# keypad_scanner

Figure 1. Met2 routing (keypad_scanner).
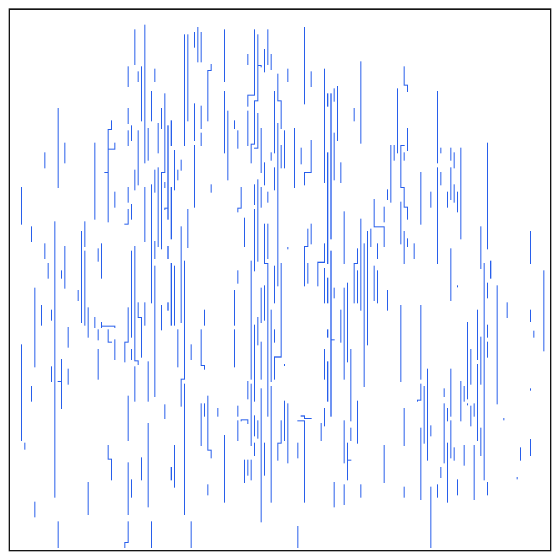

<file path="config.mk">
export PLATFORM = sky130hd
export DESIGN_NAME = keypad_scanner
export DESIGN_NICKNAME = d
export VERILOG_FILES = /design/src/rtl/keypad_scanner.sv
export SDC_FILE = /design/constraint.sdc
export NUM_CORES = 1
export LEC_CHECK = 0
export CORE_UTILIZATION = 42
export DETAILED_ROUTE_END_ITERATION = 7
export PLACE_DENSITY = 0.56
export SYNTH_ARGS = -nofsm -noshare
export SYNTH_HDL_FRONTEND = slang
export SYNTH_SLANG_ARGS = --single-unit
export TNS_END_PERCENT = 50
</file>
<file path="constraint.sdc">
create_clock -name clk -period 6.8 [get_ports clk]
set_clock_uncertainty 0.15 [all_clocks]
set_input_delay 1.36 -clock clk [delete_from_list [all_inputs] [get_ports clk]]
set_output_delay 1.36 -clock clk [all_outputs]
set_load 0.02 [all_outputs]
</file>
<file path="src/rtl/keypad_scanner.sv">
// 4x4 matrix keypad scanner: drives one column low at a time, debounces a single
// pressed key, emits one coded pulse per press and tracks the key until released.
//
// state        | meaning
// SCAN         | rotate the driven column, sample rows on the last dwell cycle
// DEBOUNCE     | hold the column, count stable samples of the latched row pattern
// EMIT         | one-cycle data_valid pulse with the key code
// WAIT_RELEASE | hold the column, count stable all-high samples before rescanning
module keypad_scanner #(
  parameter int SCAN_DIV        = 16,
  parameter int DEBOUNCE_CYCLES = 20000
) (
  input  logic       clk,
  input  logic       reset,
  input  logic [3:0] row_in,
  output logic [3:0] col_out,
  output logic       data_valid,
  output logic [3:0] digit,
  output logic       key_held
);

  localparam int DIV_W = $clog2(SCAN_DIV);
  localparam int DEB_W = $clog2(DEBOUNCE_CYCLES + 1);
  localparam logic [DIV_W-1:0] DIV_LOAD = DIV_W'(SCAN_DIV - 1);
  localparam logic [DEB_W-1:0] DEB_LAST = DEB_W'(DEBOUNCE_CYCLES - 1);
  localparam logic [DEB_W-1:0] DEB_MAX  = DEB_W'(DEBOUNCE_CYCLES);

  typedef enum logic [1:0] {SCAN, DEBOUNCE, EMIT, WAIT_RELEASE} state_t;

  state_t           state_q, state_d;
  logic [3:0]       sync_q, rows_s;
  logic [1:0]       col_q, col_d;
  logic [1:0]       row_q, row_d;
  logic [DIV_W-1:0] div_q, div_d;
  logic [DEB_W-1:0] deb_q, deb_d;
  logic [3:0]       digit_q, digit_d;
  logic             row_hit;
  logic [1:0]       row_idx;
  logic [3:0]       row_pat;
  logic [DEB_W-1:0] deb_inc;

  function automatic logic [3:0] key_code(input logic [1:0] r, input logic [1:0] c);
    logic [3:0] code;
    case ({r, c})
      4'h0: code = 4'h1;
      4'h1: code = 4'h2;
      4'h2: code = 4'h3;
      4'h3: code = 4'hA;
      4'h4: code = 4'h4;
      4'h5: code = 4'h5;
      4'h6: code = 4'h6;
      4'h7: code = 4'hB;
      4'h8: code = 4'h7;
      4'h9: code = 4'h8;
      4'hA: code = 4'h9;
      4'hB: code = 4'hC;
      4'hC: code = 4'h0;
      4'hD: code = 4'hF;
      4'hE: code = 4'hE;
      default: code = 4'hD;
    endcase
    return code;
  endfunction

  // Synchronizer flops reset high so an idle keypad reads as no key.
  always_ff @(posedge clk or posedge reset) begin
    if (reset) begin
      sync_q <= 4'hF;
      rows_s <= 4'hF;
    end else begin
      sync_q <= row_in;
      rows_s <= sync_q;
    end
  end

  // Only a single low row is a valid key; multiple rows are ambiguous.
  always_comb begin
    row_hit = 1'b1;
    row_idx = 2'd0;
    case (rows_s)
      4'b1110: row_idx = 2'd0;
      4'b1101: row_idx = 2'd1;
      4'b1011: row_idx = 2'd2;
      4'b0111: row_idx = 2'd3;
      default: row_hit = 1'b0;
    endcase
  end

  assign row_pat = ~(4'b0001 << row_q);
  assign deb_inc = (deb_q == DEB_MAX) ? deb_q : deb_q + DEB_W'(1);

  always_comb begin
    state_d = state_q;
    col_d   = col_q;
    row_d   = row_q;
    div_d   = div_q;
    deb_d   = deb_q;
    digit_d = digit_q;
    case (state_q)
      SCAN: begin
        if (div_q == '0) begin
          div_d = DIV_LOAD;
          if (row_hit) begin
            row_d   = row_idx;
            deb_d   = '0;
            state_d = DEBOUNCE;
          end else begin
            col_d = col_q + 2'd1;
          end
        end else begin
          div_d = div_q - DIV_W'(1);
        end
      end
      DEBOUNCE: begin
        if (rows_s == row_pat) begin
          deb_d = deb_inc;
          if (deb_q == DEB_LAST) begin
            state_d = EMIT;
            digit_d = key_code(row_q, col_q);
          end
        end else begin
          state_d = SCAN;
          col_d   = col_q + 2'd1;
          div_d   = DIV_LOAD;
        end
      end
      EMIT: begin
        deb_d   = '0;
        state_d = WAIT_RELEASE;
      end
      default: begin
        if (rows_s == 4'hF) begin
          deb_d = deb_inc;
          if (deb_q == DEB_LAST) begin
            state_d = SCAN;
            col_d   = col_q + 2'd1;
            div_d   = DIV_LOAD;
          end
        end else begin
          deb_d = '0;
        end
      end
    endcase
  end

  always_ff @(posedge clk or posedge reset) begin
    if (reset) begin
      state_q <= SCAN;
      col_q   <= 2'd0;
      row_q   <= 2'd0;
      div_q   <= DIV_LOAD;
      deb_q   <= '0;
      digit_q <= 4'h0;
    end else begin
      state_q <= state_d;
      col_q   <= col_d;
      row_q   <= row_d;
      div_q   <= div_d;
      deb_q   <= deb_d;
      digit_q <= digit_d;
    end
  end

  // Outputs decode directly from registers so reset forces them immediately.
  assign col_out    = ~(4'b0001 << col_q);
  assign data_valid = (state_q == EMIT);
  assign key_held   = (state_q == EMIT) || (state_q == WAIT_RELEASE);
  assign digit      = digit_q;

endmodule

</file>
# alu_sequencer

$ cat src/rtl/alu_sequencer.sv
// alu_sequencer: command-driven initiator for an external combinational ALU.
// It accepts one command at a time. A command either loads an immediate into
// a 4-entry register file or issues one ALU operation on two registers. Each
// result is written back and returned on a valid/ready response channel.
//
// Ports:
//   clk, rst                 clock and synchronous active-high reset
//   cmd_valid / cmd_ready    command handshake
//   cmd_load                 1 = load immediate, 0 = execute ALU op
//   cmd_opcode, cmd_cin      ALU controls for exec commands
//   cmd_srca, cmd_srcb       source register indices
//   cmd_dst                  destination register index
//   cmd_imm                  immediate for loads
//   alu_a, alu_b             registered operands driven to the ALU
//   alu_cin, alu_opcode      registered controls driven to the ALU
//   alu_result, alu_zero     ALU outputs, sampled at the end of ISSUE
//   rsp_valid / rsp_ready    response handshake
//   rsp_data, rsp_zero       written-back value and its zero flag
//   err                      sticky flag: ALU zero output disagreed with result
module alu_sequencer #(
  parameter int unsigned WIDTH = 4
) (
  input  logic             clk,
  input  logic             rst,
  input  logic             cmd_valid,
  output logic             cmd_ready,
  input  logic             cmd_load,
  input  logic [2:0]       cmd_opcode,
  input  logic             cmd_cin,
  input  logic [1:0]       cmd_srca,
  input  logic [1:0]       cmd_srcb,
  input  logic [1:0]       cmd_dst,
  input  logic [WIDTH-1:0] cmd_imm,
  output logic [WIDTH-1:0] alu_a,
  output logic [WIDTH-1:0] alu_b,
  output logic             alu_cin,
  output logic [2:0]       alu_opcode,
  input  logic [WIDTH-1:0] alu_result,
  input  logic             alu_zero,
  output logic             rsp_valid,
  input  logic             rsp_ready,
  output logic [WIDTH-1:0] rsp_data,
  output logic             rsp_zero,
  output logic             err
);

  typedef enum logic [1:0] {
    IDLE  = 2'd0,
    ISSUE = 2'd1,
    RESP  = 2'd2
  } state_t;

  state_t           state_q, state_d;
  logic [WIDTH-1:0] rf_q [4];
  logic [WIDTH-1:0] rf_d [4];
  logic [1:0]       dst_q, dst_d;
  logic [WIDTH-1:0] alu_a_q, alu_a_d;
  logic [WIDTH-1:0] alu_b_q, alu_b_d;
  logic             alu_cin_q, alu_cin_d;
  logic [2:0]       alu_opcode_q, alu_opcode_d;
  logic [WIDTH-1:0] rsp_data_q, rsp_data_d;
  logic             rsp_zero_q, rsp_zero_d;
  logic             err_q, err_d;
  logic             cmd_fire;

  assign cmd_ready = (state_q == IDLE) && !rst;
  assign cmd_fire  = cmd_valid && cmd_ready;

  always_comb begin
    state_d      = state_q;
    rf_d         = rf_q;
    dst_d        = dst_q;
    alu_a_d      = alu_a_q;
    alu_b_d      = alu_b_q;
    alu_cin_d    = alu_cin_q;
    alu_opcode_d = alu_opcode_q;
    rsp_data_d   = rsp_data_q;
    rsp_zero_d   = rsp_zero_q;
    err_d        = err_q;

    unique case (state_q)
      IDLE: begin
        if (cmd_fire) begin
          if (cmd_load) begin
            rf_d[cmd_dst] = cmd_imm;
            rsp_data_d    = cmd_imm;
            rsp_zero_d    = (cmd_imm == '0);
            state_d       = RESP;
          end else begin
            alu_a_d      = rf_q[cmd_srca];
            alu_b_d      = rf_q[cmd_srcb];
            alu_opcode_d = cmd_opcode;
            alu_cin_d    = cmd_cin;
            dst_d        = cmd_dst;
            state_d      = ISSUE;
          end
        end
      end
      ISSUE: begin
        // ALU is combinational: its outputs are valid by the end of this cycle.
        rf_d[dst_q] = alu_result;
        rsp_data_d  = alu_result;
        rsp_zero_d  = alu_zero;
        if (alu_zero != (alu_result == '0)) begin
          err_d = 1'b1;
        end
        state_d = RESP;
      end
      RESP: begin
        if (rsp_ready) begin
          state_d = IDLE;
        end
      end
      default: state_d = IDLE;
    endcase
  end

  always_ff @(posedge clk) begin
    if (rst) begin
      state_q <= IDLE;
      for (int unsigned i = 0; i < 4; i++) begin
        rf_q[i] <= '0;
      end
      dst_q        <= '0;
      alu_a_q      <= '0;
      alu_b_q      <= '0;
      alu_cin_q    <= 1'b0;
      alu_opcode_q <= '0;
      rsp_data_q   <= '0;
      rsp_zero_q   <= 1'b0;
      err_q        <= 1'b0;
    end else begin
      state_q      <= state_d;
      rf_q         <= rf_d;
      dst_q        <= dst_d;
      alu_a_q      <= alu_a_d;
      alu_b_q      <= alu_b_d;
      alu_cin_q    <= alu_cin_d;
      alu_opcode_q <= alu_opcode_d;
      rsp_data_q   <= rsp_data_d;
      rsp_zero_q   <= rsp_zero_d;
      err_q        <= err_d;
    end
  end

  assign alu_a      = alu_a_q;
  assign alu_b      = alu_b_q;
  assign alu_cin    = alu_cin_q;
  assign alu_opcode = alu_opcode_q;
  assign rsp_valid  = (state_q == RESP);
  assign rsp_data   = rsp_data_q;
  assign rsp_zero   = rsp_zero_q;
  assign err        = err_q;

endmodule

$ cat config.mk
export PLATFORM = sky130hd
export DESIGN_NAME = alu_sequencer
export DESIGN_NICKNAME = d
export VERILOG_FILES = /design/src/rtl/alu_sequencer.sv
export SDC_FILE = /design/constraint.sdc
export NUM_CORES = 1
export LEC_CHECK = 0
export CAP_MARGIN = 20
export CELL_PAD_IN_SITES_DETAIL_PLACEMENT = 1
export CELL_PAD_IN_SITES_GLOBAL_PLACEMENT = 1
export CORE_MARGIN = 5
export CORE_UTILIZATION = 42
export CTS_BUF_LIST = sky130_fd_sc_hd__clkbuf_8
export CTS_CLUSTER_SIZE = 25
export DETAILED_ROUTE_END_ITERATION = 8
export MAX_ROUTING_LAYER = met4
export PLACE_DENSITY = 0.95
export SYNTH_ARGS = -nofsm -noshare
export SYNTH_HDL_FRONTEND = slang
export SYNTH_SLANG_ARGS = --single-unit
$ cat constraint.sdc
create_clock -name clk -period 3.91 [get_ports clk]
set_clock_uncertainty 0.15 [all_clocks]
set_input_delay 0.782 -clock clk [delete_from_list [all_inputs] [get_ports clk]]
set_output_delay 0.782 -clock clk [all_outputs]
set_load 0.02 [all_outputs]
# exc_irq_ctrl

[config.mk]
export PLATFORM = sky130hd
export DESIGN_NAME = exc_irq_ctrl
export DESIGN_NICKNAME = d
export VERILOG_FILES = /design/src/rtl/exc_irq_ctrl.sv
export SDC_FILE = /design/constraint.sdc
export NUM_CORES = 1
export LEC_CHECK = 0
export ABC_AREA = 0
export CAP_MARGIN = 10
export CORE_MARGIN = 8
export CORE_UTILIZATION = 42
export CTS_CLUSTER_SIZE = 14
export DETAILED_ROUTE_END_ITERATION = 6
export GPL_TIMING_DRIVEN = 0
export PLACE_DENSITY = 0.82
export SETUP_SLACK_MARGIN = 0.2
export SYNTH_ARGS = -nofsm -noshare
export SYNTH_HDL_FRONTEND = slang
export SYNTH_SLANG_ARGS = --single-unit
[constraint.sdc]
create_clock -name C -period 1.5 [get_ports C]
set_clock_uncertainty 0.1 [all_clocks]
set_input_delay 0.15 -clock C [delete_from_list [all_inputs] [get_ports C]]
set_output_delay 0.15 -clock C [all_outputs]
set_load 0.01 [all_outputs]
[src/rtl/exc_irq_ctrl.sv]
// exc_irq_ctrl: exception/interrupt controller for the single-cycle MIPS32 core.
// Rev 1.0 - fixed-priority arbitration, edge/level IRQs, sticky W1C pending, EPC/Cause.
`default_nettype none

module exc_irq_ctrl #(
  parameter int                   WIDTH      = 32,
  parameter int                   NEXC       = 2,
  parameter int                   NIRQ       = 3,
  parameter logic [NIRQ-1:0]      EDGE_MASK  = 3'b001,
  parameter logic [NIRQ-1:0]      MASK_RESET = 3'b111,
  parameter logic [WIDTH-1:0]     VECTOR     = 32'h8000_0008,
  parameter logic [WIDTH-1:0]     EPC_RESET  = 32'h8000_0000
) (
  input  logic             C,
  input  logic             R,
  input  logic [WIDTH-1:0] pc,
  input  logic [NEXC-1:0]  exc,
  input  logic [NIRQ-1:0]  irq_src,
  input  logic             mask_we,
  input  logic [NIRQ-1:0]  mask_wd,
  input  logic             clr_we,
  input  logic [NIRQ-1:0]  clr_wd,
  output logic             take,
  output logic [WIDTH-1:0] vector,
  output logic [WIDTH-1:0] epc,
  output logic [WIDTH-1:0] cause,
  output logic [NIRQ-1:0]  mask,
  output logic [NIRQ-1:0]  pending
);

  localparam int NSRC = NEXC + NIRQ;

  logic [NIRQ-1:0]  prev_irq;
  logic [NIRQ-1:0]  set_irq;
  logic [NIRQ-1:0]  eff_pend;
  logic [NIRQ-1:0]  live_irq;
  logic [NIRQ-1:0]  win_irq;
  logic [NIRQ-1:0]  auto_clr;
  logic [NIRQ-1:0]  clr_bits;
  logic [NIRQ-1:0]  pend_next;
  logic             exc_hit;
  logic             irq_hit;
  logic             found;
  logic [7:0]       win_code;
  logic [WIDTH-1:0] cause_next;

  // An arriving event is visible to arbitration in the same cycle it is set.
  always_comb begin
    set_irq  = (irq_src & ~prev_irq & EDGE_MASK) | (irq_src & ~EDGE_MASK);
    eff_pend = pending | set_irq;
    live_irq = eff_pend & mask;
    exc_hit  = |exc;
    irq_hit  = (|live_irq) & ~pc[WIDTH-1];
    take     = exc_hit | irq_hit;
    vector   = take ? VECTOR : '0;
  end

  always_comb begin
    found    = 1'b0;
    win_code = '0;
    win_irq  = '0;
    for (int i = 0; i < NEXC; i++) begin
      if (!found && exc[i]) begin
        win_code = 8'(i);
        found    = 1'b1;
      end
    end
    for (int i = 0; i < NIRQ; i++) begin
      if (!found && live_irq[i]) begin
        win_code   = 8'(NEXC + i);
        found      = 1'b1;
        win_irq[i] = irq_hit;
      end
    end
  end

  // Taking an edge line consumes its event; a level line re-pends while its source is high.
  always_comb begin
    auto_clr  = win_irq & EDGE_MASK;
    clr_bits  = clr_we ? clr_wd : '0;
    pend_next = (set_irq | (pending & ~clr_bits)) & ~auto_clr;

    cause_next              = '0;
    cause_next[NSRC-1:0]    = {live_irq, exc};
    cause_next[15:8]        = win_code;
  end

  always_ff @(posedge C) begin
    if (!R) begin
      mask     <= MASK_RESET;
      pending  <= '0;
      prev_irq <= '0;
      epc      <= EPC_RESET;
      cause    <= '0;
    end else begin
      prev_irq <= irq_src;
      pending  <= pend_next;
      if (mask_we) begin
        mask <= mask_wd;
      end
      if (take) begin
        epc   <= pc;
        cause <= cause_next;
      end
    end
  end

endmodule

`default_nettype wire

# cpu7_icu_flat

**src/rtl/cpu7_icu_if.sv**
```systemverilog
// IFU/BIU-facing signal bundle for the cpu7 instruction cache unit.
// The ICU takes the slave modport; the fetch unit / bus side takes master.
interface cpu7_icu_if;
  logic        ifu_icu_req_ic1;
  logic [31:0] ifu_icu_addr_ic1;
  logic        icu_ifu_ack_ic1;
  logic        ifu_icu_cancel;
  logic [63:0] icu_ifu_data_ic2;
  logic        icu_ifu_data_valid_ic2;
  logic        icu_biu_req;
  logic [31:0] icu_biu_addr;
  logic        biu_icu_ack;
  logic [63:0] biu_icu_data;
  logic        biu_icu_data_valid;

  modport slave (
    input  ifu_icu_req_ic1, ifu_icu_addr_ic1, ifu_icu_cancel,
    input  biu_icu_ack, biu_icu_data, biu_icu_data_valid,
    output icu_ifu_ack_ic1, icu_ifu_data_ic2, icu_ifu_data_valid_ic2,
    output icu_biu_req, icu_biu_addr
  );

  modport master (
    output ifu_icu_req_ic1, ifu_icu_addr_ic1, ifu_icu_cancel,
    output biu_icu_ack, biu_icu_data, biu_icu_data_valid,
    input  icu_ifu_ack_ic1, icu_ifu_data_ic2, icu_ifu_data_valid_ic2,
    input  icu_biu_req, icu_biu_addr
  );
endinterface

```
**src/rtl/cpu7_icu.sv**
```systemverilog
// Uncached fetch path: one IFU request at a time turned into a single BIU read,
// with cancel/refetch support that lets an in-flight bus read drain unseen.
module cpu7_icu (
  input  logic        clk,
  input  logic        reset,
  cpu7_icu_if.slave   bus
);
  typedef enum logic [1:0] {IDLE, BREQ, BWAIT} state_t;

  state_t      state;
  logic        stale;
  logic        pend_vld;
  logic [31:0] pend_addr;
  logic [31:0] addr_al;
  logic        ack;
  logic        bus_done;

  logic        biu_req_q;
  logic [31:0] biu_addr_q;
  logic        dv_q;
  logic [63:0] data_q;

  assign addr_al  = bus.ifu_icu_addr_ic1 & 32'hFFFF_FFF8;
  assign bus_done = (state == BWAIT) && bus.biu_icu_data_valid;

  // A cancel always frees the single IFU slot, so it may accept alongside.
  assign ack = bus.ifu_icu_req_ic1 && !reset &&
               (((state == IDLE) && !pend_vld && !dv_q) || bus.ifu_icu_cancel);

  assign bus.icu_ifu_ack_ic1        = ack;
  assign bus.icu_biu_req            = biu_req_q;
  assign bus.icu_biu_addr           = biu_addr_q;
  assign bus.icu_ifu_data_valid_ic2 = dv_q;
  assign bus.icu_ifu_data_ic2       = data_q;

  always_ff @(posedge clk) begin
    if (reset) begin
      state      <= IDLE;
      stale      <= 1'b0;
      pend_vld   <= 1'b0;
      pend_addr  <= '0;
      biu_req_q  <= 1'b0;
      biu_addr_q <= '0;
      dv_q       <= 1'b0;
      data_q     <= '0;
    end else begin
      dv_q <= 1'b0;
      case (state)
        IDLE: begin
          if (ack) begin
            state      <= BREQ;
            biu_req_q  <= 1'b1;
            biu_addr_q <= addr_al;
          end
        end
        BREQ: begin
          // The bus request is never withdrawn; a cancel only marks it stale.
          if (bus.biu_icu_ack) begin
            state     <= BWAIT;
            biu_req_q <= 1'b0;
          end
          if (bus.ifu_icu_cancel) begin
            stale    <= 1'b1;
            pend_vld <= bus.ifu_icu_req_ic1;
            if (bus.ifu_icu_req_ic1) pend_addr <= addr_al;
          end
        end
        BWAIT: begin
          if (bus_done) begin
            stale    <= 1'b0;
            pend_vld <= 1'b0;
            if (bus.ifu_icu_cancel) begin
              // Transaction ends this cycle, so a new request goes straight out.
              if (bus.ifu_icu_req_ic1) begin
                state      <= BREQ;
                biu_req_q  <= 1'b1;
                biu_addr_q <= addr_al;
              end else begin
                state <= IDLE;
              end
            end else if (stale) begin
              if (pend_vld) begin
                state      <= BREQ;
                biu_req_q  <= 1'b1;
                biu_addr_q <= pend_addr;
              end else begin
                state <= IDLE;
              end
            end else begin
              dv_q   <= 1'b1;
              data_q <= bus.biu_icu_data;
              state  <= IDLE;
            end
          end else if (bus.ifu_icu_cancel) begin
            stale    <= 1'b1;
            pend_vld <= bus.ifu_icu_req_ic1;
            if (bus.ifu_icu_req_ic1) pend_addr <= addr_al;
          end
        end
        default: state <= IDLE;
      endcase
    end
  end

  // Read data outside BWAIT means the BIU broke its one-response-per-ack rule.
  always_ff @(posedge clk) begin
    if (!reset) assert (!(bus.biu_icu_data_valid && state != BWAIT));
  end
endmodule

```
**src/flat_wrapper.sv**
```systemverilog
// flat-port wrapper written by rule: the top's interface ports become plain ports
module cpu7_icu_flat 
  (clk, reset, bus_ifu_icu_req_ic1, bus_ifu_icu_addr_ic1, bus_ifu_icu_cancel, bus_biu_icu_ack, bus_biu_icu_data, bus_biu_icu_data_valid, bus_icu_ifu_ack_ic1, bus_icu_ifu_data_ic2, bus_icu_ifu_data_valid_ic2, bus_icu_biu_req, bus_icu_biu_addr);
  cpu7_icu_if bus_i ();
  input  logic clk;
  input  logic reset;
  input wire logic [$bits(bus_i.ifu_icu_req_ic1)-1:0] bus_ifu_icu_req_ic1;
  input wire logic [$bits(bus_i.ifu_icu_addr_ic1)-1:0] bus_ifu_icu_addr_ic1;
  input wire logic [$bits(bus_i.ifu_icu_cancel)-1:0] bus_ifu_icu_cancel;
  input wire logic [$bits(bus_i.biu_icu_ack)-1:0] bus_biu_icu_ack;
  input wire logic [$bits(bus_i.biu_icu_data)-1:0] bus_biu_icu_data;
  input wire logic [$bits(bus_i.biu_icu_data_valid)-1:0] bus_biu_icu_data_valid;
  output wire logic [$bits(bus_i.icu_ifu_ack_ic1)-1:0] bus_icu_ifu_ack_ic1;
  output wire logic [$bits(bus_i.icu_ifu_data_ic2)-1:0] bus_icu_ifu_data_ic2;
  output wire logic [$bits(bus_i.icu_ifu_data_valid_ic2)-1:0] bus_icu_ifu_data_valid_ic2;
  output wire logic [$bits(bus_i.icu_biu_req)-1:0] bus_icu_biu_req;
  output wire logic [$bits(bus_i.icu_biu_addr)-1:0] bus_icu_biu_addr;
  assign bus_i.ifu_icu_req_ic1 = bus_ifu_icu_req_ic1;
  assign bus_i.ifu_icu_addr_ic1 = bus_ifu_icu_addr_ic1;
  assign bus_i.ifu_icu_cancel = bus_ifu_icu_cancel;
  assign bus_i.biu_icu_ack = bus_biu_icu_ack;
  assign bus_i.biu_icu_data = bus_biu_icu_data;
  assign bus_i.biu_icu_data_valid = bus_biu_icu_data_valid;
  assign bus_icu_ifu_ack_ic1 = bus_i.icu_ifu_ack_ic1;
  assign bus_icu_ifu_data_ic2 = bus_i.icu_ifu_data_ic2;
  assign bus_icu_ifu_data_valid_ic2 = bus_i.icu_ifu_data_valid_ic2;
  assign bus_icu_biu_req = bus_i.icu_biu_req;
  assign bus_icu_biu_addr = bus_i.icu_biu_addr;
  cpu7_icu u_core (.clk(clk), .reset(reset), .bus(bus_i));
endmodule
```
**config.mk**
```make
export PLATFORM = sky130hd
export DESIGN_NAME = cpu7_icu_flat
export DESIGN_NICKNAME = d
export VERILOG_FILES = /design/src/rtl/cpu7_icu_if.sv /design/src/rtl/cpu7_icu.sv /design/src/flat_wrapper.sv
export SDC_FILE = /design/constraint.sdc
export NUM_CORES = 1
export LEC_CHECK = 0
export ABC_AREA = 1
export ABC_CLOCK_PERIOD_IN_PS = 2150
export CAP_MARGIN = 20
export CORE_MARGIN = 3
export CORE_UTILIZATION = 35
export CTS_CLUSTER_SIZE = 30
export DETAILED_ROUTE_END_ITERATION = 10
export PLACE_DENSITY_LB_ADDON = 0.3
export SETUP_SLACK_MARGIN = 0.1
export SLEW_MARGIN = 20
export SYNTH_ARGS = -nofsm -noshare
export SYNTH_HDL_FRONTEND = slang
export SYNTH_SLANG_ARGS = --single-unit
```
**constraint.sdc**
```tcl
create_clock -name clk -period 2.15 [get_ports clk]
set_input_delay 0.215 -clock clk [delete_from_list [all_inputs] [get_ports clk]]
set_output_delay 0.215 -clock clk [all_outputs]
set_load 0.005 [all_outputs]
```
Figure 2. Met1 routing (cpu7_icu_flat).
Scale bar: 50 um.
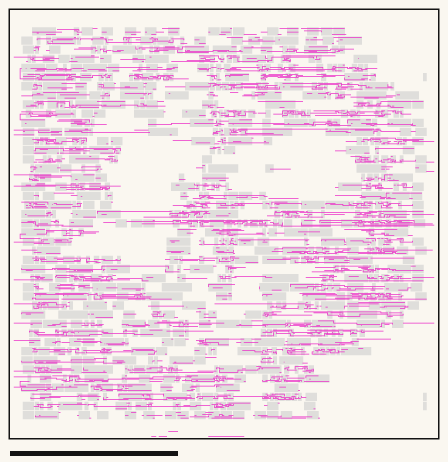
The longest straight run is 30.4 um. 851 nets have wire on it. The layer holds 43% of the routed length. The layer carries 6200 um of wire.

==> flow_summary_export.csv, cpu7_icu_flat <==
group,metric,value,unit
final_layout,n_antenna_cell,0,
placed_design,numPortBuffers,194,
synth,synth-adder-area-share,0.0121,
power,switching_share,0.322,
synth,synth_area_per_cell,7.61,um^2
global_route,grt_antenna_before_repair,0,
hold_path,min_from,"bus_biu_icu_data[27]",
outcome,status,"completed",
floorplan,initCoreUtil,0.365,
power,pg_comb,3.06,mW
worst_setup_path,startpoint_type,"flop",
clock_network,cts_max_level,4,
power,peakVddDrop,0.610,mV
hold_path,hold_path_class,"input pin to flop",
placed_design,place_congestion,0.757,
sta,slew_violations,0,
cpu7_icu_flat: area by class of cell:
| type | count | area [um^2] | area share |
|---|---|---|---|
| sequential | 128 | 2560 | 0.328 |
| multi-input combinational | 454 | 2150 | 0.275 |
| timing repair buffer | 210 | 2140 | 0.273 |
| clock buffer | 22 | 474 | 0.0607 |
| tap | 180 | 225 | 0.0288 |
| inverter | 42 | 160 | 0.0205 |
| clock inverter | 10 | 110 | 0.0141 |
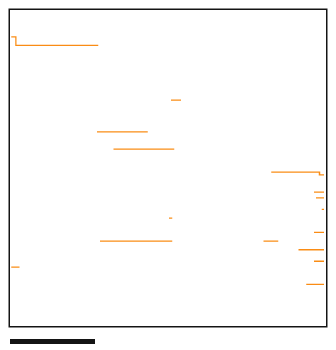
Figure 3: keypad_scanner, met3 routing.
Scale bar: 20 um.
The layer holds 2.5% of the routed length. The longest straight run is 19.3 um.

About Figure 1:
The wires run mostly vertical. The layer carries 1850 um of wire. 192 nets have wire on it.

==> flow_summary_export.csv, keypad_scanner <==
group,metric,value,unit
synth,synth-main-ff-cell,"dfrtp_1",
placed_design,place_congestion,0.701,
outcome,status,"completed",
worst_setup_path,crit_arrival,1.82,ns
synth,asyncSetResetFlopFracSynth,1.00,
synth,ys_sh_simple,0.238,
synth,top_logic_kind,"simple AND/OR/NAND/NOR gates",
sta,hold_viol,0,
hold_path,min_from,"sync_q[3]$_DFF_PP1_",
clock_network,numClockSinks,37,
final_layout,final_cell_area,2530,um^2
hold_path,holdPathStages,0,
placed_design,detailed_place_hpwl,2.80,mm
synth,ys.flops,37,
sta,max_slew_margin,0.233,
synth,ys_seq_frac,0.424,
synth,synth_cell_types,47,
worst_setup_path,cp.buffers_inverters,2,
[keypad_scanner: report_power, final]
| group | switching (mW) | total, mW | internal, mW | leakage [nW] |
|---|---|---|---|---|
| Clock | 0.0827 | 0.202 | 0.119 | 0.0574 |
| Sequential | 0.0512 | 0.316 | 0.265 | 0.468 |
| Combinational | 0.115 | 0.220 | 0.106 | 0.508 |
[keypad_scanner: flip-flops by register name (all words and copies together) (netlist names)]
signal   flops
digit        4
div_q        4
deb_q       15
row_q        2
sync_q       4
col_q        2
rows_s       4
state_q      2
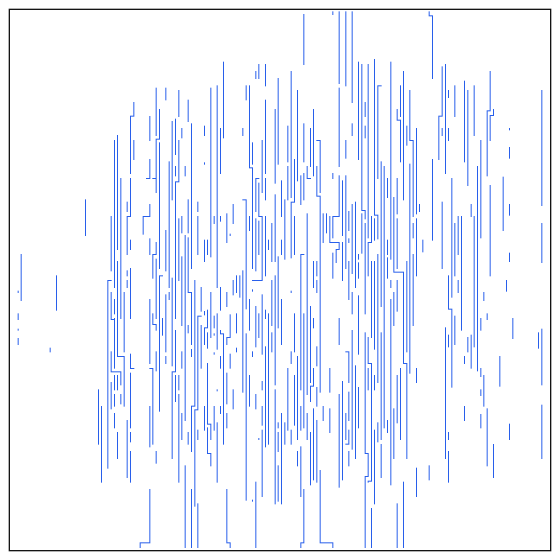
Figure 4: alu_sequencer, met2 routing.
The layer holds 51% of the routed length. 227 nets have wire on it. The wires run mostly vertical. The layer carries 2910 um of wire. The longest straight run is 37.4 um.

==> flow_summary_export.csv, alu_sequencer <==
group,metric,value,unit
power,total_power,0.974,mW
worst_setup_path,required,2.98,ns
worst_setup_path,r2r-start,"state_q[1]$_SDFFE_PP0P_",
synth,yosysChipArea,1900,um^2
worst_setup_path,crit_arrival,2.00,ns
final_layout,layout-drive-gt1-share,0.114,
clock_network,numClockSinks,38,
outcome,status,"completed",
synth,syn_area,1900,um^2
synth,synth_cell_types,27,
synth,mux_area_frac,0.0947,
routing,drt_iter0_drc,116,
clock_network,cts_root_buf,"clkbuf_8",
sta,finalWorstSetupSlack,0.982,ns
clock_network,clk_pin_slew_worst_paths,0.07,ns
clock_network,cts_setup_buffers,0,
worst_setup_path,cpPeakStageDelay,0.63,ns
[alu_sequencer: registers in the layout (all words and copies together), names as in the netlist, 2 cells and up]
register and flops:
rf_q 16, rsp_data 4, alu_opcode 3, alu_b 4
state_q 2, alu_a 4, dst_q 2
[alu_sequencer: cell type report]
class,instances,area [um^2],area share
Multi-Input combinational cell,145,1040,0.424
Sequential cell,38,761,0.311
Timing Repair Buffer,44,438,0.179
Clock buffer,6,82.6,0.0338
Tap cell,52,65.1,0.0266
Clock inverter,2,60.1,0.0246
Inverter,1,3.75,0.00153
Figure 5. Met1 routing (exc_irq_ctrl).
Scale bar: 20 um.
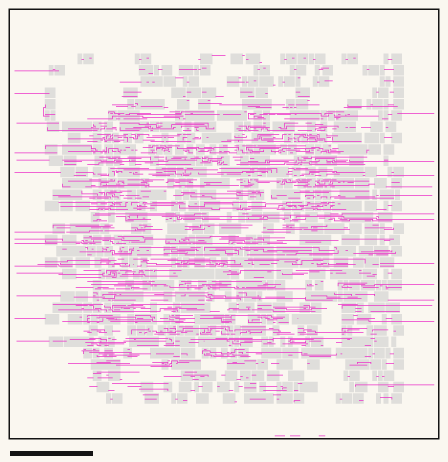
The layer carries 4450 um of wire. 527 nets have wire on it. The layer holds 38% of the routed length. The longest straight run is 23.9 um. The wires run mostly horizontal.

==> flow_summary_export.csv, exc_irq_ctrl <==
group,metric,value,unit
outcome,status,"complete, but fails checks",
floorplan,initCoreUtil,0.435,
synth,ys.flops,47,
sta,setup-violations-final,3,
sta,finalWorstSetupSlack,-0.216,ns
synth,ys_sh_simple,0.332,
final_layout,nFillCells,603,
placed_design,numPortBuffers,94,
outcome,violations,"negative setup slack",
clock_network,clockBufferDepth,2,
synth,ys_seq_frac,0.297,
worst_setup_path,crit_top_cell,"buf_6",
final_layout,layout-drive-gt1-share,0.305,
clock_network,cts_max_level,2,
global_route,grt_pass1_vias,3485,
-- exc_irq_ctrl: per-layer routing --
layer / wire [um] / GRT usage / share of wire / up-vias
met1: 4450 / 0.251 / 0.38 / 1750
met3: 1350 / 0.0547 / 0.12 / 26
li1: - / - / - / 1728
met2: 5680 / 0.334 / 0.48 / 264
met4: 244 / 0.0734 / 0.021 / 0
met5: 0 / 0 / 0 / -
-- exc_irq_ctrl: sequential cells by signal, summed over array words and instances (netlist names) --
register  cells
cause         8
pending       3
epc          32
mask          3
prev_irq      1

# bless_ni

Figure 6. Clock nets (bless_ni).
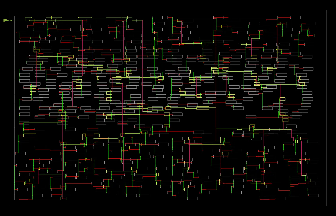

`src/rtl/bless_ni_pkg.sv`:
```
`default_nettype none
// ============================================================================
// Module      : bless_ni_pkg
// Description : Shared constants for the BLESS network interface: link and
//               address widths plus default counter width / starvation limit.
// Revision    : 1.0 - initial release
// ============================================================================
package bless_ni_pkg;

    localparam int LINKWIDTH       = 32;
    localparam int ADDRBITS2       = 4;
    localparam int NI_CNTBITS      = 16;
    localparam int NI_STARVE_LIMIT = 16;

    // One injection FIFO entry: payload above destination address
    typedef struct packed {
        logic [LINKWIDTH-1:0] data;
        logic [ADDRBITS2-1:0] dst;
    } inj_entry_t;

endpackage
`default_nettype wire

```
`src/rtl/ni_fifo.sv`:
```
`default_nettype none
// ============================================================================
// Module      : ni_fifo
// Description : Registered synchronous FIFO with asynchronous reset. Reads
//               return zero when empty; push while full is accepted only when
//               a pop frees a slot in the same cycle.
// Revision    : 1.0 - initial release
// ============================================================================
module ni_fifo #(
    parameter int WIDTH = 8,
    parameter int DEPTH = 4
) (
    input  logic                     clock,
    input  logic                     reset,
    input  logic                     push,
    input  logic                     pop,
    input  logic [WIDTH-1:0]         wdata,
    output logic [WIDTH-1:0]         rdata,
    output logic                     empty,
    output logic                     full,
    output logic [$clog2(DEPTH):0]   count
);

    localparam int              c_AW   = $clog2(DEPTH);
    localparam logic [c_AW:0]   c_FULL = DEPTH[c_AW:0];

    logic [WIDTH-1:0] mem_q [DEPTH];
    logic [c_AW-1:0]  wptr_q;
    logic [c_AW-1:0]  rptr_q;
    logic [c_AW:0]    count_q;
    logic             w_push;
    logic             w_pop;

    assign empty  = (count_q == '0);
    assign full   = (count_q == c_FULL);
    assign w_pop  = pop && !empty;
    assign w_push = push && (!full || w_pop);
    assign rdata  = empty ? '0 : mem_q[rptr_q];
    assign count  = count_q;

    // Storage, pointers (wrap modulo DEPTH) and occupancy counter
    always_ff @(posedge clock or posedge reset) begin
        if (reset) begin
            wptr_q  <= '0;
            rptr_q  <= '0;
            count_q <= '0;
            for (int i = 0; i < DEPTH; i++) begin
                mem_q[i] <= '0;
            end
        end else begin
            if (w_push) begin
                mem_q[wptr_q] <= wdata;
                wptr_q        <= wptr_q + 1'b1;
            end
            if (w_pop) begin
                rptr_q <= rptr_q + 1'b1;
            end
            case ({w_push, w_pop})
                2'b10:   count_q <= count_q + 1'b1;
                2'b01:   count_q <= count_q - 1'b1;
                default: count_q <= count_q;
            endcase
        end
    end

endmodule
`default_nettype wire

```
`src/rtl/bless_ni.sv`:
```
`default_nettype none
// ============================================================================
// Module      : bless_ni
// Description : Per-node network interface for a BLESS deflection router.
//               Injection FIFO feeds the router local port; ejected flits are
//               captured into a receive FIFO. Starvation, error flags and
//               traffic counters are provided.
// Revision    : 1.0 - initial release
// ============================================================================
module bless_ni
    import bless_ni_pkg::*;
#(
    parameter int INJ_DEPTH    = 4,
    parameter int EJ_DEPTH     = 8,
    parameter int STARVE_LIMIT = NI_STARVE_LIMIT,
    parameter int CNTBITS      = NI_CNTBITS
) (
    input  logic                 clock,
    input  logic                 reset,
    input  logic [ADDRBITS2-1:0] ID,
    input  logic                 core_tx_valid,
    output logic                 core_tx_ready,
    input  logic [LINKWIDTH-1:0] core_tx_data,
    input  logic [ADDRBITS2-1:0] core_tx_dst,
    output logic [LINKWIDTH-1:0] in_data_inj,
    output logic [ADDRBITS2-1:0] in_srcdst_inj,
    output logic                 in_active_inj,
    input  logic                 in_accepted_inj,
    input  logic [LINKWIDTH-1:0] out_data_ej,
    input  logic [ADDRBITS2-1:0] out_srcdst_ej,
    input  logic                 out_active_ej,
    output logic                 core_rx_valid,
    input  logic                 core_rx_ready,
    output logic [LINKWIDTH-1:0] core_rx_data,
    output logic                 inj_starved,
    output logic                 ej_overflow,
    output logic                 ej_misroute,
    output logic [CNTBITS-1:0]   inj_count,
    output logic [CNTBITS-1:0]   ej_count
);

    localparam int                c_SW    = $clog2(STARVE_LIMIT + 1);
    localparam logic [c_SW-1:0]   c_LIMIT = STARVE_LIMIT[c_SW-1:0];

    // Injection path
    inj_entry_t                    w_inj_wentry;
    inj_entry_t                    w_inj_head;
    logic                          w_inj_empty;
    logic                          w_inj_full;
    logic [$clog2(INJ_DEPTH):0]    w_inj_cnt;
    logic                          w_inj_push;
    logic                          w_inj_pop;

    // Ejection path
    logic                          w_ej_empty;
    logic                          w_ej_full;
    logic [$clog2(EJ_DEPTH):0]     w_ej_cnt;
    logic                          w_ej_push;
    logic                          w_ej_pop;
    logic                          w_ej_for_me;

    logic [c_SW-1:0]               starve_q;
    logic [c_SW-1:0]               starve_d;
    logic                          starved_q;
    logic                          ovf_q;
    logic                          ovf_d;
    logic                          mis_q;
    logic                          mis_d;
    logic [CNTBITS-1:0]            inj_cnt_q;
    logic [CNTBITS-1:0]            ej_cnt_q;
    logic                          w_unused;

    // No pass-through: a full FIFO refuses the core even if the head leaves now
    assign core_tx_ready = !reset && !w_inj_full;
    assign w_inj_push    = core_tx_valid && core_tx_ready;
    assign in_active_inj = !w_inj_empty;
    assign w_inj_pop     = in_active_inj && in_accepted_inj;
    assign w_inj_wentry  = '{data: core_tx_data, dst: core_tx_dst};
    assign in_data_inj   = w_inj_head.data;
    assign in_srcdst_inj = w_inj_head.dst;

    ni_fifo #(
        .WIDTH ($bits(inj_entry_t)),
        .DEPTH (INJ_DEPTH)
    ) u_inj_fifo (
        .clock (clock),
        .reset (reset),
        .push  (w_inj_push),
        .pop   (w_inj_pop),
        .wdata (w_inj_wentry),
        .rdata (w_inj_head),
        .empty (w_inj_empty),
        .full  (w_inj_full),
        .count (w_inj_cnt)
    );

    // The router never waits, so a core pop can free the slot a full FIFO needs
    assign core_rx_valid = !w_ej_empty;
    assign w_ej_pop      = core_rx_valid && core_rx_ready;
    assign w_ej_for_me   = out_active_ej && (out_srcdst_ej == ID);
    assign w_ej_push     = w_ej_for_me && (!w_ej_full || w_ej_pop);

    ni_fifo #(
        .WIDTH (LINKWIDTH),
        .DEPTH (EJ_DEPTH)
    ) u_ej_fifo (
        .clock (clock),
        .reset (reset),
        .push  (w_ej_push),
        .pop   (w_ej_pop),
        .wdata (out_data_ej),
        .rdata (core_rx_data),
        .empty (w_ej_empty),
        .full  (w_ej_full),
        .count (w_ej_cnt)
    );

    assign w_unused = ^{w_inj_cnt, w_ej_cnt};

    // Next-state for starvation counter and sticky ejection error flags
    always_comb begin
        starve_d = starve_q;
        ovf_d    = ovf_q;
        mis_d    = mis_q;
        if (w_inj_empty || w_inj_pop) begin
            starve_d = '0;
        end else if (starve_q != c_LIMIT) begin
            starve_d = starve_q + 1'b1;
        end
        if (out_active_ej && (out_srcdst_ej != ID)) begin
            mis_d = 1'b1;
        end
        if (w_ej_for_me && !w_ej_push) begin
            ovf_d = 1'b1;
        end
    end

    // State registers and wrapping traffic counters
    always_ff @(posedge clock or posedge reset) begin
        if (reset) begin
            starve_q  <= '0;
            starved_q <= 1'b0;
            ovf_q     <= 1'b0;
            mis_q     <= 1'b0;
            inj_cnt_q <= '0;
            ej_cnt_q  <= '0;
        end else begin
            starve_q  <= starve_d;
            starved_q <= (starve_d == c_LIMIT);
            ovf_q     <= ovf_d;
            mis_q     <= mis_d;
            if (w_inj_pop) begin
                inj_cnt_q <= inj_cnt_q + 1'b1;
            end
            if (w_ej_push) begin
                ej_cnt_q <= ej_cnt_q + 1'b1;
            end
        end
    end

    assign inj_starved = starved_q;
    assign ej_overflow = ovf_q;
    assign ej_misroute = mis_q;
    assign inj_count   = inj_cnt_q;
    assign ej_count    = ej_cnt_q;

endmodule
`default_nettype wire

```
`config.mk`:
```
export PLATFORM = sky130hd
export DESIGN_NAME = bless_ni
export DESIGN_NICKNAME = d
export VERILOG_FILES = /design/src/rtl/bless_ni_pkg.sv /design/src/rtl/ni_fifo.sv /design/src/rtl/bless_ni.sv
export SDC_FILE = /design/constraint.sdc
export NUM_CORES = 1
export LEC_CHECK = 0
export CORE_AREA = 4 4 282 173
export CTS_BUF_LIST = sky130_fd_sc_hd__clkbuf_8
export CTS_CLUSTER_SIZE = 20
export DETAILED_ROUTE_END_ITERATION = 12
export DIE_AREA = 0 0 286 177
export HOLD_SLACK_MARGIN = 0.08
export PLACE_DENSITY_LB_ADDON = 0.12
export SYNTH_ARGS = -nofsm -noshare
export SYNTH_HDL_FRONTEND = slang
export SYNTH_SLANG_ARGS = --single-unit
```
`constraint.sdc`:
```
create_clock -name clock -period 20.9 [get_ports clock]
set_input_delay 2.09 -clock clock [delete_from_list [all_inputs] [get_ports clock]]
set_output_delay 2.09 -clock clock [all_outputs]
set_load 0.03 [all_outputs]
```
# syn_current_gen_flat

### src/rtl/syn_current_gen_if.sv
// Bundle of the synaptic-current block's enable, spike/weight inputs and
// current/status outputs. The master side drives spikes and the slave
// (the current generator) drives the current and status.
interface syn_current_gen_if;
  logic              en;
  logic              spike_exc;
  logic [7:0]        w_exc;
  logic              spike_inh;
  logic [7:0]        w_inh;
  logic signed [7:0] I_syn;
  logic              active;
  logic [7:0]        evt_cnt;

  modport master (
    output en, spike_exc, w_exc, spike_inh, w_inh,
    input  I_syn, active, evt_cnt
  );

  modport slave (
    input  en, spike_exc, w_exc, spike_inh, w_inh,
    output I_syn, active, evt_cnt
  );
endinterface

### src/rtl/syn_current_gen.sv
// Synaptic current generator: accumulates excitatory/inhibitory weighted
// spikes into a saturating signed 8-bit current that decays geometrically
// towards zero once every DECAY_PERIOD enabled cycles.
module syn_current_gen #(
  parameter int DECAY_SHIFT  = 2,
  parameter int DECAY_PERIOD = 4
) (
  input logic              clk,
  input logic              rst_n,
  syn_current_gen_if.slave bus
);

  localparam logic [7:0] CNT_LAST = 8'(DECAY_PERIOD - 1);

  logic signed [7:0] r_isyn;
  logic [7:0]        r_cnt;
  logic [7:0]        r_evt;

  logic              w_tick;
  logic signed [7:0] w_shr;
  logic signed [7:0] w_d;
  logic signed [9:0] w_sum;
  logic [1:0]        w_nspk;
  logic [8:0]        w_evt_sum;

  // Clamp the 10-bit sum into the signed 8-bit current range.
  function automatic logic signed [7:0] sat8(input logic signed [9:0] v);
    if (v > 10'sd127)
      return 8'sd127;
    else if (v < -10'sd128)
      return -8'sd128;
    else
      return v[7:0];
  endfunction

  // Clamp the event counter sum at 255.
  function automatic logic [7:0] sat_evt(input logic [8:0] v);
    return v[8] ? 8'hFF : v[7:0];
  endfunction

  assign w_tick = bus.en && (r_cnt == CNT_LAST);
  assign w_shr  = r_isyn >>> DECAY_SHIFT;

  // Decay step: small positive values are forced to shrink by 1 so they
  // reach zero; negative values converge naturally via -1 >>> S = -1.
  always_comb begin
    w_d = 8'sd0;
    if (w_tick) begin
      if ((r_isyn > 8'sd0) && (w_shr == 8'sd0))
        w_d = 8'sd1;
      else
        w_d = w_shr;
    end
  end

  // Next-current sum at 10 bits so no intermediate can wrap.
  always_comb begin
    w_sum = {{2{r_isyn[7]}}, r_isyn}
          - {{2{w_d[7]}}, w_d}
          + {2'b00, (bus.spike_exc ? bus.w_exc : 8'h00)}
          - {2'b00, (bus.spike_inh ? bus.w_inh : 8'h00)};
  end

  assign w_nspk    = {1'b0, bus.spike_exc} + {1'b0, bus.spike_inh};
  assign w_evt_sum = {1'b0, r_evt} + {7'b0, w_nspk};

  // Current, decay phase and event count advance only on enabled cycles.
  always_ff @(posedge clk or negedge rst_n) begin
    if (!rst_n) begin
      r_isyn <= 8'sd0;
      r_cnt  <= 8'd0;
      r_evt  <= 8'd0;
    end else if (bus.en) begin
      r_isyn <= sat8(w_sum);
      r_cnt  <= (r_cnt == CNT_LAST) ? 8'd0 : r_cnt + 8'd1;
      r_evt  <= sat_evt(w_evt_sum);
    end
  end

  assign bus.I_syn   = r_isyn;
  assign bus.active  = (r_isyn != 8'sd0);
  assign bus.evt_cnt = r_evt;

endmodule

### src/flat_wrapper.sv
// flat-port wrapper written by rule: the top's interface ports become plain ports
module syn_current_gen_flat 
#(
  parameter int DECAY_SHIFT  = 2,
  parameter int DECAY_PERIOD = 4
)
  (clk, rst_n, bus_en, bus_spike_exc, bus_w_exc, bus_spike_inh, bus_w_inh, bus_I_syn, bus_active, bus_evt_cnt);
  syn_current_gen_if bus_i ();
  input logic clk;
  input logic rst_n;
  input wire logic [$bits(bus_i.en)-1:0] bus_en;
  input wire logic [$bits(bus_i.spike_exc)-1:0] bus_spike_exc;
  input wire logic [$bits(bus_i.w_exc)-1:0] bus_w_exc;
  input wire logic [$bits(bus_i.spike_inh)-1:0] bus_spike_inh;
  input wire logic [$bits(bus_i.w_inh)-1:0] bus_w_inh;
  output wire logic [$bits(bus_i.I_syn)-1:0] bus_I_syn;
  output wire logic [$bits(bus_i.active)-1:0] bus_active;
  output wire logic [$bits(bus_i.evt_cnt)-1:0] bus_evt_cnt;
  assign bus_i.en = bus_en;
  assign bus_i.spike_exc = bus_spike_exc;
  assign bus_i.w_exc = bus_w_exc;
  assign bus_i.spike_inh = bus_spike_inh;
  assign bus_i.w_inh = bus_w_inh;
  assign bus_I_syn = bus_i.I_syn;
  assign bus_active = bus_i.active;
  assign bus_evt_cnt = bus_i.evt_cnt;
  syn_current_gen #(.DECAY_SHIFT(DECAY_SHIFT), .DECAY_PERIOD(DECAY_PERIOD)) u_core (.clk(clk), .rst_n(rst_n), .bus(bus_i));
endmodule
### config.mk
export PLATFORM = sky130hd
export DESIGN_NAME = syn_current_gen_flat
export DESIGN_NICKNAME = d
export VERILOG_FILES = /design/src/rtl/syn_current_gen_if.sv /design/src/rtl/syn_current_gen.sv /design/src/flat_wrapper.sv
export SDC_FILE = /design/constraint.sdc
export NUM_CORES = 1
export LEC_CHECK = 0
export CAP_MARGIN = 20
export CORE_ASPECT_RATIO = 0.8
export CORE_UTILIZATION = 40
export DETAILED_ROUTE_END_ITERATION = 7
export GPL_TIMING_DRIVEN = 0
export PLACE_DENSITY_LB_ADDON = 0.25
export SETUP_SLACK_MARGIN = 0.5
export SYNTH_ARGS = -nofsm -noshare
export SYNTH_HDL_FRONTEND = slang
export SYNTH_SLANG_ARGS = --single-unit
### constraint.sdc
create_clock -name clk -period 5.4 [get_ports clk]
set_input_delay 1.08 -clock clk [delete_from_list [all_inputs] [get_ports clk]]
set_output_delay 1.08 -clock clk [all_outputs]
set_load 0.02 [all_outputs]
# stream_demux1to2

File: config.mk
export PLATFORM = sky130hd
export DESIGN_NAME = stream_demux1to2
export DESIGN_NICKNAME = d
export VERILOG_FILES = /design/src/rtl/stream_demux1to2_pkg.sv /design/src/rtl/stream_reg_slot.sv /design/src/rtl/stream_demux1to2.sv
export SDC_FILE = /design/constraint.sdc
export NUM_CORES = 1
export LEC_CHECK = 0
export CORE_MARGIN = 2
export CORE_UTILIZATION = 38
export DETAILED_ROUTE_END_ITERATION = 10
export PLACE_DENSITY = 0.89
export SYNTH_ARGS = -nofsm -noshare
export SYNTH_HDL_FRONTEND = slang
export SYNTH_SLANG_ARGS = --single-unit
File: constraint.sdc
create_clock -name clk -period 2.3 [get_ports clk]
set_input_delay 0.575 -clock clk [delete_from_list [all_inputs] [get_ports clk]]
set_output_delay 0.575 -clock clk [all_outputs]
set_load 0.05 [all_outputs]
File: src/rtl/stream_demux1to2_pkg.sv
// Shared definitions for the 1-to-2 stream demultiplexer: channel ids,
// default widths and the per-slot state encoding.
package stream_demux1to2_pkg;

  localparam int DEF_DATA_W = 8;
  localparam int DEF_CNT_W  = 16;

  localparam logic STREAM_CH0 = 1'b0;
  localparam logic STREAM_CH1 = 1'b1;

  typedef enum logic {
    SLOT_EMPTY = 1'b0,
    SLOT_FULL  = 1'b1
  } slot_state_t;

endpackage

File: src/rtl/stream_reg_slot.sv
// One-entry valid/ready register slice. A load and a drain in the same cycle
// replace the held beat, giving one beat per cycle of throughput.
module stream_reg_slot
  import stream_demux1to2_pkg::*;
#(
  parameter int DATA_W = DEF_DATA_W
) (
  input  logic              clk,
  input  logic              rst,
  input  logic              i_load,
  input  logic [DATA_W-1:0] i_data,
  input  logic              i_ready,
  output logic              o_valid,
  output logic [DATA_W-1:0] o_data,
  output logic              o_free
);

  slot_state_t       r_state;
  logic [DATA_W-1:0] r_data;

  // The producer only loads when o_free is high, so a load in FULL implies a drain.
  always_ff @(posedge clk) begin
    if (rst) begin
      r_state <= SLOT_EMPTY;
      r_data  <= '0;
    end else begin
      case (r_state)
        SLOT_EMPTY: begin
          if (i_load) begin
            r_state <= SLOT_FULL;
            r_data  <= i_data;
          end
        end
        SLOT_FULL: begin
          if (i_load) begin
            r_data <= i_data;
          end else if (i_ready) begin
            r_state <= SLOT_EMPTY;
          end
        end
        default: r_state <= SLOT_EMPTY;
      endcase
    end
  end

  assign o_valid = (r_state == SLOT_FULL);
  assign o_data  = r_data;
  assign o_free  = (r_state == SLOT_EMPTY) | i_ready;

endmodule

File: src/rtl/stream_demux1to2.sv
// 1-to-2 stream demultiplexer with a registered slot per output channel.
// Optional per-channel delivered-beat counters: define STREAM_DEMUX_COUNT_EN.
module stream_demux1to2
  import stream_demux1to2_pkg::*;
#(
  parameter int DATA_W = DEF_DATA_W,
  parameter int CNT_W  = DEF_CNT_W
) (
  input  logic              clk,
  input  logic              rst,
  input  logic              in_valid,
  output logic              in_ready,
  input  logic [DATA_W-1:0] in_data,
  input  logic              in_sel,
  output logic              out0_valid,
  input  logic              out0_ready,
  output logic [DATA_W-1:0] out0_data,
  output logic              out1_valid,
  input  logic              out1_ready,
  output logic [DATA_W-1:0] out1_data,
  output logic [CNT_W-1:0]  out0_cnt,
  output logic [CNT_W-1:0]  out1_cnt
);

  logic w_free0;
  logic w_free1;
  logic w_accept;
  logic w_load0;
  logic w_load1;

  // Only the selected channel's slot can stall the input.
  assign in_ready = (in_sel == STREAM_CH1) ? w_free1 : w_free0;
  assign w_accept = in_valid & in_ready;
  assign w_load0  = w_accept & (in_sel == STREAM_CH0);
  assign w_load1  = w_accept & (in_sel == STREAM_CH1);

  stream_reg_slot #(.DATA_W(DATA_W)) u_slot0 (
    .clk     (clk),
    .rst     (rst),
    .i_load  (w_load0),
    .i_data  (in_data),
    .i_ready (out0_ready),
    .o_valid (out0_valid),
    .o_data  (out0_data),
    .o_free  (w_free0)
  );

  stream_reg_slot #(.DATA_W(DATA_W)) u_slot1 (
    .clk     (clk),
    .rst     (rst),
    .i_load  (w_load1),
    .i_data  (in_data),
    .i_ready (out1_ready),
    .o_valid (out1_valid),
    .o_data  (out1_data),
    .o_free  (w_free1)
  );

`ifdef STREAM_DEMUX_COUNT_EN
  logic [CNT_W-1:0] r_cnt0;
  logic [CNT_W-1:0] r_cnt1;

  // Counters wrap naturally at 2**CNT_W.
  always_ff @(posedge clk) begin
    if (rst) begin
      r_cnt0 <= '0;
      r_cnt1 <= '0;
    end else begin
      if (out0_valid && out0_ready) r_cnt0 <= r_cnt0 + CNT_W'(1);
      if (out1_valid && out1_ready) r_cnt1 <= r_cnt1 + CNT_W'(1);
    end
  end

  assign out0_cnt = r_cnt0;
  assign out1_cnt = r_cnt1;
`else
  assign out0_cnt = '0;
  assign out1_cnt = '0;
`endif

endmodule

# bin2bcd_16bit

==> src/rtl/bin2bcd_16bit.sv <==
// 16-bit binary to 5-digit packed BCD converter using the shift-and-add-3 method.
// Optional macro BIN2BCD_AUTO_CONVERT_EN also starts a conversion when num changes while idle.
module bin2bcd_16bit (
   input  logic        clk,
   input  logic        rst_n,
   input  logic [15:0] num,
   input  logic        start,
   output logic        busy,
   output logic        done,
   output logic [19:0] bcd
);

   // Handshake: start is level-sampled only while busy=0; done pulses for one
   // cycle exactly when bcd takes a new value. busy and done are never both high.

   typedef enum logic {
      IDLE  = 1'b0,
      SHIFT = 1'b1
   } state_t;

   state_t      state_q, state_d;
   logic [15:0] shift_q, shift_d;
   logic [19:0] acc_q, acc_d;
   logic [3:0]  cnt_q, cnt_d;
   logic [19:0] bcd_q, bcd_d;
   logic        done_q, done_d;
   logic        busy_q, busy_d;
   logic [19:0] adj;
   logic        go;

`ifdef BIN2BCD_AUTO_CONVERT_EN
   logic [15:0] last_q, last_d;
   assign go = start || (num != last_q);
`else
   assign go = start;
`endif

   // Per-digit 4-bit correction; no carry crosses a digit boundary.
   always_comb begin
      adj = acc_q;
      for (int i = 0; i < 5; i++) begin
         adj[4*i +: 4] = (acc_q[4*i +: 4] >= 4'd5) ? acc_q[4*i +: 4] + 4'd3 : acc_q[4*i +: 4];
      end
   end

   always_comb begin
      state_d = state_q;
      shift_d = shift_q;
      acc_d   = acc_q;
      cnt_d   = cnt_q;
      bcd_d   = bcd_q;
      done_d  = 1'b0;
      busy_d  = busy_q;
`ifdef BIN2BCD_AUTO_CONVERT_EN
      last_d  = last_q;
`endif
      case (state_q)
         IDLE: begin
            if (go) begin
               shift_d = num;
               acc_d   = 20'h00000;
               cnt_d   = 4'd0;
               busy_d  = 1'b1;
               state_d = SHIFT;
`ifdef BIN2BCD_AUTO_CONVERT_EN
               last_d  = num;
`endif
            end
         end
         SHIFT: begin
            {acc_d, shift_d} = {adj[18:0], shift_q, 1'b0};
            cnt_d = cnt_q + 4'd1;
            // The 16th shift edge publishes the accumulator it is producing.
            if (cnt_q == 4'd15) begin
               bcd_d   = {adj[18:0], shift_q[15]};
               done_d  = 1'b1;
               busy_d  = 1'b0;
               state_d = IDLE;
            end
         end
         default: state_d = IDLE;
      endcase
   end

   always_ff @(posedge clk) begin
      if (!rst_n) begin
         state_q <= IDLE;
         shift_q <= 16'h0000;
         acc_q   <= 20'h00000;
         cnt_q   <= 4'd0;
         bcd_q   <= 20'h00000;
         done_q  <= 1'b0;
         busy_q  <= 1'b0;
`ifdef BIN2BCD_AUTO_CONVERT_EN
         last_q  <= 16'h0000;
`endif
      end else begin
         state_q <= state_d;
         shift_q <= shift_d;
         acc_q   <= acc_d;
         cnt_q   <= cnt_d;
         bcd_q   <= bcd_d;
         done_q  <= done_d;
         busy_q  <= busy_d;
`ifdef BIN2BCD_AUTO_CONVERT_EN
         last_q  <= last_d;
`endif
      end
   end

   assign busy = busy_q;
   assign done = done_q;
   assign bcd  = bcd_q;

endmodule

==> config.mk <==
export PLATFORM = sky130hd
export DESIGN_NAME = bin2bcd_16bit
export DESIGN_NICKNAME = d
export VERILOG_FILES = /design/src/rtl/bin2bcd_16bit.sv
export SDC_FILE = /design/constraint.sdc
export NUM_CORES = 1
export LEC_CHECK = 0
export ABC_CLOCK_PERIOD_IN_PS = 2900
export CAP_MARGIN = 5
export CORE_MARGIN = 2
export CORE_UTILIZATION = 57
export CTS_CLUSTER_SIZE = 20
export DETAILED_ROUTE_END_ITERATION = 10
export PLACE_DENSITY_LB_ADDON = 0.05
export SETUP_SLACK_MARGIN = 0.1
export SYNTH_ARGS = -nofsm -noshare
export SYNTH_HDL_FRONTEND = slang
export SYNTH_SLANG_ARGS = --single-unit
==> constraint.sdc <==
create_clock -name clk -period 2.9 [get_ports clk]
set_input_delay 0.435 -clock clk [delete_from_list [all_inputs] [get_ports clk]]
set_output_delay 0.435 -clock clk [all_outputs]
set_load 0.02 [all_outputs]
Figure 7. Met1 routing (bin2bcd_16bit).
Scale bar: 20 um.
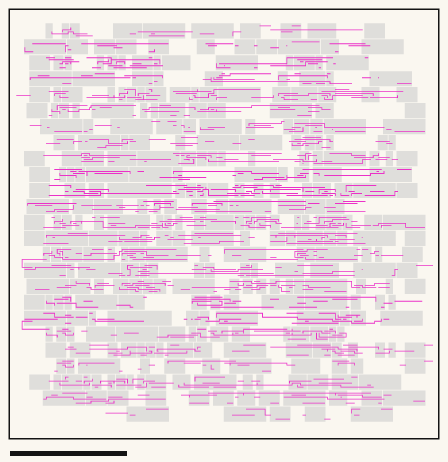
332 nets have wire on it. The wires run mostly horizontal. The layer carries 2490 um of wire. The layer holds 47% of the routed length.

Figure 8. Clock nets (bin2bcd_16bit).
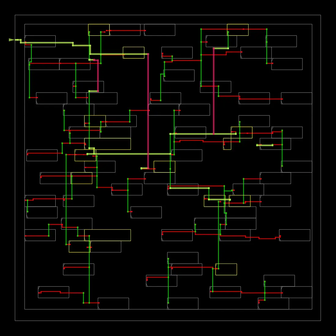
num sequential: 63
Clock Skew: 0.00878 ns
CLK BUF: 12
Worst-Skew Late Latency: 0.33 ns
TritonCTS Sinks: 63

==> flow_summary_export.csv, bin2bcd_16bit <==
group,metric,value,unit
sta,finalWorstSetupSlack,0.941,ns
clock_network,cts_max_level,3,
worst_setup_path,startpoint_type,"flop",
final_layout,post-route-util,0.719,
outcome,status,"completed",
clock_network,cts_hold_buf,0,
worst_setup_path,crit_arrival,2.24,ns
clock_network,post_cts_resize_count,0,
placed_design,place_area,3120,um^2
synth,yosys-top-cells-count,"dfxtp_1 (63), a21oi_1 (39), nor2_1 (36), mux2i_1 (22), o21ai_0 (22)",
sta,max_slew_margin,0.412,
global_route,grt_pass1_wl,8.97,mm
synth,yosysChipArea,2710,um^2
final_layout,inverters,14,
hold_path,min_from,"bcd[12]$_SDFFE_PN0P_",
final_layout,layout-drive-gt1-share,0.0612,
worst_setup_path,cpPeakStageDelay,0.76,ns
hold_path,whs_endpoint,"bcd[12]$_SDFFE_PN0P_",
hold_path,holdPathStages,2,
global_route,grt-busiest-layer,"met2",
==> bin2bcd_16bit: logic make-up after synthesis <==
kind of cell    Yosys count  share of synthesized area
fa+ha+maj                11                     0.0509
xor+xnor                  5                     0.0162
mux                      22                     0.0814
flops                    63                      0.466
simple gates             85                      0.150
compound gates           85                      0.189
buf+inv                  29                     0.0467
==> bin2bcd_16bit: worst reg2reg max path, cell delays in order, from the launching register on <==
cell and delay [ns]:
dfxtp_1 0.76, clkinv_1 0.45, nor2_2 0.50, a22o_1 0.21
Figure 9. Met3 routing (syn_current_gen_flat).
Scale bar: 20 um.
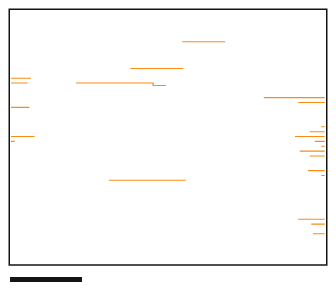
The layer holds 2.9% of the routed length. 22 nets have wire on it.

Figure 10. Met1 routing (syn_current_gen_flat).
Scale bar: 20 um.
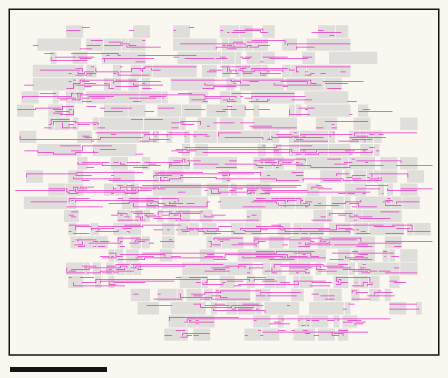
The layer holds 52% of the routed length. 350 nets have wire on it.

==> flow_summary_export.csv, syn_current_gen_flat <==
group,metric,value,unit
synth,syn_area,2390,um^2
clock_network,post_cts_resize_count,15,
floorplan,initCoreUtil,0.427,
placed_design,place_congestion,0.831,
placed_design,numPortBuffers,36,
outcome,status,"completed",
placed_design,preCtsSetupSlack,-0.858,ns
final_layout,dominant_cells,"logic gates",
final_layout,logic_gates,215,
final_layout,inverters,27,
worst_setup_path,crit_arrival,4.92,ns
routing,drt_iter0_drc,91,
hold_path,whs_endpoint,"u_core.bus.evt_cnt[7]$_DFFE_PN0P_",
clock_network,cts_buffers,3,
clock_network,cts_max_level,1,
[syn_current_gen_flat: registers in the layout, summed over array words and instances (netlist names)]
register	flops
u_core.bus.evt_cnt	8
u_core.bus.I_syn	8
u_core.r_cnt	8
[syn_current_gen_flat: routing by layer]
| layer | vias to the layer above | share of wire | routed length, um |
|---|---|---|---|
| met5 | - | 0 | 0 |
| met4 | 0 | 0.0012 | 7 |
| met3 | 2 | 0.029 | 163 |
| met2 | 26 | 0.45 | 2530 |
| met1 | 1002 | 0.52 | 2950 |
| li1 | 1047 | - | - |
Figure 11. Met1 routing (stream_demux1to2).
Scale bar: 20 um.
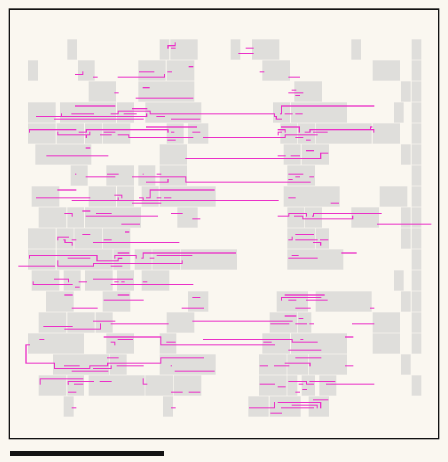
The layer carries 707 um of wire. 102 nets have wire on it. The longest straight run is 26.7 um.

==> flow_summary_export.csv, stream_demux1to2 <==
group,metric,value,unit
outcome,status,"completed",
worst_setup_path,r2r-end,"u_slot0.o_valid$_SDFF_PP0_",
synth,synth_cell_types,13,
routing,routed-wl-met2,880,um
worst_setup_path,r2r_setup_slack,1.06,ns
synth,synth-main-ff-cell,"dfxtp_1",
clock_network,numClockSinks,18,
worst_setup_path,startpoint_type,"input pin",
floorplan,die_x,55.5,um
sta,skew,0.00211,ns
final_layout,nFillCells,239,
worst_setup_path,required,1.73,ns
placed_design,place_area,1220,um^2
sta,finalWorstSetupSlack,0.0700,ns
final_layout,n_antenna_cell,0,
[stream_demux1to2: area by class of cell]
class / instances / share of cell area
clock buffers: 3 / 0.0181
multi-input cells: 80 / 0.399
flip-flops and latches: 18 / 0.290
well taps: 30 / 0.0302
repair buffers: 33 / 0.262
[stream_demux1to2: registers in the layout, indices dropped and copies added, names as in the netlist]
name and cells:
u_slot0.o_data 8, u_slot1.o_data 8, u_slot0.o_valid 1, u_slot1.o_valid 1
Figure 12. Met1 routing (bless_ni).
Scale bar: 100 um.
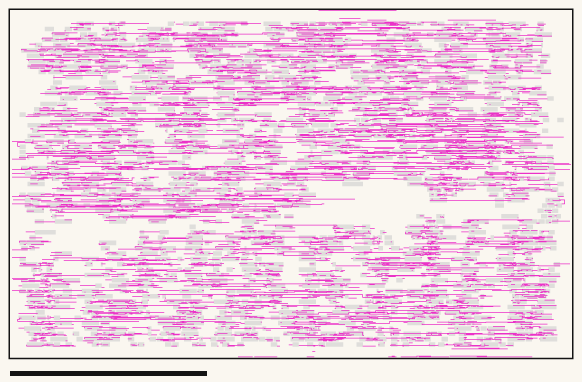
The wires run mostly horizontal. The layer holds 48% of the routed length.

Figure 13. The metal 4 layer (bless_ni).
Scale bar: 100 um.
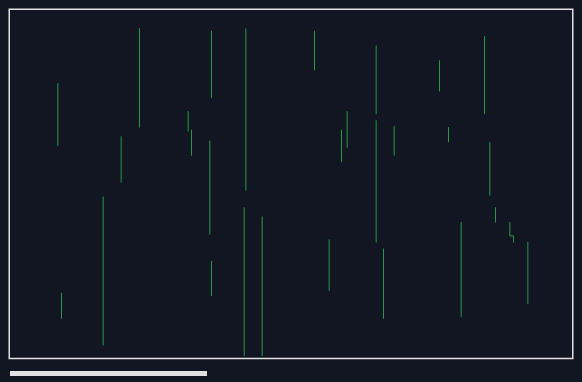
The longest straight run is 82.3 um. The layer holds 2.0% of the routed length. The layer carries 961 um of wire. 13 nets have wire on it. The wires run mostly vertical.

Notes on Figure 6 above:
TritonCTS Sinks: 457
TritonCTS Buffers: 74
CLK BUF: 94

==> flow_summary_export.csv, bless_ni <==
group,metric,value,unit
synth,synth_cell_types,44,
synth,synth-main-ff-cell,"dfrtp_1",
synth,edf_count,0,
synth,synth_area_per_cell,15.5,um^2
synth,ys.flops,457,
sta,hold_viol,0,
clock_network,cts_tree,"done",
hold_path,whs_endpoint,"inj_count[15]$_DFFE_PP0P_",
synth,ys_sh_simple,0.0428,
worst_setup_path,worstSetupPathType,"flop to output pin",
worst_setup_path,r2r_setup_slack,18.05,ns
placed_design,place_area,23200,um^2
job,warnings,35,
job,cap_violations,0,
clock_network,cts_root_buf,"clkbuf_8",
sta,max_slew_margin,0.235,
routing,via_per_inst,5.37,
sta,fin_crit_sh,0.284,
worst_setup_path,cp.buffers_inverters,2,
outcome,status,"completed",
routing,drc,0,
synth,yosys-top-cells-count,"dfrtp_1 (457), mux2_2 (338), mux4_2 (100), mux2_1 (67), nor2_1 (50)",
synth,postSynthCellCount,1333,
routing,routed-wl-met2,22.1,mm
final_layout,layout_top_cells,"dfrtp_1 (453), mux2_2 (338), clkdlybuf4s50_1 (187)",
clock_network,clock_latency,0.61,ns
final_layout,fin_cells,2230,
==> bless_ni: area by class of cell <==
class                   instances  area (um^2)  area share
diodes                          1         2.50    0.000101
clock buffers                  94         1290      0.0524
repair buffers                210         2060      0.0834
well taps                     630          788      0.0319
flip-flops and latches        457        11400       0.464
multi-input cells             785         8800       0.357
clock inverters                38          226     0.00918
inverters                      15         63.8     0.00259

# instruction_loader

Figure 14. Met3 routing (instruction_loader).
Scale bar: 50 um.
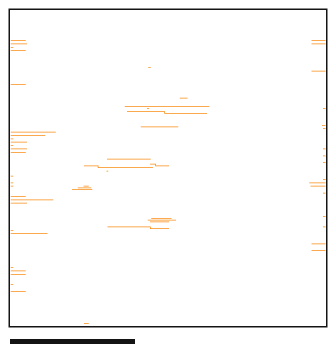

File: src/rtl/instruction_loader.sv
`default_nettype none
// ============================================================================
// Module      : instruction_loader
// Description : Accepts a byte stream, assembles big-endian 32-bit
//               instruction words and writes them to a writable instruction
//               memory port. Holds the processor (CpuHold) while loading.
// Revision    : 1.0 - initial release
// ----------------------------------------------------------------------------
// Optional feature macro: LOADER_CHECKSUM_EN
//   defined   : one trailing checksum byte (XOR of all data bytes) is accepted
//               after the last word. ChkErr flags a mismatch and holds until
//               the next accepted Start.
//   undefined : no checksum stage, ChkErr is constant 0.
// ----------------------------------------------------------------------------
// Parameters:
//   ADDR_WIDTH  word-address width of the target memory (default 9 = 512 words)
// Ports:
//   Clk        in   system clock, rising edge
//   Reset      in   asynchronous active-low reset
//   Start      in   one-cycle pulse, begins a load (ignored while Busy)
//   WordCount  in   number of words to load, sampled on accepted Start
//   ByteIn     in   incoming byte
//   ByteValid  in   ByteIn valid
//   ByteReady  out  loader accepts a byte this cycle
//   WrEn       out  one-cycle memory write strobe
//   WrAddress  out  byte address of the write (bits [1:0] = 0)
//   WrData     out  assembled instruction word
//   Busy       out  load in progress
//   Done       out  one-cycle pulse, load finished
//   CpuHold    out  processor hold, equal to Busy
//   ChkErr     out  checksum mismatch flag
// ============================================================================
module instruction_loader #(
    parameter int ADDR_WIDTH = 9
) (
    input  logic                  Clk,
    input  logic                  Reset,
    input  logic                  Start,
    input  logic [ADDR_WIDTH:0]   WordCount,
    input  logic [7:0]            ByteIn,
    input  logic                  ByteValid,
    output logic                  ByteReady,
    output logic                  WrEn,
    output logic [31:0]           WrAddress,
    output logic [31:0]           WrData,
    output logic                  Busy,
    output logic                  Done,
    output logic                  CpuHold,
    output logic                  ChkErr
);

    // Largest legal word count: the full memory depth.
    localparam logic [ADDR_WIDTH:0] MAX_COUNT = {1'b1, {ADDR_WIDTH{1'b0}}};
    localparam logic [ADDR_WIDTH:0] ONE_WORD  = {{ADDR_WIDTH{1'b0}}, 1'b1};

    typedef enum logic [2:0] {
        S_IDLE  = 3'd0,
        S_RECV  = 3'd1,
        S_WRITE = 3'd2,
        S_CHECK = 3'd3,
        S_DONE  = 3'd4
    } state_t;

    state_t              state;
    logic [ADDR_WIDTH:0] word_total;   // clamped word count of this load
    logic [ADDR_WIDTH:0] word_addr;    // word index of the next write
    logic [1:0]          byte_idx;     // bytes already received for this word
    logic [23:0]         shift_reg;    // first three bytes of the current word

    logic                xfer;
    logic [ADDR_WIDTH:0] next_addr;
    logic [31:0]         addr_bytes;

`ifdef LOADER_CHECKSUM_EN
    logic [7:0]          run_xor;      // XOR of all data bytes of this load
`endif

    assign xfer       = ByteValid & ByteReady;
    assign next_addr  = word_addr + ONE_WORD;
    // The clamp keeps word_addr below MAX_COUNT while a write is issued, so
    // its top bit is never needed in the byte address.
    assign addr_bytes = {{(30 - ADDR_WIDTH){1'b0}}, word_addr[ADDR_WIDTH-1:0], 2'b00};
    assign CpuHold    = Busy;

    always_ff @(posedge Clk or negedge Reset) begin
        if (!Reset) begin
            state      <= S_IDLE;
            word_total <= '0;
            word_addr  <= '0;
            byte_idx   <= '0;
            shift_reg  <= '0;
            ByteReady  <= 1'b0;
            WrEn       <= 1'b0;
            WrAddress  <= '0;
            WrData     <= '0;
            Busy       <= 1'b0;
            Done       <= 1'b0;
`ifdef LOADER_CHECKSUM_EN
            run_xor    <= '0;
            ChkErr     <= 1'b0;
`endif
        end else begin
            // Strobes are single-cycle unless re-asserted below.
            WrEn <= 1'b0;
            Done <= 1'b0;

            case (state)
                S_IDLE: begin
                    if (Start) begin
                        Busy      <= 1'b1;
                        word_addr <= '0;
                        byte_idx  <= '0;
`ifdef LOADER_CHECKSUM_EN
                        run_xor   <= '0;
                        ChkErr    <= 1'b0;
`endif
                        if (WordCount == '0) begin
                            Done  <= 1'b1;
                            state <= S_DONE;
                        end else begin
                            word_total <= (WordCount > MAX_COUNT) ? MAX_COUNT : WordCount;
                            ByteReady  <= 1'b1;
                            state      <= S_RECV;
                        end
                    end
                end

                S_RECV: begin
                    if (xfer) begin
                        shift_reg <= {shift_reg[15:0], ByteIn};
                        byte_idx  <= byte_idx + 2'd1;  // wraps to 0 after the 4th byte
`ifdef LOADER_CHECKSUM_EN
                        run_xor   <= run_xor ^ ByteIn;
`endif
                        if (byte_idx == 2'd3) begin
                            // Stall the stream for the write cycle.
                            ByteReady <= 1'b0;
                            WrEn      <= 1'b1;
                            WrAddress <= addr_bytes;
                            WrData    <= {shift_reg, ByteIn};
                            state     <= S_WRITE;
                        end
                    end
                end

                S_WRITE: begin
                    word_addr <= next_addr;
                    if (next_addr == word_total) begin
`ifdef LOADER_CHECKSUM_EN
                        ByteReady <= 1'b1;
                        state     <= S_CHECK;
`else
                        Done      <= 1'b1;
                        state     <= S_DONE;
`endif
                    end else begin
                        ByteReady <= 1'b1;
                        state     <= S_RECV;
                    end
                end

`ifdef LOADER_CHECKSUM_EN
                S_CHECK: begin
                    if (xfer) begin
                        ChkErr    <= (ByteIn != run_xor);
                        ByteReady <= 1'b0;
                        Done      <= 1'b1;
                        state     <= S_DONE;
                    end
                end
`endif

                S_DONE: begin
                    Busy  <= 1'b0;
                    state <= S_IDLE;
                end

                default: begin
                    ByteReady <= 1'b0;
                    Busy      <= 1'b0;
                    state     <= S_IDLE;
                end
            endcase
        end
    end

`ifndef LOADER_CHECKSUM_EN
    assign ChkErr = 1'b0;
`endif

endmodule
`default_nettype wire

File: config.mk
export PLATFORM = sky130hd
export DESIGN_NAME = instruction_loader
export DESIGN_NICKNAME = d
export VERILOG_FILES = /design/src/rtl/instruction_loader.sv
export SDC_FILE = /design/constraint.sdc
export NUM_CORES = 1
export LEC_CHECK = 0
export CAP_MARGIN = 20
export CORE_MARGIN = 5
export CORE_UTILIZATION = 31
export CTS_CLUSTER_SIZE = 16
export DETAILED_ROUTE_END_ITERATION = 16
export PLACE_DENSITY = 0.61
export RECOVER_POWER = 50
export SKIP_LAST_GASP = 1
export SLEW_MARGIN = 10
export SYNTH_ARGS = -nofsm -noshare
export SYNTH_HDL_FRONTEND = slang
export SYNTH_SLANG_ARGS = --single-unit
File: constraint.sdc
create_clock -name Clk -period 6.25 [get_ports Clk]
set_input_delay 1.25 -clock Clk [delete_from_list [all_inputs] [get_ports Clk]]
set_output_delay 1.25 -clock Clk [all_outputs]
set_load 0.02 [all_outputs]
# stream_video_pattern_gen

**src/rtl/stream_video_pattern_gen.sv**
```systemverilog
// stream_video_pattern_gen: AXI4-Stream video test-pattern source.
// Emits FRAME_W x FRAME_H beat frames with SOF on tuser and EOL on tlast.
// Define VPG_LFSR_EN to build the pseudo-random pattern (mode 3); when it is
// undefined, no LFSR logic exists and mode 3 produces the ramp pattern.
module stream_video_pattern_gen #(
    parameter int unsigned CH_W       = 8,
    parameter int unsigned CHANNELS   = 3,
    parameter int unsigned FRAME_W    = 20,
    parameter int unsigned FRAME_H    = 10,
    parameter int unsigned GAP_CYCLES = 0,
    parameter int unsigned CNT_W      = 16,
    parameter logic [31:0] LFSR_SEED  = 32'hACE1
) (
    input  logic                     clk,
    input  logic                     rst,
    input  logic                     enable,
    input  logic [1:0]               mode,
    output logic [CH_W*CHANNELS-1:0] m_axis_video_tdata,
    output logic                     m_axis_video_tvalid,
    input  logic                     m_axis_video_tready,
    output logic                     m_axis_video_tuser,
    output logic                     m_axis_video_tlast,
    output logic                     frame_done,
    output logic [CNT_W-1:0]         frame_cnt
);

    localparam int unsigned DATA_W = CH_W * CHANNELS;
    localparam int unsigned XW     = (FRAME_W > 1) ? $clog2(FRAME_W) : 1;
    localparam int unsigned YW     = (FRAME_H > 1) ? $clog2(FRAME_H) : 1;
    localparam int unsigned GW     = (GAP_CYCLES > 1) ? $clog2(GAP_CYCLES) : 1;

    // Elaboration-time parameter sanity checks.
    if (DATA_W > 32) begin : g_bad_width
        $error("stream_video_pattern_gen: CH_W*CHANNELS must be <= 32");
    end
    if (LFSR_SEED == 32'd0) begin : g_bad_seed
        $error("stream_video_pattern_gen: LFSR_SEED must be non-zero");
    end

    typedef enum logic [1:0] {
        S_IDLE = 2'd0,
        S_RUN  = 2'd1,
        S_GAP  = 2'd2
    } state_t;

    state_t              r_state, w_state_nxt;
    logic                r_valid, w_valid_nxt;
    logic [DATA_W-1:0]   r_tdata, w_tdata_nxt;
    logic                r_tuser, w_tuser_nxt;
    logic                r_tlast, w_tlast_nxt;
    logic [XW-1:0]       r_x, w_x_nxt;
    logic [YW-1:0]       r_y, w_y_nxt;
    logic [1:0]          r_mode, w_mode_nxt;
    logic [GW-1:0]       r_gap, w_gap_nxt;
    logic                r_done, w_done_nxt;
    logic [CNT_W-1:0]    r_cnt, w_cnt_nxt;
    logic                w_load;
    logic                w_xfer;
    logic                w_last_x;
    logic                w_last_y;

`ifdef VPG_LFSR_EN
    localparam logic [31:0] LFSR_TAPS = 32'h80200003;
    logic [31:0] r_lfsr, w_lfsr_nxt, w_lfsr_adv;

    // Galois LFSR one step ahead, consumed only when a beat transfers.
    assign w_lfsr_adv = {1'b0, r_lfsr[31:1]} ^ (r_lfsr[0] ? LFSR_TAPS : 32'd0);
`endif

    // Deterministic patterns (ramp, bars, grey) for one pixel position.
    function automatic logic [DATA_W-1:0] f_pattern(
        input logic [1:0]    md,
        input logic [XW-1:0] px,
        input logic [YW-1:0] py
    );
        logic [DATA_W-1:0] v;
        logic [CH_W-1:0]   ch;
        logic [31:0]       bar;
        v   = '0;
        bar = (32'(px) << 3) / 32'(FRAME_W);
        for (int c = 0; c < int'(CHANNELS); c++) begin
            case (md)
                2'd1:    ch = (((bar >> (c % 3)) & 32'd1) != 32'd0) ? '1 : '0;
                2'd2:    ch = CH_W'(1) << (CH_W - 1);
                default: ch = CH_W'(px) + CH_W'(py) + CH_W'(c);
            endcase
            v = v | (DATA_W'(ch) << (c * int'(CH_W)));
        end
        return v;
    endfunction

    assign w_xfer   = r_valid && m_axis_video_tready;
    assign w_last_x = (r_x == XW'(FRAME_W - 1));
    assign w_last_y = (r_y == YW'(FRAME_H - 1));

    // Next-state and next-output logic; everything holds unless a branch moves it.
    always_comb begin
        w_state_nxt = r_state;
        w_valid_nxt = r_valid;
        w_tdata_nxt = r_tdata;
        w_tuser_nxt = r_tuser;
        w_tlast_nxt = r_tlast;
        w_x_nxt     = r_x;
        w_y_nxt     = r_y;
        w_mode_nxt  = r_mode;
        w_gap_nxt   = r_gap;
        w_done_nxt  = 1'b0;
        w_cnt_nxt   = r_cnt;
        w_load      = 1'b0;
`ifdef VPG_LFSR_EN
        w_lfsr_nxt  = r_lfsr;
`endif

        case (r_state)
            S_IDLE: begin
                if (enable) begin
                    w_state_nxt = S_RUN;
                    w_x_nxt     = '0;
                    w_y_nxt     = '0;
                    w_mode_nxt  = mode;
                    w_load      = 1'b1;
                end
            end
            S_RUN: begin
                if (w_xfer) begin
`ifdef VPG_LFSR_EN
                    w_lfsr_nxt = w_lfsr_adv;
`endif
                    if (!w_last_x) begin
                        w_x_nxt = r_x + XW'(1);
                        w_load  = 1'b1;
                    end else if (!w_last_y) begin
                        w_x_nxt = '0;
                        w_y_nxt = r_y + YW'(1);
                        w_load  = 1'b1;
                    end else begin
                        // Last beat of the frame has gone out.
                        w_done_nxt = 1'b1;
                        w_cnt_nxt  = r_cnt + CNT_W'(1);
                        w_x_nxt    = '0;
                        w_y_nxt    = '0;
                        if (GAP_CYCLES > 0) begin
                            w_state_nxt = S_GAP;
                            w_gap_nxt   = GW'(GAP_CYCLES - 1);
                            w_valid_nxt = 1'b0;
                        end else if (enable) begin
                            w_mode_nxt = mode;
                            w_load     = 1'b1;
                        end else begin
                            w_state_nxt = S_IDLE;
                            w_valid_nxt = 1'b0;
                        end
                        if (!w_load) begin
                            w_tdata_nxt = '0;
                            w_tuser_nxt = 1'b0;
                            w_tlast_nxt = 1'b0;
                        end
                    end
                end
            end
            S_GAP: begin
                if (r_gap == '0) begin
                    if (enable) begin
                        w_state_nxt = S_RUN;
                        w_mode_nxt  = mode;
                        w_load      = 1'b1;
                    end else begin
                        w_state_nxt = S_IDLE;
                    end
                end else begin
                    w_gap_nxt = r_gap - GW'(1);
                end
            end
            default: begin
                w_state_nxt = S_IDLE;
                w_valid_nxt = 1'b0;
            end
        endcase

        // Present the beat at (w_x_nxt, w_y_nxt) on the next cycle.
        if (w_load) begin
            w_state_nxt = S_RUN;
            w_valid_nxt = 1'b1;
            w_tdata_nxt = f_pattern(w_mode_nxt, w_x_nxt, w_y_nxt);
`ifdef VPG_LFSR_EN
            if (w_mode_nxt == 2'd3) begin
                w_tdata_nxt = w_lfsr_nxt[DATA_W-1:0];
            end
`endif
            w_tuser_nxt = (w_x_nxt == '0) && (w_y_nxt == '0);
            w_tlast_nxt = (w_x_nxt == XW'(FRAME_W - 1));
        end
    end

    // State and output registers with synchronous active-low reset.
    always_ff @(posedge clk) begin
        if (!rst) begin
            r_state <= S_IDLE;
            r_valid <= 1'b0;
            r_tdata <= '0;
            r_tuser <= 1'b0;
            r_tlast <= 1'b0;
            r_x     <= '0;
            r_y     <= '0;
            r_mode  <= 2'd0;
            r_gap   <= '0;
            r_done  <= 1'b0;
            r_cnt   <= '0;
`ifdef VPG_LFSR_EN
            r_lfsr  <= LFSR_SEED;
`endif
        end else begin
            r_state <= w_state_nxt;
            r_valid <= w_valid_nxt;
            r_tdata <= w_tdata_nxt;
            r_tuser <= w_tuser_nxt;
            r_tlast <= w_tlast_nxt;
            r_x     <= w_x_nxt;
            r_y     <= w_y_nxt;
            r_mode  <= w_mode_nxt;
            r_gap   <= w_gap_nxt;
            r_done  <= w_done_nxt;
            r_cnt   <= w_cnt_nxt;
`ifdef VPG_LFSR_EN
            r_lfsr  <= w_lfsr_nxt;
`endif
        end
    end

    assign m_axis_video_tdata  = r_tdata;
    assign m_axis_video_tvalid = r_valid;
    assign m_axis_video_tuser  = r_tuser;
    assign m_axis_video_tlast  = r_tlast;
    assign frame_done          = r_done;
    assign frame_cnt           = r_cnt;

endmodule

```
**config.mk**
```make
export PLATFORM = sky130hd
export DESIGN_NAME = stream_video_pattern_gen
export DESIGN_NICKNAME = d
export VERILOG_FILES = /design/src/rtl/stream_video_pattern_gen.sv
export SDC_FILE = /design/constraint.sdc
export NUM_CORES = 1
export LEC_CHECK = 0
export ABC_AREA = 1
export CORE_MARGIN = 5
export CORE_UTILIZATION = 55
export DETAILED_ROUTE_END_ITERATION = 6
export HOLD_SLACK_MARGIN = 0.1
export PLACE_DENSITY = 0.9
export SKIP_LAST_GASP = 1
export SYNTH_ARGS = -nofsm -noshare
export SYNTH_HDL_FRONTEND = slang
export SYNTH_SLANG_ARGS = --single-unit
export TNS_END_PERCENT = 10
```
**constraint.sdc**
```tcl
create_clock -name clk -period 4.9 [get_ports clk]
set_input_delay 1.47 -clock clk [delete_from_list [all_inputs] [get_ports clk]]
set_output_delay 1.47 -clock clk [all_outputs]
set_load 0.01 [all_outputs]
```
# ask4_symbol_source

<file path="config.mk">
export PLATFORM = sky130hd
export DESIGN_NAME = ask4_symbol_source
export DESIGN_NICKNAME = d
export VERILOG_FILES = /design/src/rtl/ask4_symbol_source.sv
export SDC_FILE = /design/constraint.sdc
export NUM_CORES = 1
export LEC_CHECK = 0
export ABC_CLOCK_PERIOD_IN_PS = 2800
export CAP_MARGIN = 25
export CELL_PAD_IN_SITES_DETAIL_PLACEMENT = 1
export CELL_PAD_IN_SITES_GLOBAL_PLACEMENT = 1
export CORE_MARGIN = 2
export CORE_UTILIZATION = 40
export DETAILED_ROUTE_END_ITERATION = 8
export HOLD_SLACK_MARGIN = 0.1
export PLACE_DENSITY_LB_ADDON = 0.25
export SYNTH_ARGS = -nofsm -noshare
export SYNTH_HDL_FRONTEND = slang
export SYNTH_SLANG_ARGS = --single-unit
</file>
<file path="constraint.sdc">
create_clock -name sys_clk -period 2.8 [get_ports sys_clk]
set_input_delay 0.42 -clock sys_clk [delete_from_list [all_inputs] [get_ports sys_clk]]
set_output_delay 0.42 -clock sys_clk [all_outputs]
set_load 0.02 [all_outputs]
</file>
<file path="src/rtl/ask4_symbol_source.sv">
// 4-ASK test-symbol source: single impulse or PRBS-driven Gray-mapped 4-ASK stream,
// upsampled to the sample rate by zero-stuffing or holding.
module ask4_symbol_source #(
    parameter int                        WIDTH     = 18,
    parameter logic signed [WIDTH-1:0]   LVL_OUT   = 18'sd98303,
    parameter logic signed [WIDTH-1:0]   LVL_IN    = 18'sd32768,
    parameter logic signed [WIDTH-1:0]   IMP_AMP   = 18'sd131071,
    parameter int                        IMP_LEN   = 128,
    parameter int                        NSYM      = 0,
    parameter bit                        ZSTUFF    = 1'b1,
    parameter logic [21:0]               LFSR_SEED = 22'h3FFFFF
) (
    input  logic                     sys_clk,
    input  logic                     reset,
    input  logic                     sam_clk_en,
    input  logic                     sym_clk_en,
    input  logic                     start,
    input  logic                     mode,
    input  logic                     stop,
    output logic signed [WIDTH-1:0]  x_out,
    output logic [1:0]               sym_out,
    output logic                     busy,
    output logic                     done,
    output logic [15:0]              sym_cnt
);

    localparam int          IMPW      = $clog2(IMP_LEN + 1);
    localparam bit          HAS_NSYM  = (NSYM > 0);
    localparam logic [15:0] NSYM_W    = 16'(NSYM);
    localparam logic [IMPW-1:0] IMP_LAST = IMPW'(IMP_LEN - 1);

    typedef enum logic [1:0] {
        S_IDLE,
        S_ARM,
        S_IMP,
        S_PRBS
    } state_t;

    state_t                  r_state,    w_stateNext;
    logic                    r_mode,     w_modeNext;
    logic [21:0]             r_lfsr,     w_lfsrNext;
    logic signed [WIDTH-1:0] r_x,        w_xNext;
    logic [1:0]              r_sym,      w_symNext;
    logic                    r_busy,     w_busyNext;
    logic                    r_done,     w_doneNext;
    logic [15:0]             r_symCnt,   w_symCntNext;
    logic [IMPW-1:0]         r_impCnt,   w_impCntNext;
    logic                    r_stopPend, w_stopPendNext;
    logic                    w_symTick;
    logic                    w_symLimit;

    function automatic logic signed [WIDTH-1:0] grayMap(input logic [1:0] s);
        case (s)
            2'b00:   return -LVL_OUT;
            2'b01:   return -LVL_IN;
            2'b11:   return LVL_IN;
            default: return LVL_OUT;
        endcase
    endfunction

    always_ff @(posedge sys_clk) begin
        if (!reset) begin
            r_state    <= S_IDLE;
            r_mode     <= 1'b0;
            r_lfsr     <= LFSR_SEED;
            r_x        <= '0;
            r_sym      <= '0;
            r_busy     <= 1'b0;
            r_done     <= 1'b0;
            r_symCnt   <= '0;
            r_impCnt   <= '0;
            r_stopPend <= 1'b0;
        end else begin
            r_state    <= w_stateNext;
            r_mode     <= w_modeNext;
            r_lfsr     <= w_lfsrNext;
            r_x        <= w_xNext;
            r_sym      <= w_symNext;
            r_busy     <= w_busyNext;
            r_done     <= w_doneNext;
            r_symCnt   <= w_symCntNext;
            r_impCnt   <= w_impCntNext;
            r_stopPend <= w_stopPendNext;
        end
    end

    // A stop seen between sample strobes is remembered until the next sam_clk_en acts on it.
    always_comb begin
        w_stateNext    = r_state;
        w_modeNext     = r_mode;
        w_lfsrNext     = r_lfsr;
        w_xNext        = r_x;
        w_symNext      = r_sym;
        w_doneNext     = 1'b0;
        w_symCntNext   = r_symCnt;
        w_impCntNext   = r_impCnt;
        w_stopPendNext = r_stopPend;
        w_symTick      = sam_clk_en && sym_clk_en;
        w_symLimit     = HAS_NSYM && (r_symCnt == NSYM_W);

        if (r_state == S_IDLE) begin
            w_xNext        = '0;
            w_stopPendNext = 1'b0;
            if (start) begin
                w_modeNext   = mode;
                w_lfsrNext   = LFSR_SEED;
                w_symCntNext = '0;
                w_impCntNext = '0;
                w_stateNext  = S_ARM;
            end
        end else begin
            if (stop) begin
                w_stopPendNext = 1'b1;
            end
            if ((stop || r_stopPend) && sam_clk_en) begin
                w_xNext        = '0;
                w_stopPendNext = 1'b0;
                w_stateNext    = S_IDLE;
            end else begin
                case (r_state)
                    S_ARM: begin
                        if (w_symTick) begin
                            if (!r_mode) begin
                                w_xNext      = IMP_AMP;
                                w_impCntNext = '0;
                                w_stateNext  = S_IMP;
                            end else begin
                                w_symNext    = r_lfsr[1:0];
                                w_xNext      = grayMap(r_lfsr[1:0]);
                                w_symCntNext = r_symCnt + 16'd1;
                                w_lfsrNext   = {r_lfsr[20:0], r_lfsr[21] ^ r_lfsr[20]};
                                w_stateNext  = S_PRBS;
                            end
                        end
                    end
                    S_IMP: begin
                        if (sam_clk_en) begin
                            w_xNext      = '0;
                            w_impCntNext = r_impCnt + 1'b1;
                            if (r_impCnt == IMP_LAST) begin
                                w_doneNext  = 1'b1;
                                w_stateNext = S_IDLE;
                            end
                        end
                    end
                    S_PRBS: begin
                        if (w_symTick) begin
                            if (w_symLimit) begin
                                w_xNext     = '0;
                                w_doneNext  = 1'b1;
                                w_stateNext = S_IDLE;
                            end else begin
                                w_symNext    = r_lfsr[1:0];
                                w_xNext      = grayMap(r_lfsr[1:0]);
                                w_symCntNext = r_symCnt + 16'd1;
                                w_lfsrNext   = {r_lfsr[20:0], r_lfsr[21] ^ r_lfsr[20]};
                            end
                        end else if (sam_clk_en && ZSTUFF) begin
                            w_xNext = '0;
                        end
                    end
                    default: ;
                endcase
            end
        end

        w_busyNext = (w_stateNext != S_IDLE);
    end

    assign x_out   = r_x;
    assign sym_out = r_sym;
    assign busy    = r_busy;
    assign done    = r_done;
    assign sym_cnt = r_symCnt;

endmodule

</file>
Figure 15. Met3 routing (stream_video_pattern_gen).
Scale bar: 20 um.
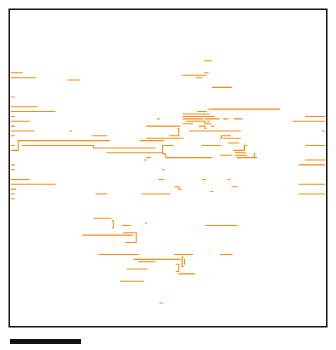
76 nets have wire on it. The longest straight run is 25.5 um. The layer holds 5.9% of the routed length. The layer carries 506 um of wire.

Figure 16. Clock nets (stream_video_pattern_gen).
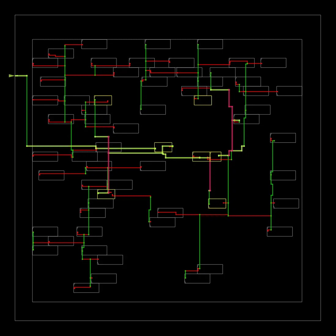
Power Clock: 0.272 mW
Worst-Skew Late Latency: 0.31 ns
TritonCTS Buffers: 5

==> flow_summary_export.csv, stream_video_pattern_gen <==
group,metric,value,unit
outcome,status,"completed",
power,p_seq,0.493,mW
worst_setup_path,slowest_stage,"clkdlybuf4s50_1",
synth,top_logic_kind,"simple AND/OR/NAND/NOR gates",
power,power_frac_seq,0.503,
final_layout,fin_cells,628,
synth,synth-adder-area-share,0.0573,
worst_setup_path,worstSetupPathType,"input pin to flop",
worst_setup_path,cp.buffers_inverters,4,
worst_setup_path,r2r_setup_slack,1.25,ns
final_layout,seq_share,0.272,
sta,timing.setup.tns,0,ns
final_layout,layout-drive-gt1-share,0.132,
global_route,grt_antenna_before_repair,0,
clock_network,cts_tree,"done",
global_route,grt_pass1_wl,14.6,mm
worst_setup_path,crit_path_start,"enable",
placed_design,place_area,4020,um^2
final_layout,area_delta_synth_final,20.9,%
final_layout,clk_share,0.0222,
sta,whs,0.470,ns
floorplan,taps,75,
final_layout,final_common_cell,"nand2_1",
final_layout,nFillCells,481,
sta,worst_slew_pin_slew,1.07,ns
final_layout,n_all_buffers,60,
final_layout,final_nets,574,
synth,synth_area_per_cell,6.84,um^2
==> stream_video_pattern_gen: sequential cells by signal, indices dropped and copies added, names as in the netlist <==
| signal | flops |
|---|---|
| frame_cnt | 16 |
| frame_done | 1 |
| m_axis_video_tdata | 24 |
| m_axis_video_tlast | 1 |
| m_axis_video_tuser | 1 |
| m_axis_video_tvalid | 1 |
| r_mode | 2 |
| r_state | 1 |
| r_x | 5 |
| r_y | 4 |
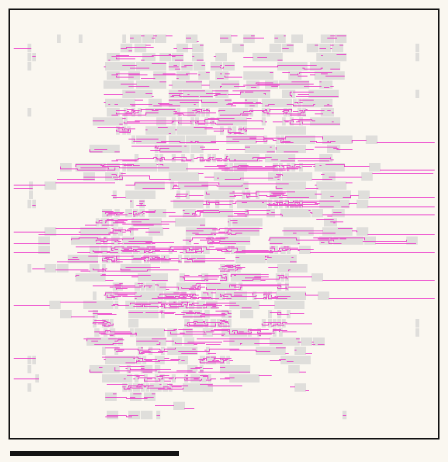
Figure 17: instruction_loader, met1 routing.
Scale bar: 50 um.
The layer holds 46% of the routed length. 435 nets have wire on it. The wires run mostly horizontal.

## Picture notes: Figure 14
The wires run mostly horizontal. The layer carries 391 um of wire. The longest straight run is 33.6 um.

==> flow_summary_export.csv, instruction_loader <==
group,metric,value,unit
routing,via_per_inst,4.63,
synth,top_cell,"nand2_1",
synth,yosys-top-cells-count,"nand2_1 (127), dfrtp_1 (94), mux2_2 (31), buf_4 (28), o21ai_0 (21)",
floorplan,initCoreUtil,0.318,
sta,finalCriticalPeriod,4.57,ns
final_layout,n_antenna_cell,0,
sta,timing.setup.tns,0,ns
final_layout,largest_reg_flops,32,
worst_setup_path,crit_arrival,4.79,ns
worst_setup_path,cp_max_fo,26,
synth,asyncSetResetFlopFracSynth,1.00,
sta,max_slew_margin,-0.0749,
synth,ys_warn_count,0,
outcome,violations,"max-capacitance violations, max-slew violations",
sta,fin_crit_sh,0.731,
routing,postRouteAntennaNets,0,
final_layout,seqCellArea,2350,um^2
final_layout,buffer_area_frac,0.133,
outcome,status,"complete, but fails checks",
sta,slew_violations,68,
job,cap_violations,1,
synth,synth_cell_types,49,
worst_setup_path,r2r_cells,7,
instruction_loader: layer usage:
layer / routed length [um] / up-vias / GRT usage
met5: 0 / - / 0
met4: 84 / 0 / 0.0366
met3: 390 / 6 / 0.0265
met2: 4520 / 75 / 0.196
met1: 4280 / 1476 / 0.155
li1: - / 1461 / -
instruction_loader: logic make-up after synthesis:
logic type / Yosys count / synth area share
mux: 33 / 0.0875
fa+ha+maj: 2 / 0.00591
buf+inv: 49 / 0.0704
flops: 94 / 0.556
xor+xnor: 15 / 0.0346
compound gates: 45 / 0.0686
other cells: 1 / 0.000886
simple gates: 170 / 0.176
Figure 18. Clock nets (ask4_symbol_source).
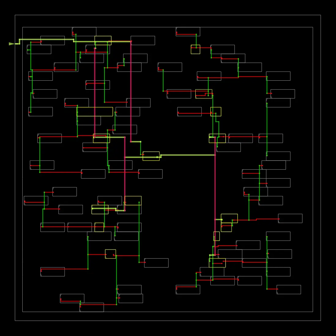
TritonCTS Buffers: 9
Worst-Skew Late Latency: 0.35 ns
CLK BUF: 9
Clock Skew: 0.0112 ns
Power Clock: 0.837 mW

==> flow_summary_export.csv, ask4_symbol_source <==
group,metric,value,unit
job,warnings,33,
power,power_leader,"registers",
sta,fmax,401,MHz
power,p_seq,1.06,mW
final_layout,largest_reg_flops,22,
floorplan,die_x,93.5,um
worst_setup_path,r2r_cells,7,
floorplan,die_area,8740,um^2
worst_setup_path,worst-path-stages,7,
clock_network,cts_hold_buf,0,
floorplan,initCoreUtil,0.415,
clock_network,clk_pin_slew_worst_paths,0.08,ns
routing,postRouteAntennaNets,0,
final_layout,layout_top_cells,"dfxtp_1 (72), nand2_1 (59), clkdlybuf4s50_1 (44)",
synth,synth_cell_types,51,
power,pg_comb,0.303,mW
power,pwr-share-comb,0.138,
outcome,status,"completed",
synth,yosysCellCount,365,
hold_path,holdPathStages,2,
final_layout,regMostFlops,"r_lfsr",
sta,hold_viol,0,
synth,ys.flops,72,
floorplan,rows,32,
synth,ys_sh_simple,0.229,
sta,rsz0062_at_grt,"false",
worst_setup_path,cp.buffers_inverters,1,
clock_network,cts_root_buf,"clkbuf_8",
worst_setup_path,startpoint_type,"flop",
global_route,grt_max_degree,27,
[ask4_symbol_source: through the flow]
step	hold slack, ns	area, um^2	power [mW]
2_1_floorplan	0.441	3200	1.29
3_3_place_gp	0.441	3760	1.38
3_5_place_dp	0.447	3760	1.39
4_1_cts	0.459	3960	2.23
5_1_grt	0.487	3960	2.29
6_report	0.457	3960	2.20
[ask4_symbol_source: metal layers]
layer,up-vias,share of wire
met5,-,0
met4,0,0.015
met3,11,0.030
met2,45,0.48
met1,1290,0.47
li1,1371,-

==> notes/layouts.md <==
Pictures saved along the way, in no particular order.

Met2 routing.
panel A
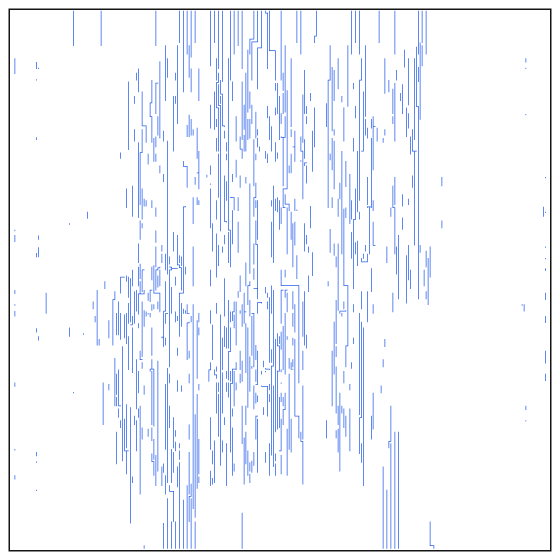
panel B
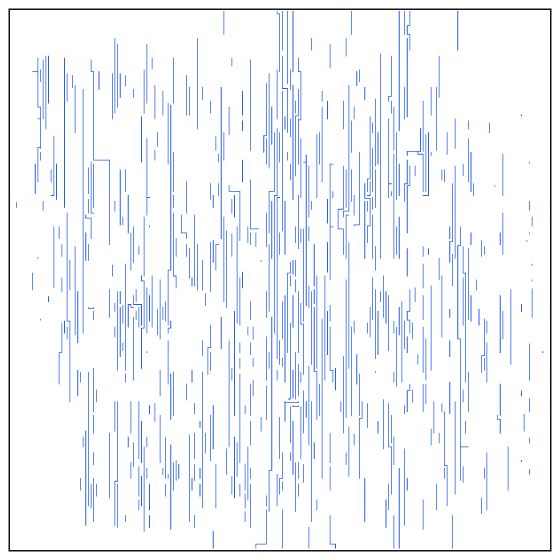
panel C
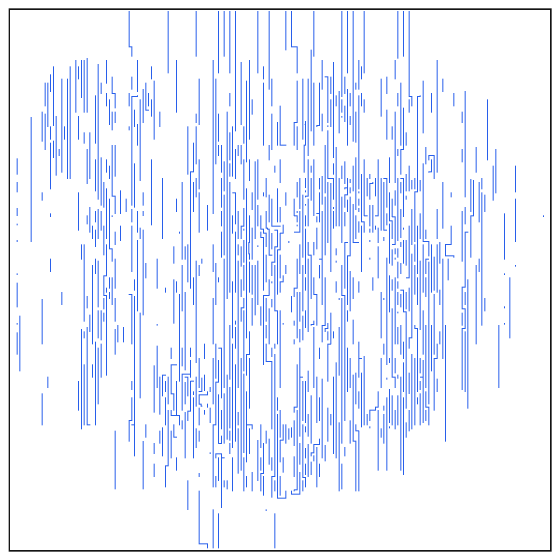
| picture | from |
|---|---|
| panel C | stream_video_pattern_gen |
| panel A | instruction_loader |
| panel B | ask4_symbol_source |


# verinject_sat_counter

Figure 19. Met2 routing (verinject_sat_counter).
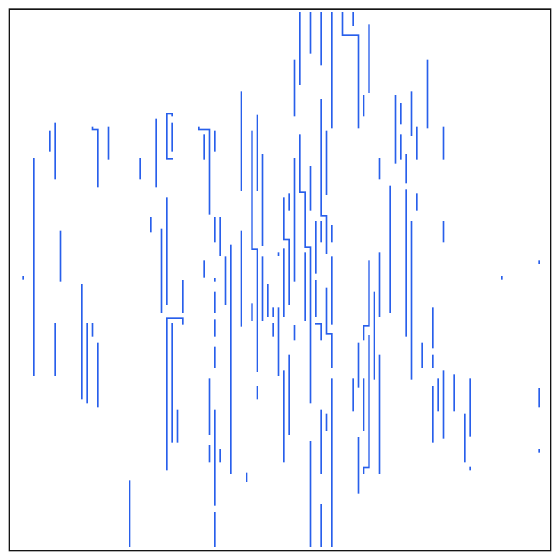

--- config.mk ---
export PLATFORM = sky130hd
export DESIGN_NAME = verinject_sat_counter
export DESIGN_NICKNAME = d
export VERILOG_FILES = /design/src/rtl/verinject_sat_counter.sv
export SDC_FILE = /design/constraint.sdc
export NUM_CORES = 1
export LEC_CHECK = 0
export CAP_MARGIN = 5
export CORE_MARGIN = 1.5
export CORE_UTILIZATION = 30
export DETAILED_ROUTE_END_ITERATION = 16
export MAX_ROUTING_LAYER = met4
export PLACE_DENSITY_LB_ADDON = 0.08
export SLEW_MARGIN = 20
export SYNTH_ARGS = -nofsm -noshare
export SYNTH_HDL_FRONTEND = slang
export SYNTH_SLANG_ARGS = --single-unit
--- constraint.sdc ---
create_clock -name clock -period 1.9 [get_ports clock]
set_input_delay 0.475 -clock clock [delete_from_list [all_inputs] [get_ports clock]]
set_output_delay 0.475 -clock clock [all_outputs]
set_load 0.02 [all_outputs]
--- src/rtl/verinject_sat_counter.sv ---
// Up-counter that stops at a programmable ceiling; clr has priority over inc.
module verinject_sat_counter #(
  parameter int W = 8
) (
  input  logic         clock,
  input  logic         reset_n,
  input  logic         inc,
  input  logic         clr,
  input  logic [W-1:0] max,
  output logic [W-1:0] count
);

  always_ff @(posedge clock or negedge reset_n) begin
    if (!reset_n)
      count <= '0;
    else if (clr)
      count <= '0;
    else if (inc && (count != max))
      count <= count + 1'b1;
  end

endmodule

# spi_device_slave

--- src/rtl/spi_device_slave.sv ---
// SPI mode-0 device endpoint: oversamples SCLK/SS/MOSI in the clk_i domain, returns MISO
// characters from a one-entry tx buffer and presents received characters with a valid/ready handshake.
module spi_device_slave #(
    parameter int unsigned CHAR_LEN    = 8,
    parameter bit          LSB_FIRST   = 1'b0,
    parameter int unsigned SYNC_STAGES = 2
) (
    input  logic                clk_i,
    input  logic                rst_i,
    input  logic                sclk_i,
    input  logic                ss_ni,
    input  logic                sd_i,
    output logic                sd_o,
    output logic                sd_oe,
    output logic [CHAR_LEN-1:0] rx_data_o,
    output logic                rx_valid_o,
    input  logic                rx_ready_i,
    output logic                rx_overflow_o,
    input  logic [CHAR_LEN-1:0] tx_data_i,
    input  logic                tx_valid_i,
    output logic                tx_ready_o,
    output logic                tx_underrun_o,
    output logic                busy_o
);

    localparam int unsigned CW = $clog2(CHAR_LEN);

    typedef enum logic {IDLE, ACTIVE} state_t;

    state_t                 state;
    logic [SYNC_STAGES-1:0] sclk_sync, ss_sync, sd_sync;
    logic                   sclk_d, ss_d;
    logic                   sclk_s, ss_s, sd_s;
    logic                   sclk_rise, sclk_fall, ss_rise, ss_fall;

    logic [CW-1:0]          bit_cnt;
    logic [CHAR_LEN-1:0]    rx_shift, rx_next, rx_word;
    logic [CHAR_LEN-1:0]    tx_shift, tx_shifted, tx_buf;
    logic                   tx_bit, tx_full, tx_load, tx_accept, last_bit;
    logic                   rx_done, sd_oe_q, busy_q, underrun_q;
    logic [CHAR_LEN-1:0]    rx_data_q;
    logic                   rx_valid_q, overflow_q;

    // Input synchronisers; ss chain resets to the inactive level so reset never fakes a frame start.
    always_ff @(posedge clk_i) begin
        if (rst_i) begin
            sclk_sync <= '0;
            ss_sync   <= '1;
            sd_sync   <= '0;
            sclk_d    <= 1'b0;
            ss_d      <= 1'b1;
        end else begin
            sclk_sync <= {sclk_sync[SYNC_STAGES-2:0], sclk_i};
            ss_sync   <= {ss_sync[SYNC_STAGES-2:0], ss_ni};
            sd_sync   <= {sd_sync[SYNC_STAGES-2:0], sd_i};
            sclk_d    <= sclk_sync[SYNC_STAGES-1];
            ss_d      <= ss_sync[SYNC_STAGES-1];
        end
    end

    assign sclk_s    = sclk_sync[SYNC_STAGES-1];
    assign ss_s      = ss_sync[SYNC_STAGES-1];
    assign sd_s      = sd_sync[SYNC_STAGES-1];
    assign sclk_rise = sclk_s & ~sclk_d;
    assign sclk_fall = ~sclk_s & sclk_d;
    assign ss_rise   = ss_s & ~ss_d;
    assign ss_fall   = ~ss_s & ss_d;

    always_comb begin
        rx_next    = '0;
        tx_shifted = '0;
        tx_bit     = 1'b0;
        if (LSB_FIRST) begin
            rx_next    = {sd_s, rx_shift[CHAR_LEN-1:1]};
            tx_shifted = {1'b0, tx_shift[CHAR_LEN-1:1]};
            tx_bit     = tx_shift[0];
        end else begin
            rx_next    = {rx_shift[CHAR_LEN-2:0], sd_s};
            tx_shifted = {tx_shift[CHAR_LEN-2:0], 1'b0};
            tx_bit     = tx_shift[CHAR_LEN-1];
        end
    end

    assign last_bit  = (bit_cnt == CW'(CHAR_LEN - 1));
    assign tx_accept = tx_valid_i & ~tx_full;
    assign tx_load   = ((state == IDLE) && ss_fall) ||
                       ((state == ACTIVE) && !ss_rise && sclk_fall && (bit_cnt == '0));

    always_ff @(posedge clk_i) begin
        if (rst_i) begin
            state      <= IDLE;
            bit_cnt    <= '0;
            rx_shift   <= '0;
            rx_word    <= '0;
            tx_shift   <= '0;
            rx_done    <= 1'b0;
            sd_oe_q    <= 1'b0;
            busy_q     <= 1'b0;
            underrun_q <= 1'b0;
        end else begin
            rx_done    <= 1'b0;
            underrun_q <= 1'b0;
            if (tx_load) begin
                tx_shift   <= tx_full ? tx_buf : '0;
                underrun_q <= ~tx_full;
            end
            case (state)
                IDLE: begin
                    bit_cnt <= '0;
                    if (ss_fall) begin
                        state   <= ACTIVE;
                        sd_oe_q <= 1'b1;
                        busy_q  <= 1'b1;
                    end
                end
                ACTIVE: begin
                    if (ss_rise) begin
                        // Abort: a partial character is simply forgotten.
                        state    <= IDLE;
                        sd_oe_q  <= 1'b0;
                        busy_q   <= 1'b0;
                        bit_cnt  <= '0;
                        rx_shift <= '0;
                    end else if (sclk_rise) begin
                        rx_shift <= rx_next;
                        if (last_bit) begin
                            bit_cnt <= '0;
                            rx_word <= rx_next;
                            rx_done <= 1'b1;
                        end else begin
                            bit_cnt <= bit_cnt + CW'(1);
                        end
                    end else if (sclk_fall && (bit_cnt != '0)) begin
                        tx_shift <= tx_shifted;
                    end
                end
                default: state <= IDLE;
            endcase
        end
    end

    // A load from an empty buffer and an accept in the same cycle leave the new data buffered.
    always_ff @(posedge clk_i) begin
        if (rst_i) begin
            tx_full <= 1'b0;
            tx_buf  <= '0;
        end else begin
            if (tx_load && tx_full) tx_full <= 1'b0;
            if (tx_accept) begin
                tx_full <= 1'b1;
                tx_buf  <= tx_data_i;
            end
        end
    end

    always_ff @(posedge clk_i) begin
        if (rst_i) begin
            rx_data_q  <= '0;
            rx_valid_q <= 1'b0;
            overflow_q <= 1'b0;
        end else begin
            overflow_q <= 1'b0;
            if (rx_done) begin
                if (!rx_valid_q || rx_ready_i) begin
                    rx_data_q  <= rx_word;
                    rx_valid_q <= 1'b1;
                end else begin
                    overflow_q <= 1'b1;
                end
            end else if (rx_valid_q && rx_ready_i) begin
                rx_valid_q <= 1'b0;
            end
        end
    end

    assign sd_o          = sd_oe_q & tx_bit;
    assign sd_oe         = sd_oe_q;
    assign busy_o        = busy_q;
    assign tx_ready_o    = ~tx_full;
    assign tx_underrun_o = underrun_q;
    assign rx_data_o     = rx_data_q;
    assign rx_valid_o    = rx_valid_q;
    assign rx_overflow_o = overflow_q;

endmodule

--- config.mk ---
export PLATFORM = sky130hd
export DESIGN_NAME = spi_device_slave
export DESIGN_NICKNAME = d
export VERILOG_FILES = /design/src/rtl/spi_device_slave.sv
export SDC_FILE = /design/constraint.sdc
export NUM_CORES = 1
export LEC_CHECK = 0
export CAP_MARGIN = 30
export CORE_AREA = 2 2 74 69
export CTS_CLUSTER_SIZE = 20
export DETAILED_ROUTE_END_ITERATION = 12
export DIE_AREA = 0 0 76 71
export GPL_TIMING_DRIVEN = 0
export HOLD_SLACK_MARGIN = 0.1
export PLACE_DENSITY = 0.71
export SYNTH_ARGS = -nofsm -noshare
export SYNTH_HDL_FRONTEND = slang
export SYNTH_SLANG_ARGS = --single-unit
export TNS_END_PERCENT = 100
--- constraint.sdc ---
create_clock -name clk_i -period 1.9 [get_ports clk_i]
set_input_delay 0.19 -clock clk_i [delete_from_list [all_inputs] [get_ports clk_i]]
set_output_delay 0.19 -clock clk_i [all_outputs]
set_load 0.03 [all_outputs]

==> layout pictures side by side <==
Drive-strength map.
(a)
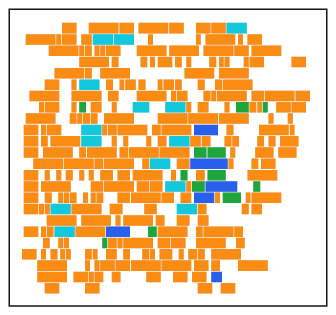
(b)
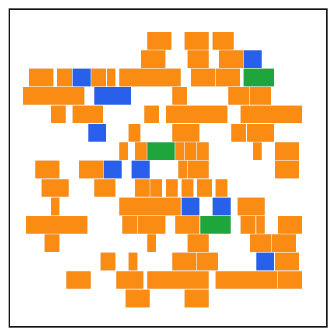
spi_device_slave -> (a)
verinject_sat_counter -> (b)
The one with the most cells is (a).

Figure 20. Met1 routing (spi_device_slave).
Scale bar: 20 um.
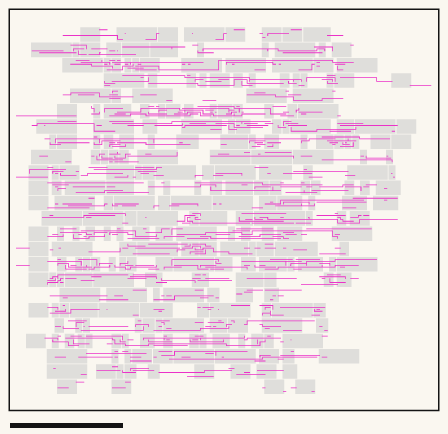
269 nets have wire on it. The wires run mostly horizontal. The longest straight run is 44.6 um.

==> flow_summary_export.csv, spi_device_slave <==
group,metric,value,unit
final_layout,n_all_buffers,39,
sta,skew,0.00531,ns
power,leakagePower,1.07,nW
placed_design,place_congestion,0.737,
final_layout,n_antenna_cell,0,
synth,ys.flops,57,
synth,floorplan.nets,248,
clock_network,cts_setup_buffers,0,
clock_network,cts_buffers,9,
worst_setup_path,crit_arrival,1.51,ns
sta,worst_slew_pin_slew,0.611,ns
worst_setup_path,slowest_stage,"clkdlybuf4s50_1",
routing,routed-wl-met2,1.78,mm
final_layout,buffer_area_frac,0.122,
outcome,status,"completed",
final_layout,nFillCells,420,
routing,first_pass_iters,4,
global_route,grt_use_total,0.166,
sta,fin_crit_sh,0.897,
synth,aoi_share,0.161,
placed_design,numPortBuffers,29,
clock_network,clock_latency,0.32,ns
power,peakVddDrop,0.601,mV
worst_setup_path,worstSetupPathType,"flop to output pin",
sta,setup-violations-final,0,
==> spi_device_slave: what timing repair did <==
item	4_1_cts	5_1_grt
setup endpoints to repair	0	5
hold buffers	0	0
hold endpoints to repair	0	0
==> spi_device_slave: cells in the mapped netlist (2+ instances only) <==
cell	number
or2_1	3
o2bb2ai_1	7
a21oi_1	24
o21ai_2	2
clkbuf_1	8
ha_1	3
dfxtp_1	57
inv_2	2
nand2_1	29
a32oi_1	4
nor3_1	5
nor3_4	2
nand3_1	8
a22oi_1	7
and2_1	3
o21bai_1	3
nor2b_1	9
mux2i_1	11
inv_1	6
nor2_1	19
Figure 21. Met1 routing (verinject_sat_counter).
Scale bar: 10 um.
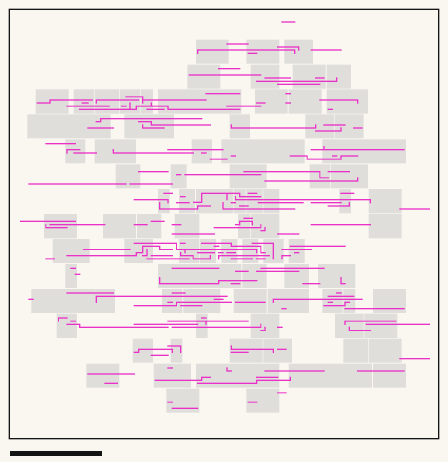
87 nets have wire on it. The layer holds 48% of the routed length. The longest straight run is 14.7 um.

Notes on Figure 19 above:
The layer carries 635 um of wire. The longest straight run is 19.7 um.

==> flow_summary_export.csv, verinject_sat_counter <==
group,metric,value,unit
sta,setup-violations-final,0,
sta,hold_viol,0,
synth,yosysTopAreaCell,"dfrtp_1",
global_route,grt_pass1_wl,2.46,mm
synth,yosysCellCount,59,
final_layout,inverters,0,
synth,yosysChipArea,573,um^2
synth,postSynthCellCount,59,
final_layout,final_cell_area,851,um^2
clock_network,cts_setup_buffers,0,
outcome,status,"completed",
final_layout,clk_share,0.0265,
placed_design,numPortBuffers,19,
worst_setup_path,slowest_stage,"clkdlybuf4s50_1",
synth,synth_cell_types,18,
## verinject_sat_counter: power breakdown
| part | internal (mW) | total (mW) | switching [mW] |
|---|---|---|---|
| logic | 0.0501 | 0.0878 | 0.0377 |
| registers | 0.174 | 0.181 | 0.00657 |
| clock network | 0.0728 | 0.139 | 0.0658 |
| total | 0.297 | 0.407 | 0.110 |
## verinject_sat_counter: stage by stage
step	hold WS, ns	instances
after floorplan	0.179	59
after global placement	0.621	107
after detailed placement	0.616	107
after CTS	0.526	110
after global routing	0.554	110
final	0.507	110


==> notes/layouts.md <==
Pictures saved along the way, in no particular order.

The metal 4 layer.
image #1
Scale bar: 20 um.
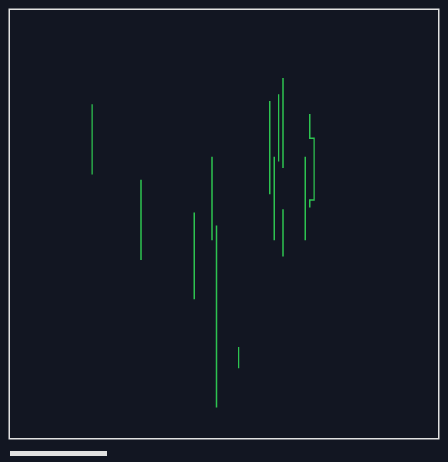
image #2
Scale bar: 20 um.
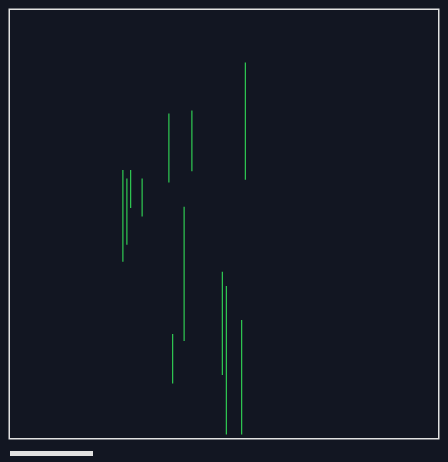
image #3
Scale bar: 50 um.
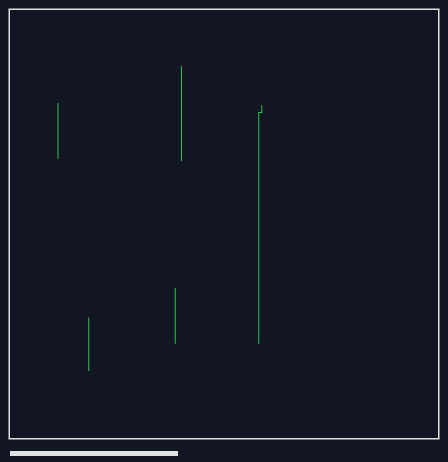
- exc_irq_ctrl = image #2
- stream_video_pattern_gen = image #1
- cpu7_icu_flat = image #3

Key to image #1:
The longest straight run is 37.4 um. The wires run mostly vertical. The layer holds 2.6% of the routed length. 12 nets have wire on it.


==> notes/layouts.md <==
Pictures saved along the way, in no particular order.

Drive-strength map.
Plate I
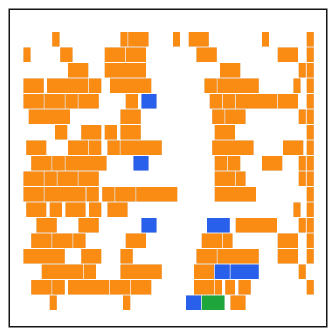
Plate II
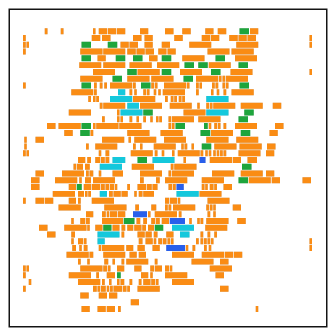
Plate III
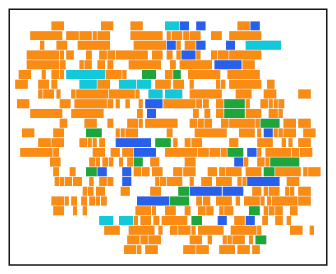
Plate IV
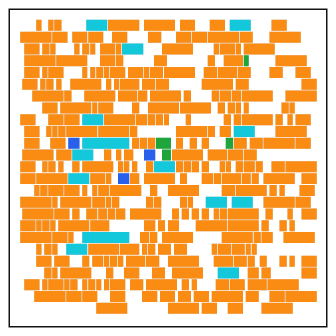
Plate V
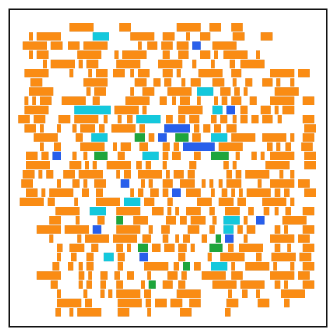
Plate VI
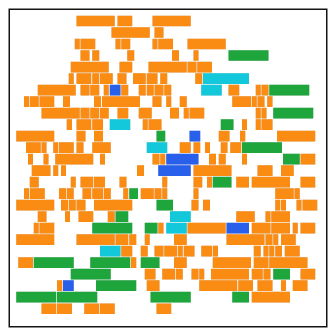
ask4_symbol_source is Plate V.
syn_current_gen_flat is Plate III.
keypad_scanner is Plate VI.
stream_demux1to2 is Plate I.
bin2bcd_16bit is Plate IV.
instruction_loader is Plate II.

Power and IR drop assume default switching activity.
